==================== block 1
Block 1, layout detail:
Window x 75 to 115, y 265 to 305 µm. Cells in grey, sequential cells in the stronger grey; small squares are vias.
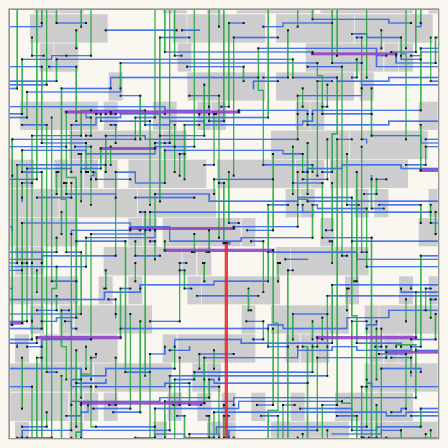

$ cat config.mk
export PLATFORM = sky130hd
export DESIGN_NAME = mul_div_unit
export DESIGN_NICKNAME = d
export VERILOG_FILES = /design/src/rtl/rv32m_pkg.sv /design/src/rtl/mul_div_unit_div_step.sv /design/src/rtl/mul_div_unit.sv
export SDC_FILE = /design/constraint.sdc
export NUM_CORES = 2
export LEC_CHECK = 0
export CAP_MARGIN = 20
export CORE_MARGIN = 2
export CORE_UTILIZATION = 35
export DETAILED_ROUTE_END_ITERATION = 16
export PLACE_DENSITY = 0.59
export SYNTH_ARGS = -nofsm -noshare
export SYNTH_HDL_FRONTEND = slang
export SYNTH_SLANG_ARGS = --single-unit
export TNS_END_PERCENT = 5
$ cat constraint.sdc
create_clock -name CLK -period 10.5 [get_ports CLK]
set_input_delay 1.575 -clock CLK [delete_from_list [all_inputs] [get_ports CLK]]
set_output_delay 1.575 -clock CLK [all_outputs]
set_load 0.05 [all_outputs]
$ cat src/rtl/rv32m_pkg.sv
// Shared RV32M definitions: operand width, funct3 encodings and the
// mul/div unit state encoding.
package rv32m_pkg;

    localparam int XLEN = 32;

    localparam logic [2:0] F3_MUL    = 3'b000;
    localparam logic [2:0] F3_MULH   = 3'b001;
    localparam logic [2:0] F3_MULHSU = 3'b010;
    localparam logic [2:0] F3_MULHU  = 3'b011;
    localparam logic [2:0] F3_DIV    = 3'b100;
    localparam logic [2:0] F3_DIVU   = 3'b101;
    localparam logic [2:0] F3_REM    = 3'b110;
    localparam logic [2:0] F3_REMU   = 3'b111;

    typedef enum logic [1:0] {
        MD_IDLE = 2'd0,
        MD_DIV  = 2'd1,
        MD_DONE = 2'd2
    } md_state_t;

endpackage

$ cat src/rtl/mul_div_unit_div_step.sv
// One radix-2 restoring division iteration: shift the next dividend bit
// into the partial remainder, trial-subtract the divisor and keep the
// difference only when it does not go negative.
module div_step #(
    parameter int W = 32
) (
    input  logic [W-1:0] i_rem,
    input  logic [W-1:0] i_quo,
    input  logic [W-1:0] i_div,
    output logic [W-1:0] o_rem,
    output logic [W-1:0] o_quo
);

    // The shifted remainder needs one extra bit; the borrow out of that
    // extra bit tells whether the divisor fits.
    logic [W:0] w_shift;
    logic [W:0] w_diff;
    logic       w_fits;

    assign w_shift = {i_rem, i_quo[W-1]};
    assign w_diff  = w_shift - {1'b0, i_div};
    assign w_fits  = ~w_diff[W];

    // Restore or keep the trial difference and shift in the quotient bit
    always_comb begin
        o_rem = w_shift[W-1:0];
        if (w_fits) begin
            o_rem = w_diff[W-1:0];
        end
        o_quo = {i_quo[W-2:0], w_fits};
    end

endmodule

$ cat src/rtl/mul_div_unit.sv
// RV32M execute unit: single-cycle multiplier plus a 32-iteration
// restoring divider. The dividend is held in the quotient register and
// shifted out one bit per iteration while quotient bits shift in.
module mul_div_unit
    import rv32m_pkg::*;
#(
    parameter int XLEN = rv32m_pkg::XLEN
) (
    input  logic            CLK,
    input  logic            RESET,
    input  logic            START,
    input  logic            KILL,
    input  logic [2:0]      FUNCT3,
    input  logic [XLEN-1:0] DATA1,
    input  logic [XLEN-1:0] DATA2,
    output logic [XLEN-1:0] RESULT,
    output logic            BUSY,
    output logic            DONE
);

    localparam logic [XLEN-1:0] MIN_NEG = {1'b1, {(XLEN-1){1'b0}}};
    localparam logic [4:0]      LAST_CNT = 5'd31;

    function automatic logic [XLEN-1:0] neg_if(input logic neg, input logic [XLEN-1:0] v);
        return neg ? -v : v;
    endfunction

    md_state_t       r_state;
    md_state_t       w_state_next;
    logic [4:0]      r_cnt;
    logic [XLEN-1:0] r_result;
    logic [XLEN-1:0] r_rem;
    logic [XLEN-1:0] r_quo;
    logic [XLEN-1:0] r_divisor;
    logic            r_is_rem;
    logic            r_q_neg;
    logic            r_r_neg;

    logic            w_accept;
    logic            w_is_div;
    logic            w_is_rem;
    logic            w_signed_div;
    logic            w_div_zero;
    logic            w_overflow;
    logic            w_special;
    logic            w_div_iter;
    logic [XLEN-1:0] w_special_res;

    logic                   w_a_signed;
    logic                   w_b_signed;
    logic signed [2*XLEN-1:0] w_mul_a;
    logic signed [2*XLEN-1:0] w_mul_b;
    logic signed [2*XLEN-1:0] w_prod;
    logic [XLEN-1:0]        w_mul_res;

    logic [XLEN-1:0] w_rem_next;
    logic [XLEN-1:0] w_quo_next;
    logic [XLEN-1:0] w_div_res;

    // START is honoured outside the divide loop and never alongside KILL
    assign w_accept     = START && !KILL && (r_state != MD_DIV);
    assign w_is_div     = FUNCT3[2];
    assign w_is_rem     = FUNCT3[1];
    assign w_signed_div = ~FUNCT3[0];
    assign w_div_zero   = (DATA2 == '0);
    assign w_overflow   = w_signed_div && (DATA1 == MIN_NEG) && (DATA2 == '1);
    assign w_special    = w_is_div && (w_div_zero || w_overflow);
    assign w_div_iter   = w_accept && w_is_div && !w_special;

    // Divide-by-zero wins over overflow; both resolve without iterating
    always_comb begin
        if (w_div_zero) begin
            w_special_res = w_is_rem ? DATA1 : '1;
        end else begin
            w_special_res = w_is_rem ? '0 : MIN_NEG;
        end
    end

    // Operands are sign- or zero-extended to full product width so a single
    // multiply covers all four signedness combinations.
    assign w_a_signed = (FUNCT3 == F3_MULH) || (FUNCT3 == F3_MULHSU);
    assign w_b_signed = (FUNCT3 == F3_MULH);
    assign w_mul_a    = {{XLEN{w_a_signed & DATA1[XLEN-1]}}, DATA1};
    assign w_mul_b    = {{XLEN{w_b_signed & DATA2[XLEN-1]}}, DATA2};
    assign w_prod     = w_mul_a * w_mul_b;
    assign w_mul_res  = (FUNCT3 == F3_MUL) ? w_prod[XLEN-1:0] : w_prod[2*XLEN-1:XLEN];

    div_step #(
        .W (XLEN)
    ) u_div_step (
        .i_rem (r_rem),
        .i_quo (r_quo),
        .i_div (r_divisor),
        .o_rem (w_rem_next),
        .o_quo (w_quo_next)
    );

    // Sign fix-up of the final iteration's output
    assign w_div_res = r_is_rem ? neg_if(r_r_neg, w_rem_next) : neg_if(r_q_neg, w_quo_next);

    // State register
    always_ff @(posedge CLK) begin
        if (RESET) begin
            r_state <= MD_IDLE;
        end else begin
            r_state <= w_state_next;
        end
    end

    // Next-state logic
    always_comb begin
        w_state_next = r_state;
        case (r_state)
            MD_IDLE, MD_DONE: begin
                if (KILL) begin
                    w_state_next = MD_IDLE;
                end else if (w_accept) begin
                    w_state_next = w_div_iter ? MD_DIV : MD_DONE;
                end else begin
                    w_state_next = MD_IDLE;
                end
            end
            MD_DIV: begin
                if (KILL) begin
                    w_state_next = MD_IDLE;
                end else if (r_cnt == '0) begin
                    w_state_next = MD_DONE;
                end
            end
            default: w_state_next = MD_IDLE;
        endcase
    end

    // Status outputs decoded from the state
    always_comb begin
        BUSY = (r_state == MD_DIV);
        DONE = (r_state == MD_DONE);
    end

    // Iteration counter: loaded on divide launch, counts down to zero
    always_ff @(posedge CLK) begin
        if (RESET || KILL) begin
            r_cnt <= '0;
        end else if (w_div_iter) begin
            r_cnt <= LAST_CNT;
        end else if (r_state == MD_DIV && r_cnt != '0) begin
            r_cnt <= r_cnt - 5'd1;
        end
    end

    // Result register: multiply, special divide or final divide iteration
    always_ff @(posedge CLK) begin
        if (RESET) begin
            r_result <= '0;
        end else if (!KILL) begin
            if (w_accept && !w_is_div) begin
                r_result <= w_mul_res;
            end else if (w_accept && w_special) begin
                r_result <= w_special_res;
            end else if (r_state == MD_DIV && r_cnt == '0) begin
                r_result <= w_div_res;
            end
        end
    end

    // Divider datapath: capture magnitudes and sign flags, then iterate
    always_ff @(posedge CLK) begin
        if (w_div_iter) begin
            r_rem     <= '0;
            r_quo     <= neg_if(w_signed_div & DATA1[XLEN-1], DATA1);
            r_divisor <= neg_if(w_signed_div & DATA2[XLEN-1], DATA2);
            r_is_rem  <= w_is_rem;
            r_q_neg   <= w_signed_div & (DATA1[XLEN-1] ^ DATA2[XLEN-1]);
            r_r_neg   <= w_signed_div & DATA1[XLEN-1];
        end else if (r_state == MD_DIV) begin
            r_rem <= w_rem_next;
            r_quo <= w_quo_next;
        end
    end

    assign RESULT = r_result;

endmodule
==================== block 2
File: src/rtl/alu_exec_ctrl.sv
// alu_exec_ctrl
//   Execute-stage controller for the combinational ALU_J. It accepts one
//   instruction per valid/ready handshake and reads both operands from a small
//   internal register file. It presents registered opcode, operands and param
//   to the ALU. It then captures the ALU result and status, and finally writes
//   the result back and updates the flag register.
//   Sequence: IDLE (accept) -> EXEC (ALU settles) -> WB (write back) -> IDLE.
//
// Ports
//   clk, reset_n                    clock, synchronous active-low reset
//   instr_valid / instr_ready       instruction handshake
//   instr_opcode/dst/src1/src2/param instruction fields
//   alu_opcode/operand1/operand2/param registered drive to ALU_J
//   alu_result, alu_status          combinational return from ALU_J
//   flags                           status of the last legal, non-NOP instruction
//   done                            one-cycle pulse during write-back
//   illegal_op                      sticky flag for an opcode above VAL
//   rd_sel / rd_data                debug read port into the register file
module alu_exec_ctrl #(
  parameter int DataWidth     = 8,
  parameter int NumOpCodeBits = 5,
  parameter int ParamBits     = 8,
  parameter int NumStatusBits = 3,
  parameter int NumRegs       = 4,
  localparam int SelBits      = (NumRegs > 1) ? $clog2(NumRegs) : 1
) (
  input  logic                     clk,
  input  logic                     reset_n,
  input  logic                     instr_valid,
  output logic                     instr_ready,
  input  logic [NumOpCodeBits-1:0] instr_opcode,
  input  logic [SelBits-1:0]       instr_dst,
  input  logic [SelBits-1:0]       instr_src1,
  input  logic [SelBits-1:0]       instr_src2,
  input  logic [ParamBits-1:0]     instr_param,
  output logic [NumOpCodeBits-1:0] alu_opcode,
  output logic [DataWidth-1:0]     alu_operand1,
  output logic [DataWidth-1:0]     alu_operand2,
  output logic [ParamBits-1:0]     alu_param,
  input  logic [DataWidth-1:0]     alu_result,
  input  logic [NumStatusBits-1:0] alu_status,
  output logic [NumStatusBits-1:0] flags,
  output logic                     done,
  output logic                     illegal_op,
  input  logic [SelBits-1:0]       rd_sel,
  output logic [DataWidth-1:0]     rd_data
);

  localparam logic [NumOpCodeBits-1:0] OP_NOP  = NumOpCodeBits'(0);
  localparam logic [NumOpCodeBits-1:0] OP_LAST = NumOpCodeBits'(9);

  typedef enum logic [1:0] {
    ST_IDLE = 2'd0,
    ST_EXEC = 2'd1,
    ST_WB   = 2'd2
  } state_t;

  state_t                     state_r;
  logic [NumOpCodeBits-1:0]   opcode_r;
  logic [DataWidth-1:0]       operand1_r;
  logic [DataWidth-1:0]       operand2_r;
  logic [ParamBits-1:0]       param_r;
  logic [SelBits-1:0]         dst_r;
  logic [DataWidth-1:0]       res_r;
  logic                       skip_r;     // NOP or illegal: no flag update, no write-back
  logic [NumStatusBits-1:0]   flags_r;
  logic                       done_r;
  logic                       illegal_r;
  logic [DataWidth-1:0]       regs_r [NumRegs];
  logic                       is_illegal_s;

  // Opcode legality of the instruction currently offered
  always_comb begin
    is_illegal_s = 1'b0;
    if (instr_opcode > OP_LAST) begin
      is_illegal_s = 1'b1;
    end else begin
      is_illegal_s = 1'b0;
    end
  end

  // Controller FSM, ALU drive registers, result capture and register file
  always_ff @(posedge clk) begin
    if (!reset_n) begin
      state_r    <= ST_IDLE;
      opcode_r   <= {NumOpCodeBits{1'b0}};
      operand1_r <= {DataWidth{1'b0}};
      operand2_r <= {DataWidth{1'b0}};
      param_r    <= {ParamBits{1'b0}};
      dst_r      <= {SelBits{1'b0}};
      res_r      <= {DataWidth{1'b0}};
      skip_r     <= 1'b0;
      flags_r    <= {NumStatusBits{1'b0}};
      done_r     <= 1'b0;
      illegal_r  <= 1'b0;
      for (int i = 0; i < NumRegs; i++) begin
        regs_r[i] <= {DataWidth{1'b0}};
      end
    end else begin
      case (state_r)
        ST_IDLE: begin
          done_r <= 1'b0;
          if (instr_valid) begin
            // The raw opcode goes to the ALU even when it is illegal
            opcode_r   <= instr_opcode;
            operand1_r <= regs_r[instr_src1];
            operand2_r <= regs_r[instr_src2];
            param_r    <= instr_param;
            dst_r      <= instr_dst;
            skip_r     <= (instr_opcode == OP_NOP) || is_illegal_s;
            if (is_illegal_s) begin
              illegal_r <= 1'b1;
            end
            state_r    <= ST_EXEC;
          end
        end
        ST_EXEC: begin
          res_r <= alu_result;
          if (!skip_r) begin
            flags_r <= alu_status;
          end
          // done is high for exactly the WB cycle
          done_r  <= 1'b1;
          state_r <= ST_WB;
        end
        ST_WB: begin
          if (!skip_r) begin
            regs_r[dst_r] <= res_r;
          end
          done_r  <= 1'b0;
          state_r <= ST_IDLE;
        end
        default: begin
          done_r  <= 1'b0;
          state_r <= ST_IDLE;
        end
      endcase
    end
  end

  // Ready only in IDLE and forced low while reset is held
  always_comb begin
    instr_ready = 1'b0;
    if (reset_n && (state_r == ST_IDLE)) begin
      instr_ready = 1'b1;
    end else begin
      instr_ready = 1'b0;
    end
  end

  assign alu_opcode   = opcode_r;
  assign alu_operand1 = operand1_r;
  assign alu_operand2 = operand2_r;
  assign alu_param    = param_r;
  assign flags        = flags_r;
  assign done         = done_r;
  assign illegal_op   = illegal_r;
  assign rd_data      = regs_r[rd_sel];

endmodule

File: config.mk
export PLATFORM = sky130hd
export DESIGN_NAME = alu_exec_ctrl
export DESIGN_NICKNAME = d
export VERILOG_FILES = /design/src/rtl/alu_exec_ctrl.sv
export SDC_FILE = /design/constraint.sdc
export NUM_CORES = 1
export LEC_CHECK = 0
export CORE_UTILIZATION = 26
export DETAILED_ROUTE_END_ITERATION = 8
export PLACE_DENSITY = 0.51
export SLEW_MARGIN = 10
export SYNTH_ARGS = -nofsm -noshare
export SYNTH_HDL_FRONTEND = slang
export SYNTH_SLANG_ARGS = --single-unit
File: constraint.sdc
create_clock -name clk -period 2.5 [get_ports clk]
set_input_delay 0.5 -clock clk [delete_from_list [all_inputs] [get_ports clk]]
set_output_delay 0.5 -clock clk [all_outputs]
set_load 0.005 [all_outputs]
==================== block 3
`config.mk`:
```
export PLATFORM = sky130hd
export DESIGN_NAME = keep_one_in_n_unzip
export DESIGN_NICKNAME = d
export VERILOG_FILES = /design/src/rtl/keep_one_in_n_unzip.sv
export SDC_FILE = /design/constraint.sdc
export NUM_CORES = 1
export LEC_CHECK = 0
export CAP_MARGIN = 40
export CORE_UTILIZATION = 46
export CTS_BUF_LIST = sky130_fd_sc_hd__clkbuf_4 sky130_fd_sc_hd__clkbuf_8
export DETAILED_ROUTE_END_ITERATION = 12
export PLACE_DENSITY = 0.82
export SETUP_SLACK_MARGIN = 0.2
export SLEW_MARGIN = 0
export SYNTH_ARGS = -nofsm -noshare
export SYNTH_HDL_FRONTEND = slang
export SYNTH_SLANG_ARGS = --single-unit
```
`constraint.sdc`:
```
create_clock -name clk -period 1.8 [get_ports clk]
set_input_delay 0.45 -clock clk [delete_from_list [all_inputs] [get_ports clk]]
set_output_delay 0.45 -clock clk [all_outputs]
set_load 0.05 [all_outputs]
```
`src/rtl/keep_one_in_n_unzip.sv`:
```
// rtl/keep_one_in_n_unzip.sv - expands each packed 4-byte word into four 32-bit samples
module keep_one_in_n_unzip #(
    parameter int WIDTH     = 32,
    parameter int FILL_MODE = 0
) (
    input  logic             clk,
    input  logic             reset,
    input  logic [WIDTH-1:0] i_tdata,
    input  logic             i_tlast,
    input  logic             i_tvalid,
    output logic             i_tready,
    output logic [WIDTH-1:0] o_tdata,
    output logic             o_tlast,
    output logic             o_tvalid,
    input  logic             o_tready
);

    logic [WIDTH-1:0] hold_data;
    logic             hold_last;
    logic             full;
    logic [1:0]       idx;
    logic [7:0]       sel_byte;
    logic             last_sub;
    logic             out_hs;
    logic             in_hs;

    assign last_sub = (idx == 2'd3);
    assign out_hs   = full & o_tready;
    assign in_hs    = i_tvalid & i_tready;

    // Refill is allowed while the final sub-sample leaves, so words stream back-to-back.
    assign i_tready = ~full | (o_tready & last_sub);

    always_ff @(posedge clk or posedge reset) begin
        if (reset) begin
            hold_data <= '0;
            hold_last <= 1'b0;
            full      <= 1'b0;
            idx       <= 2'd0;
        end else if (in_hs) begin
            hold_data <= i_tdata;
            hold_last <= i_tlast;
            full      <= 1'b1;
            idx       <= 2'd0;
        end else if (out_hs) begin
            if (last_sub) begin
                idx  <= 2'd0;
                full <= 1'b0;
            end else begin
                idx <= idx + 2'd1;
            end
        end
    end

    // The packer stores sample pairs swapped within each half-word.
    always_comb begin
        sel_byte = hold_data[23:16];
        case (idx)
            2'd0: sel_byte = hold_data[23:16];
            2'd1: sel_byte = hold_data[31:24];
            2'd2: sel_byte = hold_data[7:0];
            2'd3: sel_byte = hold_data[15:8];
            default: sel_byte = hold_data[23:16];
        endcase
    end

    generate
        if (FILL_MODE == 1) begin : g_fill_rep
            assign o_tdata = {sel_byte, sel_byte, {(WIDTH-16){1'b0}}};
        end else begin : g_fill_zero
            assign o_tdata = {sel_byte, {(WIDTH-8){1'b0}}};
        end
    endgenerate

    assign o_tvalid = full;
    assign o_tlast  = full & hold_last & last_sub;

endmodule

```
==================== block 4
File: src/rtl/wb_arbiter2.sv
// Two-master to one-slave Wishbone classic arbiter: round-robin grant locked for the whole cyc,
// with a watchdog that aborts a stalled strobe with a one-cycle error to its owner.
module wb_arbiter2 #(
  parameter int TIMEOUT = 600,
  parameter int CNT_W   = 10
) (
  input  logic        i_clk,
  input  logic        i_rst,
  input  logic [1:0]  i_m_cyc,
  input  logic [1:0]  i_m_stb,
  input  logic [1:0]  i_m_we,
  input  logic [7:0]  i_m_sel,
  input  logic [63:0] i_m_adr,
  input  logic [63:0] i_m_dat,
  output logic [31:0] o_m_dat,
  output logic [1:0]  o_m_ack,
  output logic [1:0]  o_m_err,
  output logic        o_s_cyc,
  output logic        o_s_stb,
  output logic        o_s_we,
  output logic [3:0]  o_s_sel,
  output logic [31:0] o_s_adr,
  output logic [31:0] o_s_dat,
  input  logic [31:0] i_s_dat,
  input  logic        i_s_ack,
  output logic [1:0]  o_grant
);

  typedef enum logic [1:0] {IDLE, BUSY, ABORT} state_t;

  state_t           state, state_nxt;
  logic             owner, owner_nxt, last_owner;
  logic [CNT_W-1:0] wdog, wdog_nxt;
  logic             own_cyc, own_stb, busy;

  assign own_cyc = i_m_cyc[owner];
  assign own_stb = i_m_stb[owner];
  // Slave-side signals are cut off combinationally while reset is held.
  assign busy    = (state == BUSY) && !i_rst;

  always_comb begin
    state_nxt = state;
    owner_nxt = owner;
    wdog_nxt  = '0;
    case (state)
      IDLE: begin
        if (i_m_cyc != 2'b00) begin
          state_nxt = BUSY;
          owner_nxt = (i_m_cyc == 2'b11) ? ~last_owner : i_m_cyc[1];
        end
      end
      BUSY: begin
        if (!own_cyc) begin
          state_nxt = IDLE;
        end else if (own_stb && !i_s_ack) begin
          if (wdog == CNT_W'(TIMEOUT - 1)) state_nxt = ABORT;
          else                             wdog_nxt  = wdog + 1'b1;
        end
      end
      ABORT:   state_nxt = IDLE;
      default: state_nxt = IDLE;
    endcase
  end

  always_ff @(posedge i_clk) begin
    if (i_rst) begin
      state      <= IDLE;
      owner      <= 1'b0;
      last_owner <= 1'b1;
      wdog       <= '0;
      o_grant    <= 2'b00;
      o_m_err    <= 2'b00;
    end else begin
      state   <= state_nxt;
      owner   <= owner_nxt;
      wdog    <= wdog_nxt;
      o_grant <= (state_nxt != IDLE) ? (owner_nxt ? 2'b10 : 2'b01) : 2'b00;
      o_m_err <= (state_nxt == ABORT) ? (owner_nxt ? 2'b10 : 2'b01) : 2'b00;
      if (state != IDLE && state_nxt == IDLE) last_owner <= owner;
    end
  end

  assign o_s_cyc = busy && own_cyc;
  assign o_s_stb = busy && own_stb;
  assign o_s_we  = i_m_we[owner];
  assign o_s_sel = owner ? i_m_sel[7:4]   : i_m_sel[3:0];
  assign o_s_adr = owner ? i_m_adr[63:32] : i_m_adr[31:0];
  assign o_s_dat = owner ? i_m_dat[63:32] : i_m_dat[31:0];
  assign o_m_dat = i_s_dat;
  assign o_m_ack = (busy && i_s_ack) ? (owner ? 2'b10 : 2'b01) : 2'b00;

endmodule

File: config.mk
export PLATFORM = sky130hd
export DESIGN_NAME = wb_arbiter2
export DESIGN_NICKNAME = d
export VERILOG_FILES = /design/src/rtl/wb_arbiter2.sv
export SDC_FILE = /design/constraint.sdc
export NUM_CORES = 1
export LEC_CHECK = 0
export CAP_MARGIN = 30
export CELL_PAD_IN_SITES_DETAIL_PLACEMENT = 1
export CELL_PAD_IN_SITES_GLOBAL_PLACEMENT = 2
export CORE_MARGIN = 2
export CORE_UTILIZATION = 11
export DETAILED_ROUTE_END_ITERATION = 12
export PLACE_DENSITY_LB_ADDON = 0.3
export SLEW_MARGIN = 20
export SYNTH_ARGS = -nofsm -noshare
export SYNTH_HDL_FRONTEND = slang
export SYNTH_SLANG_ARGS = --single-unit
export TNS_END_PERCENT = 1
File: constraint.sdc
create_clock -name i_clk -period 2.83 [get_ports i_clk]
set_input_delay 0.7075 -clock i_clk [delete_from_list [all_inputs] [get_ports i_clk]]
set_output_delay 0.7075 -clock i_clk [all_outputs]
set_load 0.02 [all_outputs]
==================== block 5
### src/rtl/instr_fetch_queue.sv
// Fetch stage: owns the fetch PC, reads imem over req/ack and queues {pc, instr} for decode.
// Define FETCH_BYPASS_EN to present an acked word on if_* in the same cycle when the queue is empty.
module instr_fetch_queue #(
  parameter int          DEPTH    = 4,
  parameter logic [31:0] RESET_PC = 32'h0000_0000
) (
  input  logic        clock,
  input  logic        reset_n,
  output logic        imem_req,
  output logic [31:0] imem_addr,
  input  logic        imem_ack,
  input  logic [31:0] imem_rdata,
  input  logic        redirect,
  input  logic [31:0] redirect_pc,
  input  logic        stall,
  output logic        if_valid,
  output logic [31:0] if_instr,
  output logic [31:0] if_pc,
  output logic [31:0] if_pc_plus4,
  output logic        dbg_state
);

  localparam int PW = (DEPTH > 1) ? $clog2(DEPTH) : 1;
  localparam int CW = $clog2(DEPTH + 1);
  localparam logic [CW-1:0] FULL = CW'(DEPTH);

  typedef enum logic {
    FETCH   = 1'b0,
    DISCARD = 1'b1
  } state_t;

  state_t          state, state_n;
  logic [31:0]     pc, pc_n, addr_n;
  logic            req_n;
  logic [CW-1:0]   count, count_n;
  logic [PW-1:0]   rd_ptr, wr_ptr;
  logic [31:0]     mem_pc    [DEPTH];
  logic [31:0]     mem_instr [DEPTH];
  logic            fifo_valid, ack_v, push, pop, take;

  // Handshake: imem_req/imem_addr are registered and held until the cycle imem_ack=1;
  // that cycle completes the transfer, imem_ack without imem_req is ignored.
  assign ack_v      = imem_req & imem_ack;
  assign fifo_valid = (count != '0);
  assign dbg_state  = (state == DISCARD);

`ifdef FETCH_BYPASS_EN
  logic bypass;
  assign bypass = ack_v & (state == FETCH) & ~redirect & ~fifo_valid;
  assign take   = bypass & ~stall;

  always_comb begin
    if_valid = fifo_valid | bypass;
    if_instr = 32'h0;
    if_pc    = 32'h0;
    if (fifo_valid) begin
      if_instr = mem_instr[rd_ptr];
      if_pc    = mem_pc[rd_ptr];
    end else if (bypass) begin
      if_instr = imem_rdata;
      if_pc    = pc;
    end
  end
`else
  assign take = 1'b0;

  always_comb begin
    if_valid = fifo_valid;
    if_instr = 32'h0;
    if_pc    = 32'h0;
    if (fifo_valid) begin
      if_instr = mem_instr[rd_ptr];
      if_pc    = mem_pc[rd_ptr];
    end
  end
`endif

  assign if_pc_plus4 = if_valid ? (if_pc + 32'd4) : 32'h0;

  assign pop  = fifo_valid & ~stall & ~redirect;
  assign push = ack_v & (state == FETCH) & ~redirect & ~take;

  always_comb begin
    state_n = state;
    pc_n    = pc;
    count_n = count;
    if (redirect) begin
      count_n = '0;
      pc_n    = redirect_pc & 32'hFFFF_FFFC;
      // A request still in flight must be drained before refetching.
      state_n = (imem_req & ~imem_ack) ? DISCARD : FETCH;
    end else begin
      if (state == DISCARD) begin
        if (ack_v) state_n = FETCH;
      end else if (ack_v) begin
        pc_n = pc + 32'd4;
      end
      count_n = count + CW'(push) - CW'(pop);
    end
    req_n  = (state_n == DISCARD) | (count_n < FULL);
    addr_n = (state_n == DISCARD) ? imem_addr : pc_n;
  end

  always_ff @(posedge clock or negedge reset_n) begin
    if (!reset_n) begin
      state     <= FETCH;
      pc        <= RESET_PC;
      count     <= '0;
      rd_ptr    <= '0;
      wr_ptr    <= '0;
      imem_req  <= 1'b0;
      imem_addr <= 32'h0;
    end else begin
      state     <= state_n;
      pc        <= pc_n;
      count     <= count_n;
      imem_req  <= req_n;
      imem_addr <= addr_n;
      if (redirect) begin
        rd_ptr <= '0;
        wr_ptr <= '0;
      end else begin
        if (push) wr_ptr <= wr_ptr + 1'b1;
        if (pop)  rd_ptr <= rd_ptr + 1'b1;
      end
    end
  end

  always_ff @(posedge clock) begin
    if (push) begin
      mem_pc[wr_ptr]    <= pc;
      mem_instr[wr_ptr] <= imem_rdata;
    end
  end

endmodule

### config.mk
export PLATFORM = sky130hd
export DESIGN_NAME = instr_fetch_queue
export DESIGN_NICKNAME = d
export VERILOG_FILES = /design/src/rtl/instr_fetch_queue.sv
export SDC_FILE = /design/constraint.sdc
export NUM_CORES = 1
export LEC_CHECK = 0
export CAP_MARGIN = 20
export CORE_ASPECT_RATIO = 0.75
export CORE_MARGIN = 2
export CORE_UTILIZATION = 50
export CTS_CLUSTER_DIAMETER = 120
export CTS_CLUSTER_SIZE = 20
export DETAILED_ROUTE_END_ITERATION = 6
export PLACE_DENSITY = 0.82
export SYNTH_ARGS = -nofsm -noshare
export SYNTH_HDL_FRONTEND = slang
export SYNTH_SLANG_ARGS = --single-unit
### constraint.sdc
create_clock -name clock -period 6.1 [get_ports clock]
set_clock_uncertainty 0.1 [all_clocks]
set_input_delay 0.61 -clock clock [delete_from_list [all_inputs] [get_ports clock]]
set_output_delay 0.61 -clock clock [all_outputs]
set_load 0.01 [all_outputs]

==> gallery <==
Clock routing.
panel A
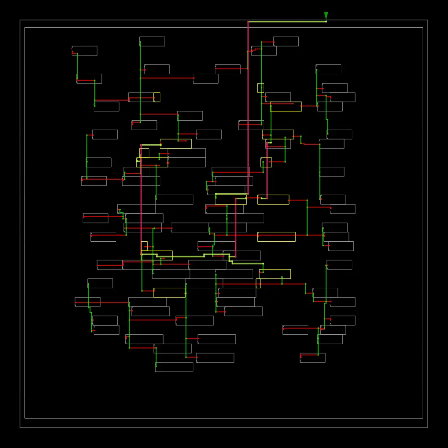
panel B
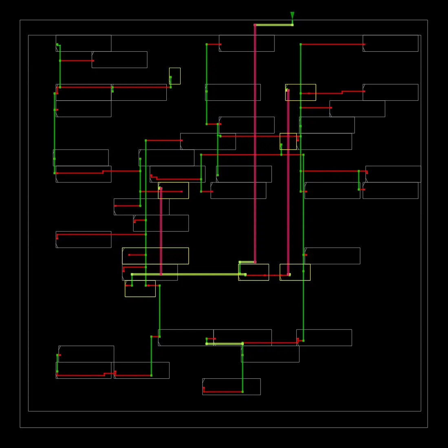
panel C
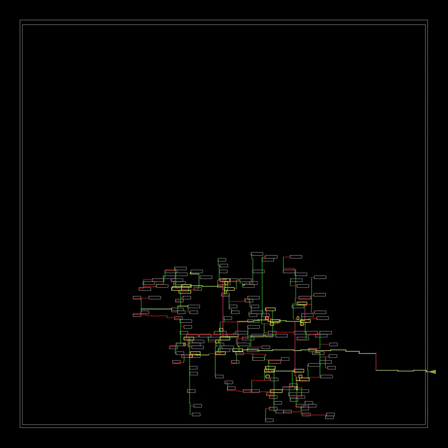
panel D
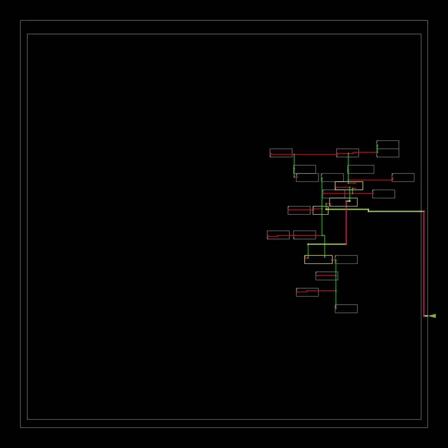
panel E
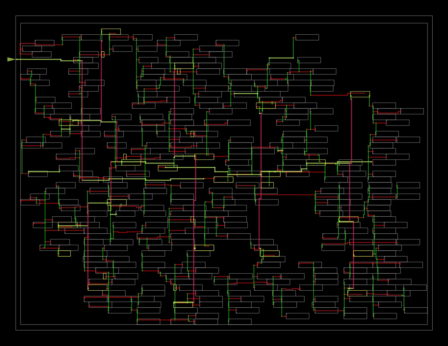
- fewest sequential cells: panel D
- most sequential cells: panel E
| picture | from |
|---|---|
| panel D | block 4 |
| panel B | block 3 |
| panel C | block 1 |
| panel A | block 2 |
| panel E | block 5 |

Block 3, signal wires by layer:
Only two layers are drawn.
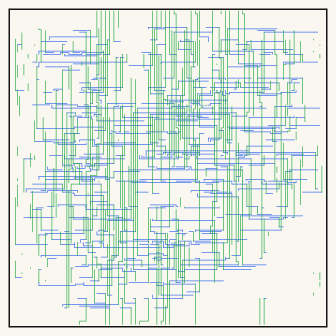
metal 1 -> blue  # wire length 1880 µm
metal 2 -> green  # wire length 2720 µm

==> metrics.log, block 3 <==
[metrics] run summary
[metrics] area of the mapped netlist: 1990 µm²
[metrics] Clock Path Buffers: 2
[metrics] number of nets at the end of the flow: 265
[metrics] total via count after detailed routing: 1384
[metrics] worst hold-check slack: 475 ps
[metrics] core area: 4090 µm²
[metrics] number of iterations in the first detailed-routing pass: 4
[metrics] Setup violations, final: 43
[metrics] MI comb area: 1040 µm²
[metrics] unrepaired setup endpoints after global routing: true
[metrics] result of the run: finished, violations left
[metrics] kind of capture point of the worst setup path: primary output
[metrics] Chip Footprint: 4600 µm²
[metrics] Max FO, Critical Path: 8
[metrics] failing checks: setup timing
[metrics] RD Place Congestion: 0.716
[metrics] instance area after placement: 2760 µm²
[metrics] Slowest cell on crit path: sky130_fd_sc_hd__dfrtp_2
[metrics] final critical-path setup slack: -427 ps
[metrics] summed area of non-filler cells in the final layout: 3140 µm²
[metrics] count of library flops with an enable pin: 0
[metrics] Num Clock Sinks: 36
-- block 3: state kept, by name, summed over array words and instances, names as in the netlist --
| name | count |
|---|---|
| hold_data | 32 |
| hold_last | 1 |
| idx | 2 |
| o_tvalid | 1 |
-- block 3: worst max-delay path by stage --
stage	to	cells after the start	slack, ps
global placement	o_tdata[27]	6	-120
finish	o_tdata[27]	6	-430
detailed placement	o_tdata[27]	6	-180
floorplan	o_tdata[24]	5	-50
CTS	o_tdata[27]	6	-430
global route	o_tdata[27]	6	-500
-- block 3: cells by family (layout without fill, tap and decap cells) --
logic type / count (synthesis) / count (layout) / synth area share [%]
other: 1 / 24 / 0.188
buffers and inverters: 43 / 100 / 15.1
AND/OR/NAND/NOR: 7 / 7 / 2.51
adder cells (fa/ha/maj): 4 / 4 / 2.51
multiplexers: 41 / 41 / 28.3
AND-OR/OR-AND: 13 / 13 / 6.16
flip-flops: 36 / 36 / 45.2
-- block 3: metrics by stage --
stage / setup TNS [ps]
after floorplan: -395
after global placement: -2580
after detailed placement: -4510
after CTS: -9090
after global routing: -12370
final: -10810
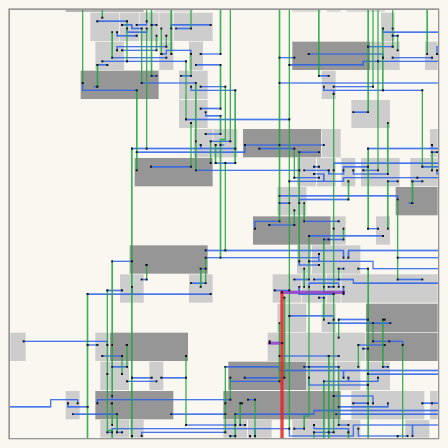
Block 2: layout detail
Window x 10 to 50, y 69 to 109 µm. Cells in grey, sequential cells in the stronger grey; small squares are vias.
metal 3 -> purple
metal 1 -> blue
metal 4 -> red
metal 2 -> green
most frequent = nand2_1 (16), dfxtp_1 (10), a21boi_0 (7)
sequential cells in the window = 13
cells with their middle in the window = 66
netlist names of flops here include = `regs_r` (3), `alu_opcode` (2), `dst_r` (2)

==> metrics.log, block 2 <==
[metrics] run summary
[metrics] CTS tree: done
[metrics] met3 WL post-DR: 239 µm
[metrics] post-synth top area cell: sky130_fd_sc_hd__edfxtp_1
[metrics] minimum clock period: 2380 ps
[metrics] root buffer cell: sky130_fd_sc_hd__clkbuf_16
[metrics] data required time at the worst endpoint: 2000 ps
[metrics] Chip Footprint: 14200 µm²
[metrics] Largest register FFs: 32
[metrics] post-CTS setup-driven buffer insertion count: 1
[metrics] number of max-capacitance violations reported: 0
[metrics] DRC marker count from the first detailed-route iteration: 77
[metrics] Routed Antenna Nets: 0
[metrics] residual DRC count: 0
[metrics] Crit path arrival time: 1880 ps
[metrics] Non-Filler Instances: 554
[metrics] kind of capture point of the worst setup path: primary output
[metrics] number of hold-repair buffers added at the cts stage: 0
[metrics] Die X-Extent: 119 µm
[metrics] min-delay worst type: flip-flop to flip-flop
[metrics] vias per std cell: 4.40
[metrics] core area: 13300 µm²
[metrics] result of the run: finished, final reports clean
[metrics] most common logic cells in the final layout: sky130_fd_sc_hd__clkdlybuf4s50_1, sky130_fd_sc_hd__nand2_1, sky130_fd_sc_hd__dfxtp_1
[metrics] register with the most flip-flops: regs_r
[metrics] area of the mapped netlist: 3570 µm²
block 2: logic make-up after synthesis:
kind of cell    synth area share (%)
mux                             15.1
flops                           53.3
compound gates                  10.7
simple gates                    17.1
buf+inv                         3.79
block 2: metrics by stage:
step | hold WS, ps | util [%] | area (µm²)
floorplan | 451 | - | 3570
global placement | 446 | 34.2 | 4540
detailed placement | 452 | 34.2 | 4540
CTS | 460 | 36.4 | 4840
global route | 476 | 36.4 | 4840
finish | 456 | 36.4 | 4840
block 2: worst paths after layout:
| kind | from | to | slack (ps) | cells after the start |
|---|---|---|---|---|
| min reg2reg | alu_operand1[7] | alu_operand1[7] | 460 | 2 |
| min | alu_operand1[7] | alu_operand1[7] | 460 | 2 |
| max reg2reg | state_r[1] | regs_r[0][1] | 750 | 3 |
| max | rd_sel[1] | rd_data[7] | 120 | 4 |
block 2: critical path: cells and delay by family:
| kind | cells | cell delay (ps) |
|---|---|---|
| mux | 1 | 280 |
| buf+inv | 3 | 1100 |
block 2: final cells by class:
cell class	count	area [µm²]
flip-flops and latches	79	1900
well taps	176	220
fillers	1335	8450
clock inverters	6	61.3
clock buffers	10	229
multi-input cells	192	1530
inverters	1	3.75
repair buffers	90	897
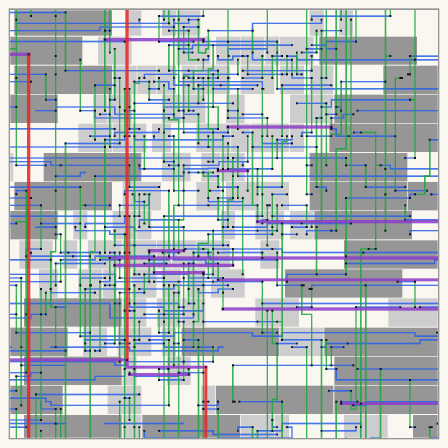
Block 5: layout detail
Window x 30 to 70, y 93 to 133 µm. Cells in grey, sequential cells in the stronger grey; small squares are vias.
metal 1 -> blue
metal 2 -> green
metal 3 -> purple
metal 4 -> red
sequential cells in the window = 24
most frequent = dfrtp_1 (16), nand2_1 (9)
cells with their middle in the window = 102
netlist names of flops here include = `pc` (12), `mem_pc` (8), `imem_addr` (3)

==> metrics.log, block 5 <==
[metrics] run summary
[metrics] number of core rows: 53
[metrics] area share of and-or/or-and cells after synthesis: 3.21%
[metrics] ClkCell Share: 3.29%
[metrics] kind of capture point of the worst setup path: primary output
[metrics] MI comb area: 4450 µm²
[metrics] result of the run: finished, final reports clean
[metrics] Max FO, Critical Path: 43
[metrics] pre-CTS worst setup slack: 1480 ps
[metrics] Clock Path Buffers: 3
[metrics] most frequent cells after synthesis: sky130_fd_sc_hd__edfxtp_1, sky130_fd_sc_hd__dfrtp_1, sky130_fd_sc_hd__mux4_2
[metrics] reg2reg path depth: 10
[metrics] summed area of non-filler cells in the final layout: 17100 µm²
[metrics] unrepaired setup endpoints after global routing: false
[metrics] CP bufs+invs: 2
[metrics] startpoint of the lowest-slack register-to-register path: count[1]
[metrics] Logic family by area: multiplexers
[metrics] ANT cells: 0
[metrics] minimum clock period: 5190 ps
[metrics] fraction of synthesized cell area taken by the top area cell type: 53.8%
[metrics] #FFs+latches synth: 329
[metrics] post-synth top area cell: sky130_fd_sc_hd__edfxtp_1
[metrics] area share of buffers outside the clock network: 11.8%
## block 5: through the flow
step	hold WS, ps	std cells
5_1_grt	280	1477
6_report	180	1477
4_1_cts	211	1477
3_5_place_dp	387	1447
3_3_place_gp	377	1447
2_1_floorplan	214	907
## block 5: routing by layer
layer	vias up	wire, µm	track usage (%)	part of all wire, %
met5	-	0	0	0
met3	35	2280	2.87	7.4
li1	3821	-	-	-
met1	4152	14200	32.6	46
met2	318	13700	32.3	45
met4	0	563	4.18	1.8
## block 5: registers in the layout, summed over array words and instances (netlist names)
signal and count:
wr_ptr 2, count 3, imem_addr 32, imem_req 1, rd_ptr 2, mem_pc 128, mem_instr 128, dbg_state 1
pc 32
## block 5: worst reg2reg max path, cell delays in order, from the launching register on
cell and delay [ps]:
sky130_fd_sc_hd__dfrtp_1 450, sky130_fd_sc_hd__nor3_4 170, sky130_fd_sc_hd__buf_4 460, sky130_fd_sc_hd__nor3_1 100, sky130_fd_sc_hd__ha_1 310, sky130_fd_sc_hd__inv_1 40
sky130_fd_sc_hd__ha_1 180, sky130_fd_sc_hd__fa_1 380, sky130_fd_sc_hd__xnor2_1 130, sky130_fd_sc_hd__nor2_1 140, sky130_fd_sc_hd__nand2_1 80
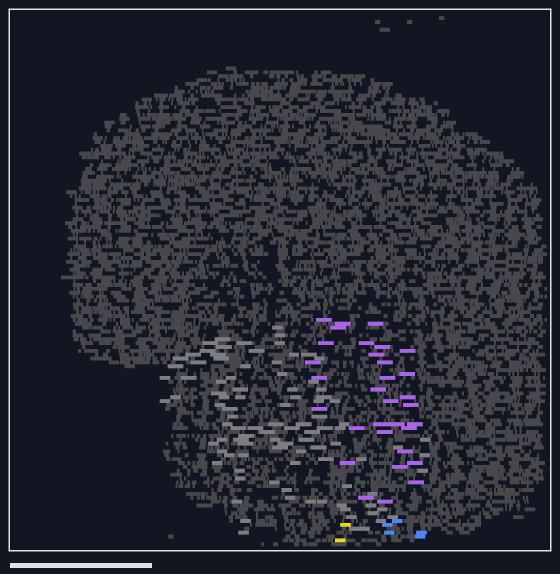
Block 1: register map, names as in the netlist
Bar = 100 µm. Other sequential cells in the stronger grey, the rest of the logic in the fainter grey.
`r_state` -> yellow  # sequential cells 2
`r_cnt` -> blue  # sequential cells 5, where south-east
`r_quo` -> purple  # sequential cells 32
not coloured = 99

## Picture notes: 'layout detail' of block 1
metal 1 -> blue
metal 4 -> red
metal 3 -> purple
metal 2 -> green
cells with their middle in the window = 107
sequential cells in the window = 0
most frequent = nand2_1 (39), fa_1 (35), inv_1 (27)

==> metrics.log, block 1 <==
[metrics] run summary
[metrics] Synth mux share: 0.615%
[metrics] Chip Footprint: 144000 µm²
[metrics] maximum number of pins on one net before global-route repair: 69
[metrics] source of the critical timing path: FUNCT3[1]
[metrics] CP Capture Point: RESULT[20]
[metrics] minimum clock period: 10120 ps
[metrics] number of nets at the end of the flow: 7183
[metrics] number of standard cells reported by yosys: 5696
[metrics] Setup violations, final: 0
[metrics] worst r2r dst: RESULT[24]
[metrics] reg2reg path depth: 22
[metrics] min-delay worst type: flip-flop to flip-flop
[metrics] total nets after synthesis: 7145
[metrics] data required time at the worst endpoint: 10840 ps
[metrics] top-level port count: 105
[metrics] worst skew pair latency: 440 ps
[metrics] synth-to-layout area growth: 9.38%
[metrics] post-CTS setup-driven buffer insertion count: 0
[metrics] sum of net half-perimeters after detailed placement: 134000 µm
[metrics] dominant cell type by count on the critical path: sky130_fd_sc_hd__fa_1
[metrics] top cell type by instance count after synthesis: sky130_fd_sc_hd__inv_1
[metrics] Yosys warning total: 0
[metrics] maximum clock frequency: 0.0989 GHz
[metrics] result of the run: finished, final reports clean
[metrics] CTS tree: done
[metrics] area fraction in and, or, nand and nor cells: 16.2%
[metrics] Async SR Flop Fraction: 0%
[metrics] number of stages on the worst setup path: 31
## block 1: worst min-delay path, cell delays in order (launching register included)
cell and delay [ps]:
sky130_fd_sc_hd__dfxtp_1 330, sky130_fd_sc_hd__nand2_1 50, sky130_fd_sc_hd__o21ai_0 70
## block 1: layout make-up
class / count / area [µm²]
Antenna cell: 5 / 12.5
Clock buffer: 18 / 429
Clock inverter: 14 / 146
Fill cell: 14200 / 85800
Inverter: 1249 / 4690
Multi-Input combinational cell: 3967 / 40000
Sequential cell: 138 / 3430
Tap cell: 1876 / 2350
Timing Repair Buffer: 361 / 2950
## block 1: through the flow
| step | std cells | worst slack (ps) | area, µm² |
|---|---|---|---|
| 2_1_floorplan | 5696 | 561 | 49400 |
| 4_1_cts | 7620 | 270 | 54000 |
| 3_3_place_gp | 7588 | -177 | 53400 |
| 3_5_place_dp | 7588 | -149 | 53400 |
| 5_1_grt | 7624 | -2.88 | 54000 |
| 6_report | 7628 | 385 | 54100 |
## block 1: per-layer routing
layer	part of all wire [%]	up-vias
li1	-	17300
met1	42	20300
met2	46	1467
met3	7.7	286
met4	4.5	10
met5	0.037	-
Block 4, layout detail:
Window x 14 to 54, y 81 to 121 µm. Cells in grey, sequential cells in the stronger grey; small squares are vias.
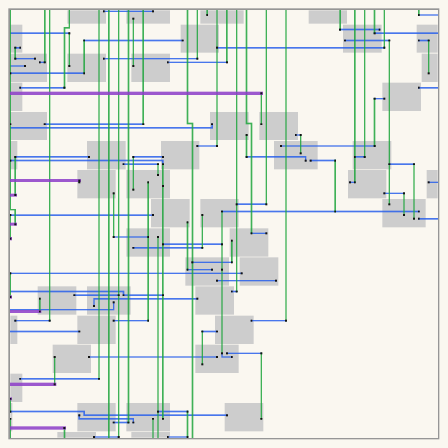
metal 1 -> blue
metal 2 -> green
metal 3 -> purple
cells with their middle in the window = 34
sequential cells in the window = 0
most frequent = clkdlybuf4s50_1 (25), mux2_2 (9)

==> metrics.log, block 4 <==
[metrics] run summary
[metrics] pre-CTS worst setup slack: -240 ps
[metrics] synth-to-layout area growth: 125%
[metrics] met2 Usage GRT: 18.6%
[metrics] most common logic cells in the final layout: sky130_fd_sc_hd__clkdlybuf4s50_1, sky130_fd_sc_hd__mux2_2, sky130_fd_sc_hd__dfxtp_1
[metrics] Chip Footprint: 18300 µm²
[metrics] most frequent cells after synthesis: sky130_fd_sc_hd__mux2_2, sky130_fd_sc_hd__buf_4, sky130_fd_sc_hd__dfxtp_1
[metrics] Synth Seq Share: 19.1%
[metrics] routed length on met2: 5250 µm
[metrics] number of max-capacitance violations reported: 0
[metrics] top-level port count: 286
[metrics] number of standard cells reported by yosys: 196
[metrics] unrepaired setup endpoints after global routing: false
[metrics] CTS tree: done
[metrics] RD Place Congestion: 0.773
[metrics] MI comb area: 1230 µm²
[metrics] reg-to-reg setup timing slack: 930 ps
[metrics] ys flop type: sky130_fd_sc_hd__dfxtp_1
[metrics] Clock Path Buffers: 2
[metrics] number of core rows: 47
[metrics] CP Launch Type: primary input
[metrics] clk slew on worst S/H paths: 50 ps
[metrics] Avg Cell Area, Syn: 9.65 µm²
[metrics] count of warning messages emitted by the tools: 26
[metrics] startpoint-to-endpoint class of the critical path: primary input to primary output
[metrics] register with the most flip-flops: wdog
[metrics] Largest cells by area: sky130_fd_sc_hd__mux2_2, sky130_fd_sc_hd__dfxtp_1, sky130_fd_sc_hd__buf_4, sky130_fd_sc_hd__a211oi_2, sky130_fd_sc_hd__nor3_2
[metrics] number of antenna violations at the first check in global routing: 0
[metrics] met3 WL post-DR: 720 µm
[metrics] result of the run: finished, final reports clean
[block 4: critical path, cell delays in order]
cell	delay (ps)
sky130_fd_sc_hd__clkdlybuf4s50_1	420
sky130_fd_sc_hd__or3b_4	410
sky130_fd_sc_hd__nor3_1	160
sky130_fd_sc_hd__dlygate4sd2_1	360
[block 4: cell type report]
type                    instances  share of cell area (%)
inverters                       4                   0.353
well taps                     220                    6.46
flip-flops and latches         18                    8.55
repair buffers                230                    53.7
multi-input cells             132                    28.8
clock buffers                   4                    2.09
[block 4: cell families (layout without fill, tap and decap cells)]
logic type | count (synthesis) | after routing
muxes | 71 | 71
buffers and inverters | 46 | 238
and+or+nand+nor | 39 | 39
AOI/OAI and AO/OA | 18 | 18
DFF | 18 | 18
xor gates and xnor gates | 3 | 3
adders and majority gates | 1 | 1

==================== block 6
Block 6, layout detail:
Window x 6 to 46, y 59 to 99 µm. Cells in grey, sequential cells in the stronger grey; small squares are vias.
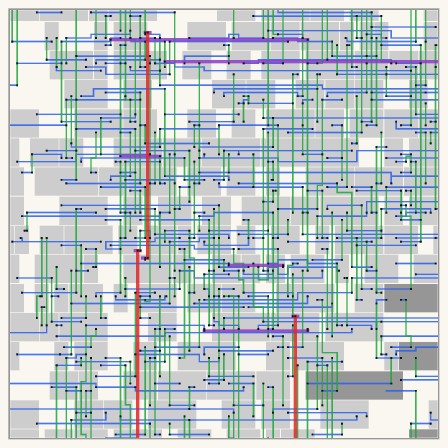

==> src/rtl/game_pkg.sv <==
// Shared game constants, sprite geometry and the crash controller state type.
package game_pkg;

   localparam int COORD_W  = 12;

   localparam int ENEMY_W  = 40;
   localparam int ENEMY_H  = 40;
   localparam int PLAYER_W = 60;
   localparam int PLAYER_H = 40;

   localparam int SCREEN_W = 1280;
   localparam int SCREEN_H = 720;

   typedef enum logic [2:0] {
      ST_IDLE,
      ST_PLAY,
      ST_HIT,
      ST_INVULN,
      ST_OVER
   } crash_state_t;

endpackage

==> src/rtl/box_overlap.sv <==
// Combinational bounding-box overlap between box A and box B (top-left coords).
// Box edges that only touch do not count as an overlap.
module box_overlap
   import game_pkg::*;
#(
   parameter int A_W = ENEMY_W,
   parameter int A_H = ENEMY_H,
   parameter int B_W = PLAYER_W,
   parameter int B_H = PLAYER_H
) (
   input  logic [COORD_W-1:0] a_x,
   input  logic [COORD_W-1:0] a_y,
   input  logic [COORD_W-1:0] b_x,
   input  logic [COORD_W-1:0] b_y,
   output logic               overlap
);

   // One extra bit so that coordinate + size can never wrap near the top of the range
   localparam int EXT_W = COORD_W + 1;

   logic [EXT_W-1:0] ax, ay, bx, by;

   assign ax = {1'b0, a_x};
   assign ay = {1'b0, a_y};
   assign bx = {1'b0, b_x};
   assign by = {1'b0, b_y};

   assign overlap = (ax < bx + EXT_W'(B_W)) &&
                    (bx < ax + EXT_W'(A_W)) &&
                    (ay < by + EXT_W'(B_H)) &&
                    (by < ay + EXT_W'(A_H));

endmodule

==> src/rtl/crash_ctrl.sv <==
// Player/enemy collision detection, CRASH pulse generation, lives and game-over tracking.
module crash_ctrl #(
   parameter int ENEMY_W       = game_pkg::ENEMY_W,
   parameter int ENEMY_H       = game_pkg::ENEMY_H,
   parameter int PLAYER_W      = game_pkg::PLAYER_W,
   parameter int PLAYER_H      = game_pkg::PLAYER_H,
   parameter int LIVES         = 3,
   parameter int HIT_CYCLES    = 50_000_000,
   parameter int INVULN_CYCLES = 100_000_000
) (
   input  logic                          clk,
   input  logic                          rst,
   input  logic                          start,
   input  logic [game_pkg::COORD_W-1:0]  enemy_x,
   input  logic [game_pkg::COORD_W-1:0]  enemy_y,
   input  logic [game_pkg::COORD_W-1:0]  player_x,
   input  logic [game_pkg::COORD_W-1:0]  player_y,
   output logic                          CRASH,
   output logic [2:0]                    lives,
   output logic                          game_over,
   output logic [7:0]                    hit_count
);

   import game_pkg::*;

   crash_state_t state;
   logic         ovl;
   logic         ovl_q;
   logic [31:0]  cnt;

   box_overlap #(
      .A_W(ENEMY_W),
      .A_H(ENEMY_H),
      .B_W(PLAYER_W),
      .B_H(PLAYER_H)
   ) u_overlap (
      .a_x    (enemy_x),
      .a_y    (enemy_y),
      .b_x    (player_x),
      .b_y    (player_y),
      .overlap(ovl)
   );

   // Overlap is only acted on in PLAY, so a hit in HIT/INVULN never decrements lives
   always_ff @(posedge clk or posedge rst) begin
      if (rst) begin
         state     <= ST_IDLE;
         ovl_q     <= 1'b0;
         cnt       <= '0;
         CRASH     <= 1'b1;
         game_over <= 1'b0;
         lives     <= 3'(LIVES);
         hit_count <= '0;
      end else begin
         ovl_q <= ovl;
         case (state)
            ST_IDLE, ST_OVER: begin
               if (start) begin
                  state     <= ST_PLAY;
                  CRASH     <= 1'b0;
                  game_over <= 1'b0;
                  lives     <= 3'(LIVES);
                  hit_count <= '0;
               end
            end
            ST_PLAY: begin
               if (ovl_q) begin
                  state <= ST_HIT;
                  CRASH <= 1'b1;
                  lives <= lives - 3'd1;
                  cnt   <= 32'(HIT_CYCLES - 1);
                  if (hit_count != 8'hFF) begin
                     hit_count <= hit_count + 8'd1;
                  end
               end
            end
            ST_HIT: begin
               if (cnt == '0) begin
                  if (lives == 3'd0) begin
                     state     <= ST_OVER;
                     game_over <= 1'b1;
                  end else begin
                     state <= ST_INVULN;
                     CRASH <= 1'b0;
                     cnt   <= 32'(INVULN_CYCLES - 1);
                  end
               end else begin
                  cnt <= cnt - 32'd1;
               end
            end
            ST_INVULN: begin
               if (cnt == '0) begin
                  state <= ST_PLAY;
               end else begin
                  cnt <= cnt - 32'd1;
               end
            end
            default: begin
               state <= ST_IDLE;
               CRASH <= 1'b1;
            end
         endcase
      end
   end

endmodule

==> config.mk <==
export PLATFORM = sky130hd
export DESIGN_NAME = crash_ctrl
export DESIGN_NICKNAME = d
export VERILOG_FILES = /design/src/rtl/game_pkg.sv /design/src/rtl/box_overlap.sv /design/src/rtl/crash_ctrl.sv
export SDC_FILE = /design/constraint.sdc
export NUM_CORES = 1
export LEC_CHECK = 0
export CAP_MARGIN = 20
export CORE_UTILIZATION = 40
export DETAILED_ROUTE_END_ITERATION = 8
export PLACE_DENSITY = 0.71
export SYNTH_ARGS = -nofsm -noshare
export SYNTH_HDL_FRONTEND = slang
export SYNTH_SLANG_ARGS = --single-unit
==> constraint.sdc <==
create_clock -name clk -period 2.63 [get_ports clk]
set_input_delay 0.526 -clock clk [delete_from_list [all_inputs] [get_ports clk]]
set_output_delay 0.526 -clock clk [all_outputs]
set_load 0.05 [all_outputs]
==================== block 7
===== src/rtl/mem_port_arbiter.sv =====
// Shared data-memory port arbiter.
// The instruction-fetch unit (IFU) and the load/store unit (LSU) share one memory port.
// Requests are granted round-robin, and only one transaction is outstanding at a time.
// Load data going back to the LSU is zero- or sign-extended to the access size.
module mem_port_arbiter #(
  parameter int AW = 32,
  parameter int DW = 32
) (
  input  logic          clk,
  input  logic          rst_n,
  input  logic          ifu_valid,
  output logic          ifu_ready,
  input  logic [AW-1:0] ifu_addr,
  output logic          ifu_rvalid,
  output logic [DW-1:0] ifu_rdata,
  input  logic          lsu_valid,
  output logic          lsu_ready,
  input  logic [AW-1:0] lsu_addr,
  input  logic          lsu_wen,
  input  logic [DW-1:0] lsu_wdata,
  input  logic [2:0]    lsu_len,
  input  logic          lsu_unsign,
  output logic          lsu_rvalid,
  output logic [DW-1:0] lsu_rdata,
  output logic          lsu_err,
  output logic          mem_req_valid,
  input  logic          mem_req_ready,
  output logic [AW-1:0] mem_addr,
  output logic          mem_wen,
  output logic [DW-1:0] mem_wdata,
  output logic [2:0]    mem_len,
  input  logic          mem_resp_valid,
  input  logic [DW-1:0] mem_resp_data
);

  localparam logic [1:0] S_IDLE = 2'd0;
  localparam logic [1:0] S_REQ  = 2'd1;
  localparam logic [1:0] S_WAIT = 2'd2;
  localparam logic [1:0] S_RESP = 2'd3;

  localparam logic OWN_IFU = 1'b0;
  localparam logic OWN_LSU = 1'b1;

  logic [1:0] state;
  logic [1:0] state_nxt;
  logic       owner;
  logic       last_grant;
  logic       unsign_q;
  logic       err_q;
  logic       lsu_len_ok;
  logic       grant_any;

  // Size the raw memory word to the access length and extend it; upper raw bits are discarded.
  function automatic logic [DW-1:0] extend_load(input logic [DW-1:0] d,
                                                input logic [2:0]    len,
                                                input logic          uns);
    logic signed [DW-1:0] ext;
    case (len)
      3'd1:    ext = uns ? {24'b0, d[7:0]}  : {{24{d[7]}},  d[7:0]};
      3'd2:    ext = uns ? {16'b0, d[15:0]} : {{16{d[15]}}, d[15:0]};
      default: ext = d;
    endcase
    return ext;
  endfunction

  // Round-robin grant, only while idle; on a tie the requester that was not served last wins.
  always_comb begin
    ifu_ready  = (state == S_IDLE) && ifu_valid && (!lsu_valid || (last_grant == OWN_LSU));
    lsu_ready  = (state == S_IDLE) && lsu_valid && (!ifu_valid || (last_grant == OWN_IFU));
    grant_any  = ifu_ready || lsu_ready;
    lsu_len_ok = (lsu_len == 3'd1) || (lsu_len == 3'd2) || (lsu_len == 3'd4);
  end

  // Handshake and response strobes, decoded from the FSM state.
  // An errored LSU access never reaches memory.
  always_comb begin
    mem_req_valid = (state == S_REQ) && !err_q;
    ifu_rvalid    = (state == S_RESP) && (owner == OWN_IFU);
    lsu_rvalid    = (state == S_RESP) && (owner == OWN_LSU);
    lsu_err       = lsu_rvalid && err_q;
  end

  // Next state.
  // An illegal-length LSU access still passes through REQ, with no memory request.
  // That keeps the error response two cycles after the grant.
  always_comb begin
    state_nxt = state;
    case (state)
      S_IDLE:  if (grant_any) state_nxt = S_REQ;
      S_REQ: begin
        if (err_q)              state_nxt = S_RESP;
        else if (mem_req_ready) state_nxt = S_WAIT;
      end
      S_WAIT:  if (mem_resp_valid) state_nxt = S_RESP;
      S_RESP:  state_nxt = S_IDLE;
      default: state_nxt = S_IDLE;
    endcase
  end

  // FSM state register.
  // An asynchronous reset drops any transaction that is in flight.
  always_ff @(posedge clk or negedge rst_n) begin
    if (!rst_n) state <= S_IDLE;
    else        state <= state_nxt;
  end

  // Latch the granted request and record its owner for the round-robin decision.
  always_ff @(posedge clk or negedge rst_n) begin
    if (!rst_n) begin
      owner      <= OWN_IFU;
      last_grant <= OWN_LSU;
      mem_addr   <= '0;
      mem_wen    <= 1'b0;
      mem_wdata  <= '0;
      mem_len    <= 3'd0;
      unsign_q   <= 1'b0;
      err_q      <= 1'b0;
    end else if (ifu_ready) begin
      owner      <= OWN_IFU;
      last_grant <= OWN_IFU;
      mem_addr   <= ifu_addr;
      mem_wen    <= 1'b0;
      mem_wdata  <= '0;
      mem_len    <= 3'd4;
      unsign_q   <= 1'b0;
      err_q      <= 1'b0;
    end else if (lsu_ready) begin
      owner      <= OWN_LSU;
      last_grant <= OWN_LSU;
      mem_addr   <= lsu_addr;
      mem_wen    <= lsu_wen;
      mem_wdata  <= lsu_wdata;
      mem_len    <= lsu_len;
      unsign_q   <= lsu_unsign;
      err_q      <= !lsu_len_ok;
    end
  end

  // Capture response data for the owner.
  // Stores and errored accesses return zero to the LSU.
  // The data is held between responses.
  always_ff @(posedge clk or negedge rst_n) begin
    if (!rst_n) begin
      ifu_rdata <= '0;
      lsu_rdata <= '0;
    end else if ((state == S_WAIT) && mem_resp_valid) begin
      if (owner == OWN_IFU) ifu_rdata <= mem_resp_data;
      else if (mem_wen)     lsu_rdata <= '0;
      else                  lsu_rdata <= extend_load(mem_resp_data, mem_len, unsign_q);
    end else if ((state == S_REQ) && err_q) begin
      lsu_rdata <= '0;
    end
  end

endmodule

===== config.mk =====
export PLATFORM = sky130hd
export DESIGN_NAME = mem_port_arbiter
export DESIGN_NICKNAME = d
export VERILOG_FILES = /design/src/rtl/mem_port_arbiter.sv
export SDC_FILE = /design/constraint.sdc
export NUM_CORES = 1
export LEC_CHECK = 0
export ABC_AREA = 1
export ABC_CLOCK_PERIOD_IN_PS = 1920
export CAP_MARGIN = 20
export CORE_ASPECT_RATIO = 2
export CORE_MARGIN = 4
export CORE_UTILIZATION = 41
export DETAILED_ROUTE_END_ITERATION = 7
export PLACE_DENSITY = 0.8
export SLEW_MARGIN = 10
export SYNTH_ARGS = -nofsm -noshare
export SYNTH_HDL_FRONTEND = slang
export SYNTH_SLANG_ARGS = --single-unit

===== constraint.sdc =====
create_clock -name clk -period 1.92 [get_ports clk]
set_clock_uncertainty 0.05 [all_clocks]
set_input_delay 0.288 -clock clk [delete_from_list [all_inputs] [get_ports clk]]
set_output_delay 0.288 -clock clk [all_outputs]
set_load 0.01 [all_outputs]

==================== block 8
`src/rtl/aes_subbytes_seq_pkg.sv`:
```
// ---------------------------------------------------------------------------
// aes_subbytes_seq_pkg
//   Shared constants and types for the byte-serial AES sequencers.
//   NUM_BYTES  : bytes per 128-bit AES state
//   state_e    : sequencer FSM encoding (IDLE / RUN / DONE)
//   byte_lsb() : bit offset of byte b of share s in a shared state vector
// ---------------------------------------------------------------------------
package aes_subbytes_seq_pkg;

    localparam int NUM_BYTES = 16;

    typedef enum logic [1:0] {
        ST_IDLE = 2'd0,
        ST_RUN  = 2'd1,
        ST_DONE = 2'd2
    } state_e;

    // Share s occupies 128 bits; byte b sits at 8*b inside its share.
    function automatic int byte_lsb(input int s, input int b);
        return s * 128 + 8 * b;
    endfunction

endpackage

```
`src/rtl/aes_subbytes_seq_if.sv`:
```
// ---------------------------------------------------------------------------
// aes_subbytes_seq_if
//   Bundle between the round logic / masked sbox and the SubBytes sequencer.
//   StartxSI    start request (sampled by the sequencer only when idle)
//   StatexDI    input state, SHARES x 128 bits
//   SboxInxDO   one shared byte to the sbox, SHARES x 8 bits
//   SboxOutxDI  shared byte from the sbox, same packing
//   RndReqxSO   high on cycles a byte enters the sbox
//   StatexDO    SubBytes result, SHARES x 128 bits
//   BusyxSO     sequencer running
//   DonexSO     one-cycle completion pulse
//   master : the surrounding datapath (drives start/state/sbox result)
//   slave  : the sequencer
// ---------------------------------------------------------------------------
interface aes_subbytes_seq_if #(
    parameter int SHARES = 2
);
    logic                    StartxSI;
    logic [128*SHARES-1:0]   StatexDI;
    logic [8*SHARES-1:0]     SboxInxDO;
    logic [8*SHARES-1:0]     SboxOutxDI;
    logic                    RndReqxSO;
    logic [128*SHARES-1:0]   StatexDO;
    logic                    BusyxSO;
    logic                    DonexSO;

    modport master (
        output StartxSI, StatexDI, SboxOutxDI,
        input  SboxInxDO, RndReqxSO, StatexDO, BusyxSO, DonexSO
    );

    modport slave (
        input  StartxSI, StatexDI, SboxOutxDI,
        output SboxInxDO, RndReqxSO, StatexDO, BusyxSO, DonexSO
    );
endinterface

```
`src/rtl/aes_subbytes_seq.sv`:
```
// ---------------------------------------------------------------------------
// aes_subbytes_seq
//   Byte-serial SubBytes sequencer in front of a pipelined masked (DOM)
//   sbox. A shared 128-bit state is latched on start, one shared byte per
//   cycle is fed to the sbox, and each sbox result is written back into the
//   output state SBOX_LATENCY cycles later. Shares are never recombined.
//
//   Parameters
//     SHARES        number of Boolean shares (>=2)
//     SBOX_LATENCY  sbox input-to-output latency in cycles (>=1)
//   Ports
//     ClkxCI   clock, rising edge
//     RstxBI   synchronous active-low reset
//     bus      aes_subbytes_seq_if slave modport (see interface header)
// ---------------------------------------------------------------------------
module aes_subbytes_seq
    import aes_subbytes_seq_pkg::*;
#(
    parameter int SHARES       = 2,
    parameter int SBOX_LATENCY = 4
) (
    input  logic              ClkxCI,
    input  logic              RstxBI,
    aes_subbytes_seq_if.slave bus
);

    localparam int CNT_W = $clog2(NUM_BYTES + SBOX_LATENCY);
    localparam logic [CNT_W-1:0] CNT_LAST = CNT_W'(NUM_BYTES - 1 + SBOX_LATENCY);
    localparam logic [CNT_W-1:0] CNT_LAT  = CNT_W'(SBOX_LATENCY);
    localparam logic [CNT_W-1:0] CNT_FEED = CNT_W'(NUM_BYTES - 1);

    state_e                 r_state;
    logic [CNT_W-1:0]       r_cnt;
    logic [128*SHARES-1:0]  r_state_in;
    logic [128*SHARES-1:0]  r_state_out;
    logic [8*SHARES-1:0]    r_sbox_in;
    logic                   r_rnd_req;
    logic                   r_busy;
    logic                   r_done;

    logic                   w_start;
    logic                   w_feed_nxt;
    logic [3:0]             w_feed_idx;
    logic [128*SHARES-1:0]  w_feed_src;
    logic [8*SHARES-1:0]    w_feed_byte;
    logic                   w_cap_en;
    logic [3:0]             w_cap_idx;
    logic [NUM_BYTES-1:0]   w_byte_we;

    assign w_start = (r_state == ST_IDLE) && bus.StartxSI;

    // The sbox input register is loaded one cycle ahead: at the start edge
    // with byte 0 straight from StatexDI (the latch happens on that same
    // edge), then with byte cnt+1 from the latched copy while bytes remain.
    always_comb begin
        w_feed_nxt = 1'b0;
        w_feed_idx = 4'd0;
        w_feed_src = r_state_in;
        if (w_start) begin
            w_feed_nxt = 1'b1;
            w_feed_src = bus.StatexDI;
        end else if ((r_state == ST_RUN) && (r_cnt < CNT_FEED)) begin
            w_feed_nxt = 1'b1;
            w_feed_idx = 4'(r_cnt + 1'b1);
        end
    end

    for (genvar s = 0; s < SHARES; s++) begin : g_feed_mux
        assign w_feed_byte[s*8 +: 8] = w_feed_src[s*128 + 8*int'(w_feed_idx) +: 8];
    end

    // Result of byte cnt-SBOX_LATENCY is on SboxOutxDI this cycle.
    assign w_cap_en  = (r_state == ST_RUN) && (r_cnt >= CNT_LAT);
    assign w_cap_idx = 4'(r_cnt - CNT_LAT);

    for (genvar b = 0; b < NUM_BYTES; b++) begin : g_cap_demux
        assign w_byte_we[b] = w_cap_en && (w_cap_idx == 4'(b));
    end

    always_ff @(posedge ClkxCI) begin
        if (!RstxBI) begin
            r_state     <= ST_IDLE;
            r_cnt       <= '0;
            r_state_in  <= '0;
            r_state_out <= '0;
            r_sbox_in   <= '0;
            r_rnd_req   <= 1'b0;
            r_busy      <= 1'b0;
            r_done      <= 1'b0;
        end else begin
            case (r_state)
                ST_IDLE: begin
                    if (bus.StartxSI) begin
                        r_state    <= ST_RUN;
                        r_cnt      <= '0;
                        r_state_in <= bus.StatexDI;
                        r_busy     <= 1'b1;
                    end
                end
                ST_RUN: begin
                    if (r_cnt == CNT_LAST) begin
                        r_state <= ST_DONE;
                        r_cnt   <= '0;
                        r_busy  <= 1'b0;
                        r_done  <= 1'b1;
                    end else begin
                        r_cnt <= r_cnt + 1'b1;
                    end
                end
                ST_DONE: begin
                    r_state <= ST_IDLE;
                    r_done  <= 1'b0;
                end
                default: begin
                    r_state <= ST_IDLE;
                    r_cnt   <= '0;
                    r_busy  <= 1'b0;
                    r_done  <= 1'b0;
                end
            endcase

            // Idle cycles drive zeros so no stale share reaches the sbox.
            r_sbox_in <= w_feed_nxt ? w_feed_byte : '0;
            r_rnd_req <= w_feed_nxt;

            for (int s = 0; s < SHARES; s++) begin
                for (int b = 0; b < NUM_BYTES; b++) begin
                    if (w_byte_we[b]) begin
                        r_state_out[byte_lsb(s, b) +: 8] <= bus.SboxOutxDI[s*8 +: 8];
                    end
                end
            end
        end
    end

    assign bus.SboxInxDO = r_sbox_in;
    assign bus.RndReqxSO = r_rnd_req;
    assign bus.StatexDO  = r_state_out;
    assign bus.BusyxSO   = r_busy;
    assign bus.DonexSO   = r_done;

endmodule
```
`src/flat_wrapper.sv`:
```
// flat-port wrapper written by rule: the top's interface ports become plain ports
module aes_subbytes_seq_flat import aes_subbytes_seq_pkg::*;
#(
    parameter int SHARES       = 2,
    parameter int SBOX_LATENCY = 4
)
  (ClkxCI, RstxBI, bus_StartxSI, bus_StatexDI, bus_SboxOutxDI, bus_SboxInxDO, bus_RndReqxSO, bus_StatexDO, bus_BusyxSO, bus_DonexSO);
  aes_subbytes_seq_if #(.SHARES(SHARES)) bus_i ();
  input  logic ClkxCI;
  input  logic RstxBI;
  input wire logic [$bits(bus_i.StartxSI)-1:0] bus_StartxSI;
  input wire logic [$bits(bus_i.StatexDI)-1:0] bus_StatexDI;
  input wire logic [$bits(bus_i.SboxOutxDI)-1:0] bus_SboxOutxDI;
  output wire logic [$bits(bus_i.SboxInxDO)-1:0] bus_SboxInxDO;
  output wire logic [$bits(bus_i.RndReqxSO)-1:0] bus_RndReqxSO;
  output wire logic [$bits(bus_i.StatexDO)-1:0] bus_StatexDO;
  output wire logic [$bits(bus_i.BusyxSO)-1:0] bus_BusyxSO;
  output wire logic [$bits(bus_i.DonexSO)-1:0] bus_DonexSO;
  assign bus_i.StartxSI = bus_StartxSI;
  assign bus_i.StatexDI = bus_StatexDI;
  assign bus_i.SboxOutxDI = bus_SboxOutxDI;
  assign bus_SboxInxDO = bus_i.SboxInxDO;
  assign bus_RndReqxSO = bus_i.RndReqxSO;
  assign bus_StatexDO = bus_i.StatexDO;
  assign bus_BusyxSO = bus_i.BusyxSO;
  assign bus_DonexSO = bus_i.DonexSO;
  aes_subbytes_seq #(.SHARES(SHARES), .SBOX_LATENCY(SBOX_LATENCY)) u_core (.ClkxCI(ClkxCI), .RstxBI(RstxBI), .bus(bus_i));
endmodule
```
`config.mk`:
```
export PLATFORM = sky130hd
export DESIGN_NAME = aes_subbytes_seq_flat
export DESIGN_NICKNAME = d
export VERILOG_FILES = /design/src/rtl/aes_subbytes_seq_pkg.sv /design/src/rtl/aes_subbytes_seq_if.sv /design/src/rtl/aes_subbytes_seq.sv /design/src/flat_wrapper.sv
export SDC_FILE = /design/constraint.sdc
export NUM_CORES = 1
export LEC_CHECK = 0
export ABC_AREA = 1
export CAP_MARGIN = 20
export CORE_MARGIN = 2
export CORE_UTILIZATION = 24
export DETAILED_ROUTE_END_ITERATION = 8
export GPL_ROUTABILITY_DRIVEN = 1
export SETUP_SLACK_MARGIN = 0.05
export SLEW_MARGIN = 5
export SYNTH_ARGS = -nofsm -noshare
export SYNTH_HDL_FRONTEND = slang
export SYNTH_SLANG_ARGS = --single-unit
```
`constraint.sdc`:
```
create_clock -name ClkxCI -period 2.3 [get_ports ClkxCI]
set_input_delay 0.345 -clock ClkxCI [delete_from_list [all_inputs] [get_ports ClkxCI]]
set_output_delay 0.345 -clock ClkxCI [all_outputs]
set_load 0.01 [all_outputs]
```
==================== block 9
`src/rtl/template_stream_source.sv`:
```
// Burst stimulus master for the `template` data interface: counter or Galois-LFSR words with idle gaps.
// Optional `checksum` output is enabled by defining TEMPLATE_STREAM_SOURCE_CHECKSUM_EN.
module template_stream_source #(
  parameter int                    DATA_WIDTH  = 16,
  parameter int                    COUNT_WIDTH = 16,
  parameter int                    GAP_WIDTH   = 8,
  parameter logic [DATA_WIDTH-1:0] SEED        = 16'h0001,
  parameter logic [DATA_WIDTH-1:0] POLY        = 16'hB400
) (
  input  logic                   clk,
  input  logic                   reset,
  input  logic                   start,
  input  logic                   mode,
  input  logic [COUNT_WIDTH-1:0] burst_len,
  input  logic [GAP_WIDTH-1:0]   gap_len,
  input  logic [7:0]             num_bursts,
  input  logic                   abort,
  output logic [DATA_WIDTH-1:0]  input_data,
  output logic                   enable,
  output logic                   busy,
  output logic                   done,
  output logic [COUNT_WIDTH-1:0] word_count
`ifdef TEMPLATE_STREAM_SOURCE_CHECKSUM_EN
  ,
  output logic [DATA_WIDTH-1:0]  checksum
`endif
);

  typedef enum logic [1:0] {
    IDLE  = 2'd0,
    BURST = 2'd1,
    GAP   = 2'd2,
    DONE  = 2'd3
  } state_t;

  localparam logic [DATA_WIDTH-1:0]  DATA_ONE = DATA_WIDTH'(1);
  localparam logic [COUNT_WIDTH-1:0] CNT_ONE  = COUNT_WIDTH'(1);
  localparam logic [GAP_WIDTH-1:0]   GAP_ONE  = GAP_WIDTH'(1);
  // An all-zero LFSR would lock up, so a zero seed is replaced by 1.
  localparam logic [DATA_WIDTH-1:0]  SEED_EFF = (SEED == '0) ? DATA_ONE : SEED;

  function automatic logic [DATA_WIDTH-1:0] gen_next(input logic m, input logic [DATA_WIDTH-1:0] x);
    if (m) begin
      gen_next = (x >> 1) ^ (x[0] ? POLY : {DATA_WIDTH{1'b0}});
    end else begin
      gen_next = x + DATA_ONE;
    end
  endfunction

  state_t                 state_q, state_d;
  logic                   mode_q, mode_d;
  logic [COUNT_WIDTH-1:0] len_q, len_d;
  logic [GAP_WIDTH-1:0]   gap_q, gap_d;
  logic [7:0]             bursts_left_q, bursts_left_d;
  logic [COUNT_WIDTH-1:0] beat_q, beat_d;
  logic [GAP_WIDTH-1:0]   gap_cnt_q, gap_cnt_d;
  logic [DATA_WIDTH-1:0]  gen_q, gen_d;
  logic [DATA_WIDTH-1:0]  data_q, data_d;
  logic                   enable_q, enable_d;
  logic                   busy_q, busy_d;
  logic                   done_q, done_d;
  logic [COUNT_WIDTH-1:0] wc_q, wc_d;
  logic [DATA_WIDTH-1:0]  first_s;
`ifdef TEMPLATE_STREAM_SOURCE_CHECKSUM_EN
  logic [DATA_WIDTH-1:0]  csum_q, csum_d;
`endif

  always_ff @(posedge clk or posedge reset) begin
    if (reset) begin
      state_q       <= IDLE;
      mode_q        <= 1'b0;
      len_q         <= '0;
      gap_q         <= '0;
      bursts_left_q <= 8'd0;
      beat_q        <= '0;
      gap_cnt_q     <= '0;
      gen_q         <= SEED_EFF;
      data_q        <= '0;
      enable_q      <= 1'b0;
      busy_q        <= 1'b0;
      done_q        <= 1'b0;
      wc_q          <= '0;
`ifdef TEMPLATE_STREAM_SOURCE_CHECKSUM_EN
      csum_q        <= '0;
`endif
    end else begin
      state_q       <= state_d;
      mode_q        <= mode_d;
      len_q         <= len_d;
      gap_q         <= gap_d;
      bursts_left_q <= bursts_left_d;
      beat_q        <= beat_d;
      gap_cnt_q     <= gap_cnt_d;
      gen_q         <= gen_d;
      data_q        <= data_d;
      enable_q      <= enable_d;
      busy_q        <= busy_d;
      done_q        <= done_d;
      wc_q          <= wc_d;
`ifdef TEMPLATE_STREAM_SOURCE_CHECKSUM_EN
      csum_q        <= csum_d;
`endif
    end
  end

  // Outputs are next-cycle values: enable_d/data_d describe the word presented after this edge.
  always_comb begin
    state_d       = state_q;
    mode_d        = mode_q;
    len_d         = len_q;
    gap_d         = gap_q;
    bursts_left_d = bursts_left_q;
    beat_d        = beat_q;
    gap_cnt_d     = gap_cnt_q;
    gen_d         = gen_q;
    data_d        = '0;
    enable_d      = 1'b0;
    busy_d        = busy_q;
    done_d        = 1'b0;
    wc_d          = wc_q;
    first_s       = mode ? SEED_EFF : {DATA_WIDTH{1'b0}};
`ifdef TEMPLATE_STREAM_SOURCE_CHECKSUM_EN
    csum_d        = csum_q;
`endif

    if (enable_q) begin
      wc_d = wc_q + CNT_ONE;
`ifdef TEMPLATE_STREAM_SOURCE_CHECKSUM_EN
      csum_d = csum_q ^ data_q;
`endif
    end else begin
      wc_d = wc_q;
    end

    case (state_q)
      IDLE: begin
        busy_d = 1'b0;
        if (start) begin
          mode_d        = mode;
          len_d         = burst_len;
          gap_d         = gap_len;
          bursts_left_d = (num_bursts == 8'd0) ? 8'd0 : (num_bursts - 8'd1);
          wc_d          = '0;
          busy_d        = 1'b1;
          beat_d        = '0;
`ifdef TEMPLATE_STREAM_SOURCE_CHECKSUM_EN
          csum_d        = '0;
`endif
          if (burst_len == '0) begin
            state_d = DONE;
            done_d  = 1'b1;
            gen_d   = first_s;
          end else begin
            state_d  = BURST;
            enable_d = 1'b1;
            data_d   = first_s;
            gen_d    = gen_next(mode, first_s);
          end
        end else begin
          state_d = IDLE;
        end
      end
      BURST: begin
        if (beat_q == (len_q - CNT_ONE)) begin
          if (bursts_left_q != 8'd0) begin
            bursts_left_d = bursts_left_q - 8'd1;
            beat_d        = '0;
            if (gap_q != '0) begin
              state_d   = GAP;
              gap_cnt_d = gap_q;
            end else begin
              enable_d = 1'b1;
              data_d   = gen_q;
              gen_d    = gen_next(mode_q, gen_q);
            end
          end else begin
            state_d = DONE;
            done_d  = 1'b1;
          end
        end else begin
          beat_d   = beat_q + CNT_ONE;
          enable_d = 1'b1;
          data_d   = gen_q;
          gen_d    = gen_next(mode_q, gen_q);
        end
      end
      GAP: begin
        if (gap_cnt_q == GAP_ONE) begin
          state_d  = BURST;
          enable_d = 1'b1;
          data_d   = gen_q;
          gen_d    = gen_next(mode_q, gen_q);
        end else begin
          gap_cnt_d = gap_cnt_q - GAP_ONE;
        end
      end
      DONE: begin
        state_d = IDLE;
        busy_d  = 1'b0;
      end
      default: begin
        state_d = IDLE;
        busy_d  = 1'b0;
      end
    endcase

    // Abort wins over everything else once a run is in progress; word_count keeps its value.
    if (abort && (state_q != IDLE)) begin
      state_d  = IDLE;
      enable_d = 1'b0;
      data_d   = '0;
      busy_d   = 1'b0;
      done_d   = 1'b0;
    end else begin
      state_d = state_d;
    end
  end

  assign input_data = data_q;
  assign enable     = enable_q;
  assign busy       = busy_q;
  assign done       = done_q;
  assign word_count = wc_q;
`ifdef TEMPLATE_STREAM_SOURCE_CHECKSUM_EN
  assign checksum   = csum_q;
`endif

endmodule
```
`config.mk`:
```
export PLATFORM = sky130hd
export DESIGN_NAME = template_stream_source
export DESIGN_NICKNAME = d
export VERILOG_FILES = /design/src/rtl/template_stream_source.sv
export SDC_FILE = /design/constraint.sdc
export NUM_CORES = 1
export LEC_CHECK = 0
export ABC_AREA = 1
export CAP_MARGIN = 20
export CORE_ASPECT_RATIO = 1.75
export CORE_UTILIZATION = 53
export CTS_BUF_LIST = sky130_fd_sc_hd__clkbuf_8
export DETAILED_ROUTE_END_ITERATION = 12
export PLACE_DENSITY = 0.85
export SYNTH_ARGS = -nofsm -noshare
export SYNTH_HDL_FRONTEND = slang
export SYNTH_SLANG_ARGS = --single-unit
```
`constraint.sdc`:
```
create_clock -name clk -period 10.65 [get_ports clk]
set_clock_uncertainty 0.05 [all_clocks]
set_input_delay 2.13 -clock clk [delete_from_list [all_inputs] [get_ports clk]]
set_output_delay 2.13 -clock clk [all_outputs]
set_load 0.01 [all_outputs]
```

==> gallery <==
Signal wires by layer.
Only two layers are drawn.
shot_01.png
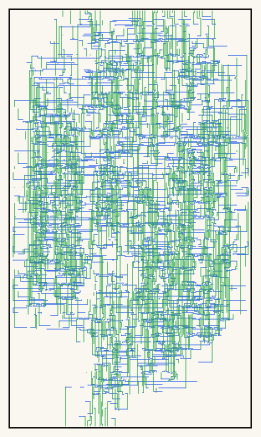
shot_02.png
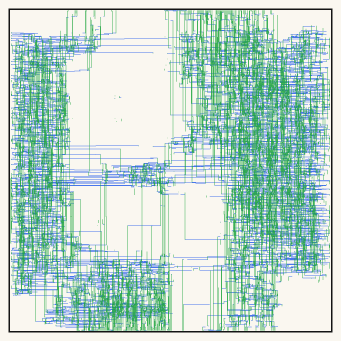
shot_03.png
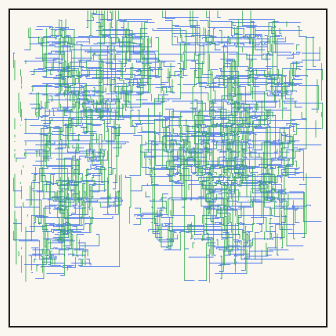
shot_04.png
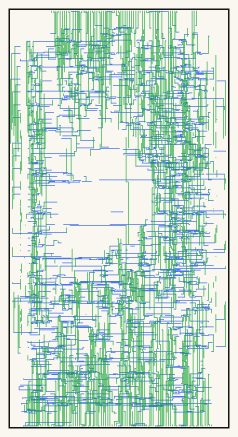
Block 7 is shot_04.png.
Block 6 is shot_03.png.
Block 8 is shot_02.png.
Block 9 is shot_01.png.
The one with the least wire is shot_03.png.

Key to shot_03.png:
metal 2 -> green  # wire length 5610 µm
metal 1 -> blue  # wire length 5260 µm

Block 7, register map, names as in the netlist:
Bar = 20 µm. Other sequential cells in the stronger grey, the rest of the logic in the fainter grey.
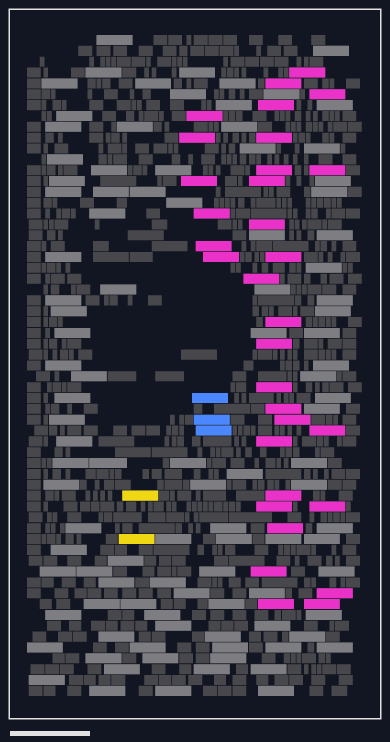
`state` -> yellow  # sequential cells 2
`mem_len` -> blue  # sequential cells 3
`lsu_rdata` -> magenta  # sequential cells 32
not coloured = 101

==> metrics.log, block 7 <==
[metrics] run summary
[metrics] fraction of synthesized cell area taken by the top area cell type: 58.2%
[metrics] maximum number of pins on one net before global-route repair: 71
[metrics] reg2reg path depth: 7
[metrics] routed length on met2: 10600 µm
[metrics] share of cell area taken by flip-flops and latches: 36.2%
[metrics] minimum clock period: 1850 ps
[metrics] min-delay worst type: primary input to async pin
[metrics] MI comb area: 2000 µm²
[metrics] post-synth top area cell: sky130_fd_sc_hd__dfrtp_1
[metrics] result of the run: finished, final reports clean
[metrics] number of standard cells after synthesis: 653
[metrics] Max-Slew Margin vs Limit: 59.6%
[metrics] internal power: 0.00923 W
[metrics] startpoint of the lowest-slack register-to-register path: state[1]
[metrics] area of the mapped netlist: 5890 µm²
[metrics] Sw Ratio: 35.3%
[metrics] root buffer cell: sky130_fd_sc_hd__clkbuf_16
[metrics] max-slew violations: 0
[metrics] #FFs+latches synth: 138
[metrics] summed area of non-filler cells in the final layout: 9540 µm²
[metrics] DR top layer: met4
[metrics] number of I/O port buffers: 276
[metrics] number of antenna violations at the first check in global routing: 2
[metrics] Die X-Extent: 92.8 µm
[block 7: power groups by stage]
stage / Combinational (W) / Sequential, W / Clock, W
after floorplan: 0.00226 / 0.00529 / 0
after global placement: 0.00609 / 0.00477 / 0
after detailed placement: 0.00623 / 0.00481 / 0
after CTS: 0.00628 / 0.00477 / 0.00332
after global routing: 0.00675 / 0.00492 / 0.00347
final: 0.00622 / 0.00478 / 0.00326
[block 7: metrics by stage]
stage / total power, W / instances / hold WS (ps) / setup slack (ps)
4_1_cts: 0.0144 / 1135 / 346 / 15.9
6_report: 0.0143 / 1137 / 355 / 69.8
2_1_floorplan: 0.00755 / 653 / -57.6 / 362
3_3_place_gp: 0.0109 / 1102 / 232 / -26.5
3_5_place_dp: 0.0110 / 1102 / 236 / -34.5
5_1_grt: 0.0151 / 1137 / 356 / 2.94
[block 7: repair_timing]
action,in CTS,in global routing
gates resized,13,8
endpoints found under the setup margin,6,6
hold buffers,1,0
endpoints found under the hold margin,48,0
[block 7: flip-flops by register name, indices dropped and copies added, names as in the netlist, 2 cells and up]
signal     flops
ifu_rdata     32
lsu_rdata     32
mem_addr      32
mem_len        3
mem_wdata     32
state          2
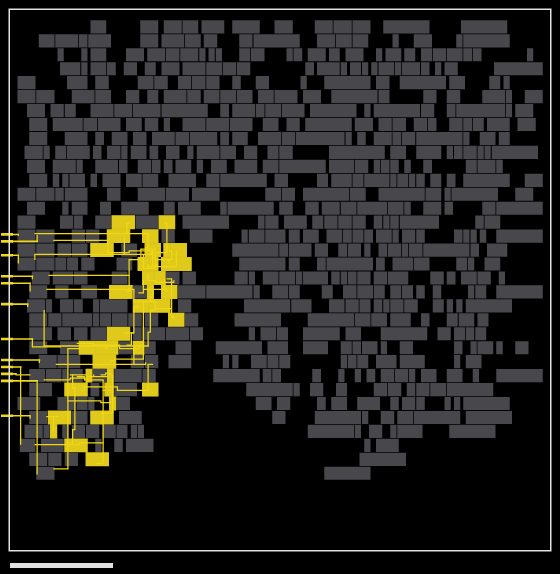
Block 6: I/O nets highlighted
Bar = 20 µm.
`player_x` -> yellow  # bits 12, direction input, edge west, end cells 35, wire 533 µm

Notes on 'layout detail' of block 6 above:
metal 2 -> green
metal 4 -> red
metal 3 -> purple
metal 1 -> blue
sequential cells in the window = 2
cells with their middle in the window = 127
most frequent = ha_1 (21), buf_4 (21), xor2_1 (9)
netlist names of flops here include = `cnt` (1), `ovl_q` (1)

==> metrics.log, block 6 <==
[metrics] run summary
[metrics] startpoint of the lowest-slack register-to-register path: lives[0]
[metrics] Max-Slew Margin vs Limit: 54.8%
[metrics] Largest cells by area: sky130_fd_sc_hd__dfrtp_1, sky130_fd_sc_hd__ha_1, sky130_fd_sc_hd__xor2_1, sky130_fd_sc_hd__xnor2_1, sky130_fd_sc_hd__nor2_1
[metrics] Sw Ratio: 37.9%
[metrics] unrepaired setup endpoints after global routing: true
[metrics] most frequent cells after synthesis: sky130_fd_sc_hd__ha_1, sky130_fd_sc_hd__dfrtp_1, sky130_fd_sc_hd__nor2_1
[metrics] most common logic cells in the final layout: sky130_fd_sc_hd__buf_4, sky130_fd_sc_hd__clkdlybuf4s50_1, sky130_fd_sc_hd__ha_1
[metrics] maximum number of pins on one net before global-route repair: 31
[metrics] Synth mux share: 0.469%
[metrics] sequential power share: 34.8%
[metrics] reg-to-reg setup timing slack: 0.6 ps
[metrics] number of standard cells after synthesis: 484
[metrics] worst-case hold path end point: lives[0]
[metrics] fraction of synthesized cell area in xor and xnor cells: 10.5%
[metrics] number of nets at the end of the flow: 728
[metrics] fraction of synthesized cell area taken by the top area cell type: 27.0%
[metrics] RD Place Congestion: 0.935
[metrics] cell total after placement: 750
[metrics] slew at the pin closest to its max-slew limit: 678 ps
[metrics] max-slew violations: 0
[metrics] post-CTS setup-driven buffer insertion count: 3
[metrics] number of hold-repair buffers added at the cts stage: 0
[metrics] root buffer cell: sky130_fd_sc_hd__clkbuf_8
[metrics] sum of net half-perimeters after detailed placement: 8990 µm
[metrics] Avg Cell Area, Syn: 8.82 µm²
[metrics] average wire length per cell after detail routing: 15.4 µm
[metrics] switching component of the power: 0.00109 W
[metrics] Pre-Place Util: 41.3%
[metrics] result of the run: finished, final reports clean
block 6: layer usage:
| metal | up-vias | GRT usage, % |
|---|---|---|
| li1 | 2092 | - |
| met1 | 2051 | 29.0 |
| met2 | 174 | 36.6 |
| met3 | 26 | 1.92 |
| met4 | 0 | 6.94 |
| met5 | - | 0 |
block 6: registers in the layout, summed over array words and instances (netlist names):
register   flops
cnt           32
hit_count      8
lives          3
state          3
CRASH          1
game_over      1
ovl_q          1
block 6: final cells by class:
type                       count  area [µm²]
clock inverter                 2        37.5
tap                          136         170
timing repair buffer         146        1270
inverter                      30         115
sequential                    49        1230
clock buffer                   6        82.6
fill                         904        4370
multi-input combinational    394        3050
block 6: how the worst max path moves through the flow:
stage | start | end | slack (ps)
floorplan | cnt[0] | cnt[13] | 50
global placement | enemy_x[4] | ovl_q | -460
detailed placement | enemy_x[3] | ovl_q | -530
CTS | cnt[26] | cnt[23] | 10
global route | lives[0] | cnt[13] | -90
finish | lives[0] | cnt[13] | 0.6
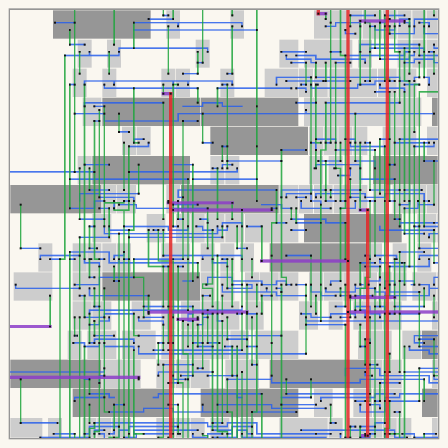
Block 9: layout detail
Window x 2 to 42, y 96 to 136 µm. Cells in grey, sequential cells in the stronger grey; small squares are vias.
metal 1 -> blue
metal 4 -> red
metal 3 -> purple
metal 2 -> green
cells with their middle in the window = 156
sequential cells in the window = 15
most frequent = nand2_1 (50), o21ai_0 (23), inv_1 (16)
netlist names of flops here include = `gen_q` (6), `gap_cnt_q` (5), `input_data` (3)

Block 9, I/O nets highlighted:
Bar = 20 µm.
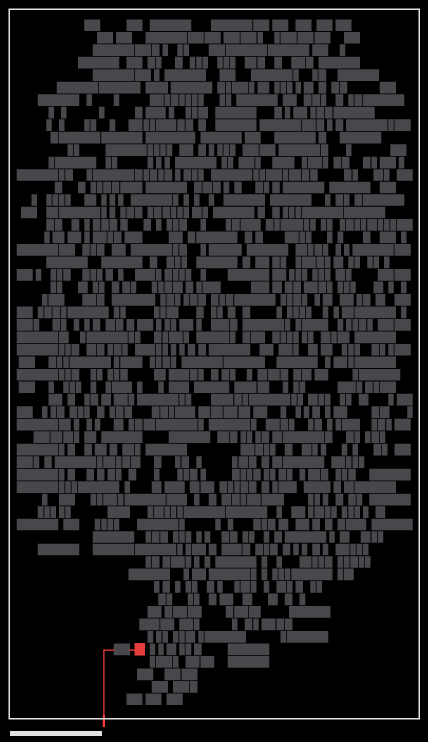
`reset` -> red  # bits 1, direction input, edge south, end cells 1, wire 18.1 µm

==> metrics.log, block 9 <==
[metrics] run summary
[metrics] ys flop type: sky130_fd_sc_hd__dfrtp_1
[metrics] sequential power: 0.000686 W
[metrics] Clock Power Share: 14.3%
[metrics] DR top layer: met4
[metrics] post-cts gate resize count: 0
[metrics] Chip Footprint: 13700 µm²
[metrics] count of warning messages emitted by the tools: 31
[metrics] core area: 12900 µm²
[metrics] slew at the pin closest to its max-slew limit: 1100 ps
[metrics] Avg Cell Area, Syn: 7.17 µm²
[metrics] DRC marker count from the first detailed-route iteration: 438
[metrics] total nets after synthesis: 1031
[metrics] result of the run: finished, final reports clean
[metrics] pre-CTS worst setup slack: 6010 ps
[metrics] min-delay worst type: flip-flop to flip-flop
[metrics] H-tree level count: 3
[metrics] peak-usage layer in the global routing report: met2
[metrics] worst skew pair latency: 390 ps
[metrics] Setup violations, final: 0
[metrics] Max FO, Critical Path: 44
[metrics] number of max-capacitance violations reported: 0
[metrics] Pre-Place Util: 54.3%
[metrics] Crit path arrival time: 4510 ps
[metrics] startpoint of the lowest-slack register-to-register path: len_q[0]
[metrics] RD Place Congestion: 0.914
[metrics] global routing usage summed across all routing layers: 26.4%
-- block 9: per-stage QoR --
step	power [W]	cell area [µm²]	cells	util, %	hold WS (ps)
finish	0.00192	8040	1211	62.2	483
global route	0.00208	8040	1211	62.2	509
CTS	0.00192	8040	1211	62.2	479
detailed placement	0.00164	7830	1195	60.5	446
global placement	0.00161	7830	1195	60.5	448
floorplan	0.00140	7020	980	-	421
-- block 9: state kept, by name, summed over array words and instances (netlist names), 2 cells and up --
signal / cells
len_q: 16
state_q: 2
gap_cnt_q: 8
beat_q: 16
bursts_left_q: 8
gap_q: 8
word_count: 16
input_data: 16
gen_q: 16
-- block 9: final cells by class --
cell class / instances / share of cell area (%)
well taps: 171 / 2.66
clock inverters: 7 / 1.09
inverters: 130 / 6.10
clock buffers: 9 / 1.54
flip-flops and latches: 110 / 34.2
multi-input cells: 710 / 45.3
repair buffers: 74 / 9.11
-- block 9: final timing paths --
| check | end | slack [ps] |
|---|---|---|
| worst min-delay path | gap_q[0] | 480 |
| worst min register to register | gap_q[0] | 480 |
| min in group asynchronous | bursts_left_q[4] | 2050 |
| worst max register to register | gen_q[2] | 7690 |
| max in group asynchronous | gap_q[2] | 7160 |
| worst max-delay path | beat_q[15] | 6390 |
Block 8, wiring heat map:
The die is cut into 31 by 31 equal tiles; dark blue is low, red is high, scaled to the fullest tile. Values are wire area over tile area, all layers added.
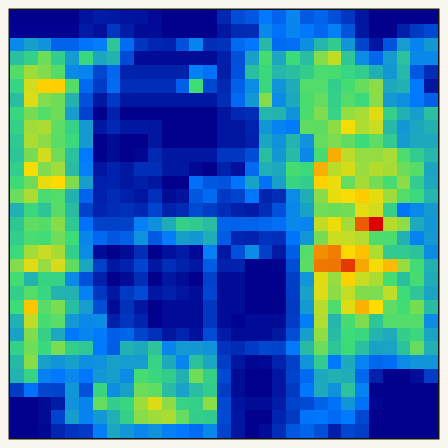
nearly empty tiles = 11%
mean over tiles = 0.18
tiles over half the peak = 21%

==> metrics.log, block 8 <==
[metrics] run summary
[metrics] residual DRC count: 0
[metrics] Avg Cell Area, Syn: 7.15 µm²
[metrics] family of cells with the greatest summed delay on the critical path: simple AND/OR/NAND/NOR gates
[metrics] slew at the pin closest to its max-slew limit: 641 ps
[metrics] max-slew violations: 0
[metrics] dominant cell type by count on the critical path: sky130_fd_sc_hd__nand3_1
[metrics] number of stages on the worst setup path: 8
[metrics] Sw Ratio: 28.2%
[metrics] Plain + repair buffers: 643
[metrics] met3 routing resource usage after global routing: 6.85%
[metrics] CTS Buf Count: 67
[metrics] total nets after synthesis: 3423
[metrics] post-cts gate resize count: 0
[metrics] Final Util: 34.2%
[metrics] kind of capture point of the worst setup path: flip-flop
[metrics] cell class with the largest area share: registers
[metrics] clock group power: 0.0105 W
[metrics] top cell type by instance count after synthesis: sky130_fd_sc_hd__nand2_1
[metrics] final critical-path setup slack: 113 ps
[metrics] Slowest cell on crit path: sky130_fd_sc_hd__dfxtp_1
[metrics] distinct cell type count after synthesis: 26
[metrics] area of the mapped netlist: 22500 µm²
[metrics] worst-case hold path end point: u_core.bus.StatexDO[151]
[metrics] worst skew pair latency: 610 ps
[metrics] ratio of total power to cell area: 742 nW/µm²
[metrics] number of nets at the end of the flow: 3864
[metrics] minimum clock period: 2190 ps
[metrics] result of the run: finished, final reports clean
[metrics] fraction of area in multi-input gates: 31.2%
[metrics] Chip Footprint: 96200 µm²
[metrics] instance area after placement: 29500 µm²
[metrics] CP Capture Point: u_core.bus.SboxInxDO[13]
block 8: logic make-up (layout without fill, tap and decap cells):
kind of cell	count (synthesis)	in the layout	synth area share [%]
simple gates	1649	1649	32.5
buf+inv	458	948	8.23
xor+xnor	2	2	0.0779
other cells	0	1	0
compound gates	493	493	11.1
flops	538	538	47.9
fa+ha+maj	4	4	0.223
block 8: cells in the final DEF, fill, tap and decap left out, types with 8 or more instances in the layout:
cell type / instances
sky130_fd_sc_hd__a21oi_1: 326
sky130_fd_sc_hd__buf_12: 29
sky130_fd_sc_hd__buf_4: 60
sky130_fd_sc_hd__clkbuf_1: 15
sky130_fd_sc_hd__clkbuf_16: 71
sky130_fd_sc_hd__clkbuf_8: 13
sky130_fd_sc_hd__clkdlybuf4s50_1: 547
sky130_fd_sc_hd__clkinv_2: 8
sky130_fd_sc_hd__dfxtp_1: 538
sky130_fd_sc_hd__inv_1: 177
sky130_fd_sc_hd__nand2_1: 662
sky130_fd_sc_hd__nand3_1: 625
sky130_fd_sc_hd__nand3b_1: 64
sky130_fd_sc_hd__nor2_1: 277
sky130_fd_sc_hd__nor2_4: 8
sky130_fd_sc_hd__o21ai_0: 153
sky130_fd_sc_hd__o21ai_1: 10


==> gallery <==
Clock routing.
picture 1
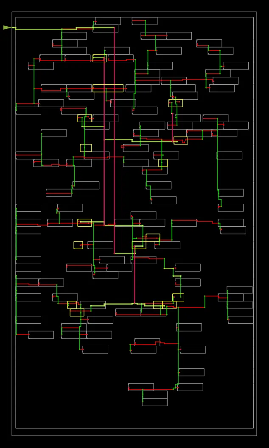
picture 2
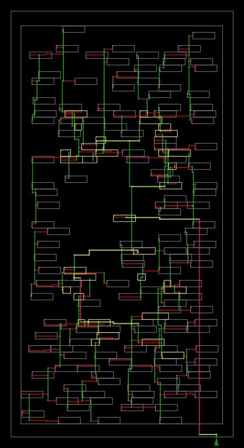
picture 3
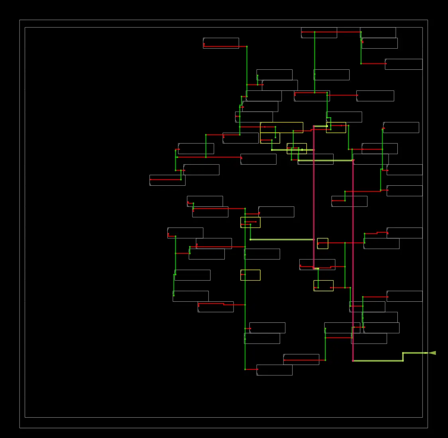
picture 4
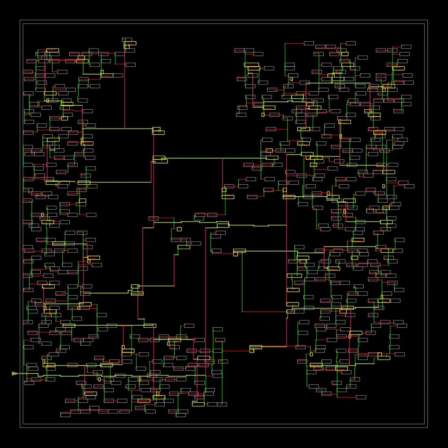
- block 7 = picture 2
- block 9 = picture 1
- block 8 = picture 4
- block 6 = picture 3
Of these, most clock buffers: picture 4


==> layout pictures side by side <==
I/O nets highlighted.
(a)
Bar = 100 µm.
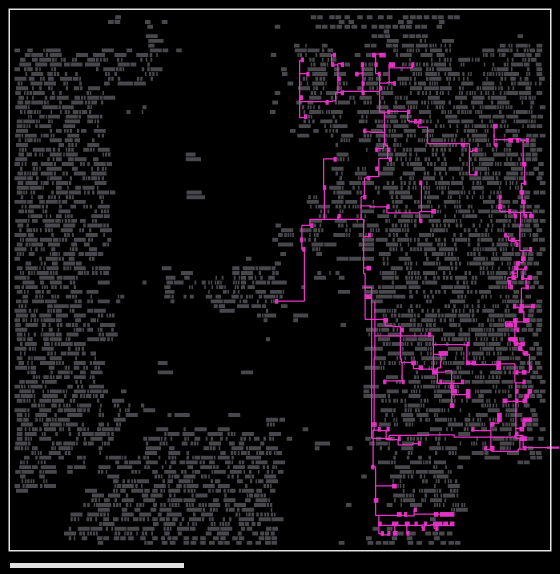
(b)
Bar = 100 µm.
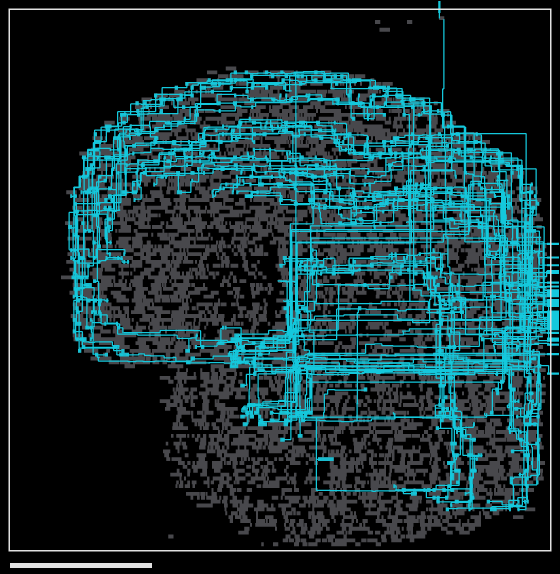
(c)
Bar = 50 µm.
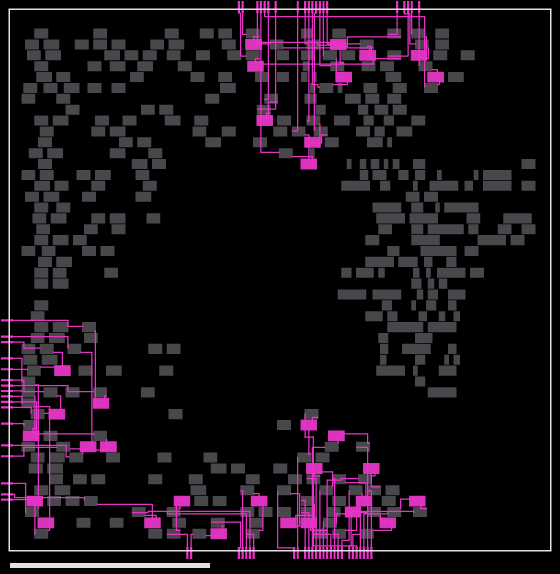
(d)
Bar = 20 µm.
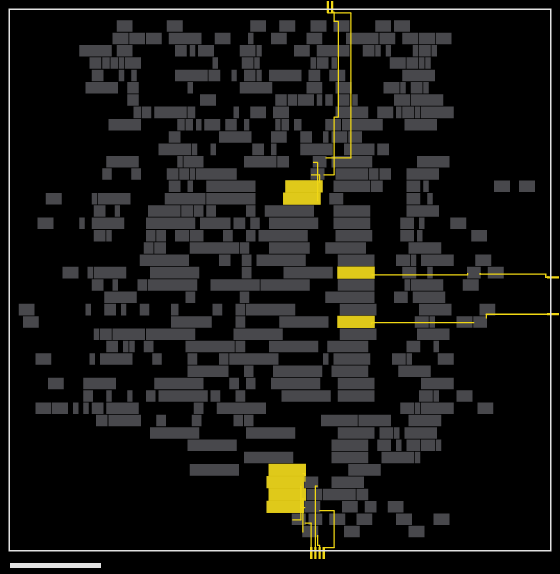
(e)
Bar = 20 µm.
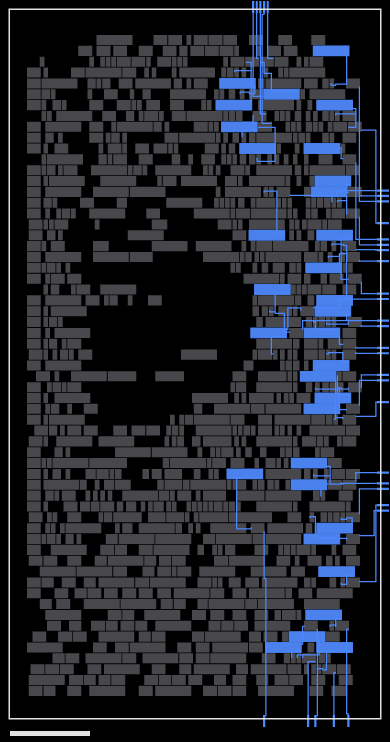
(f)
Bar = 50 µm.
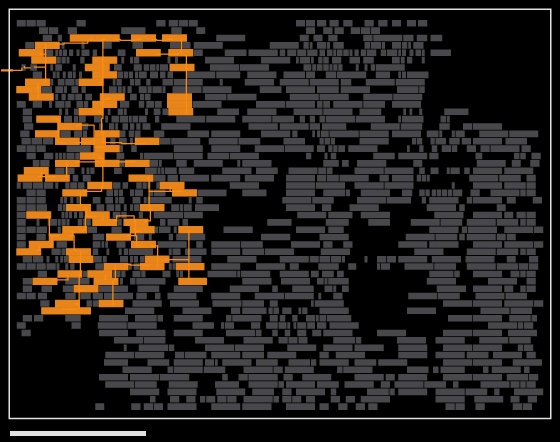
| picture | from |
|---|---|
| (f) | block 5 |
| (c) | block 4 |
| (b) | block 1 |
| (e) | block 7 |
| (d) | block 2 |
| (a) | block 8 |

Key to (b):
`DATA2` -> cyan  # bits 32, direction input, edge 31 east, 1 north, end cells 1112, wire 28.4 mm

Power is estimated from default activity; no workload was simulated.
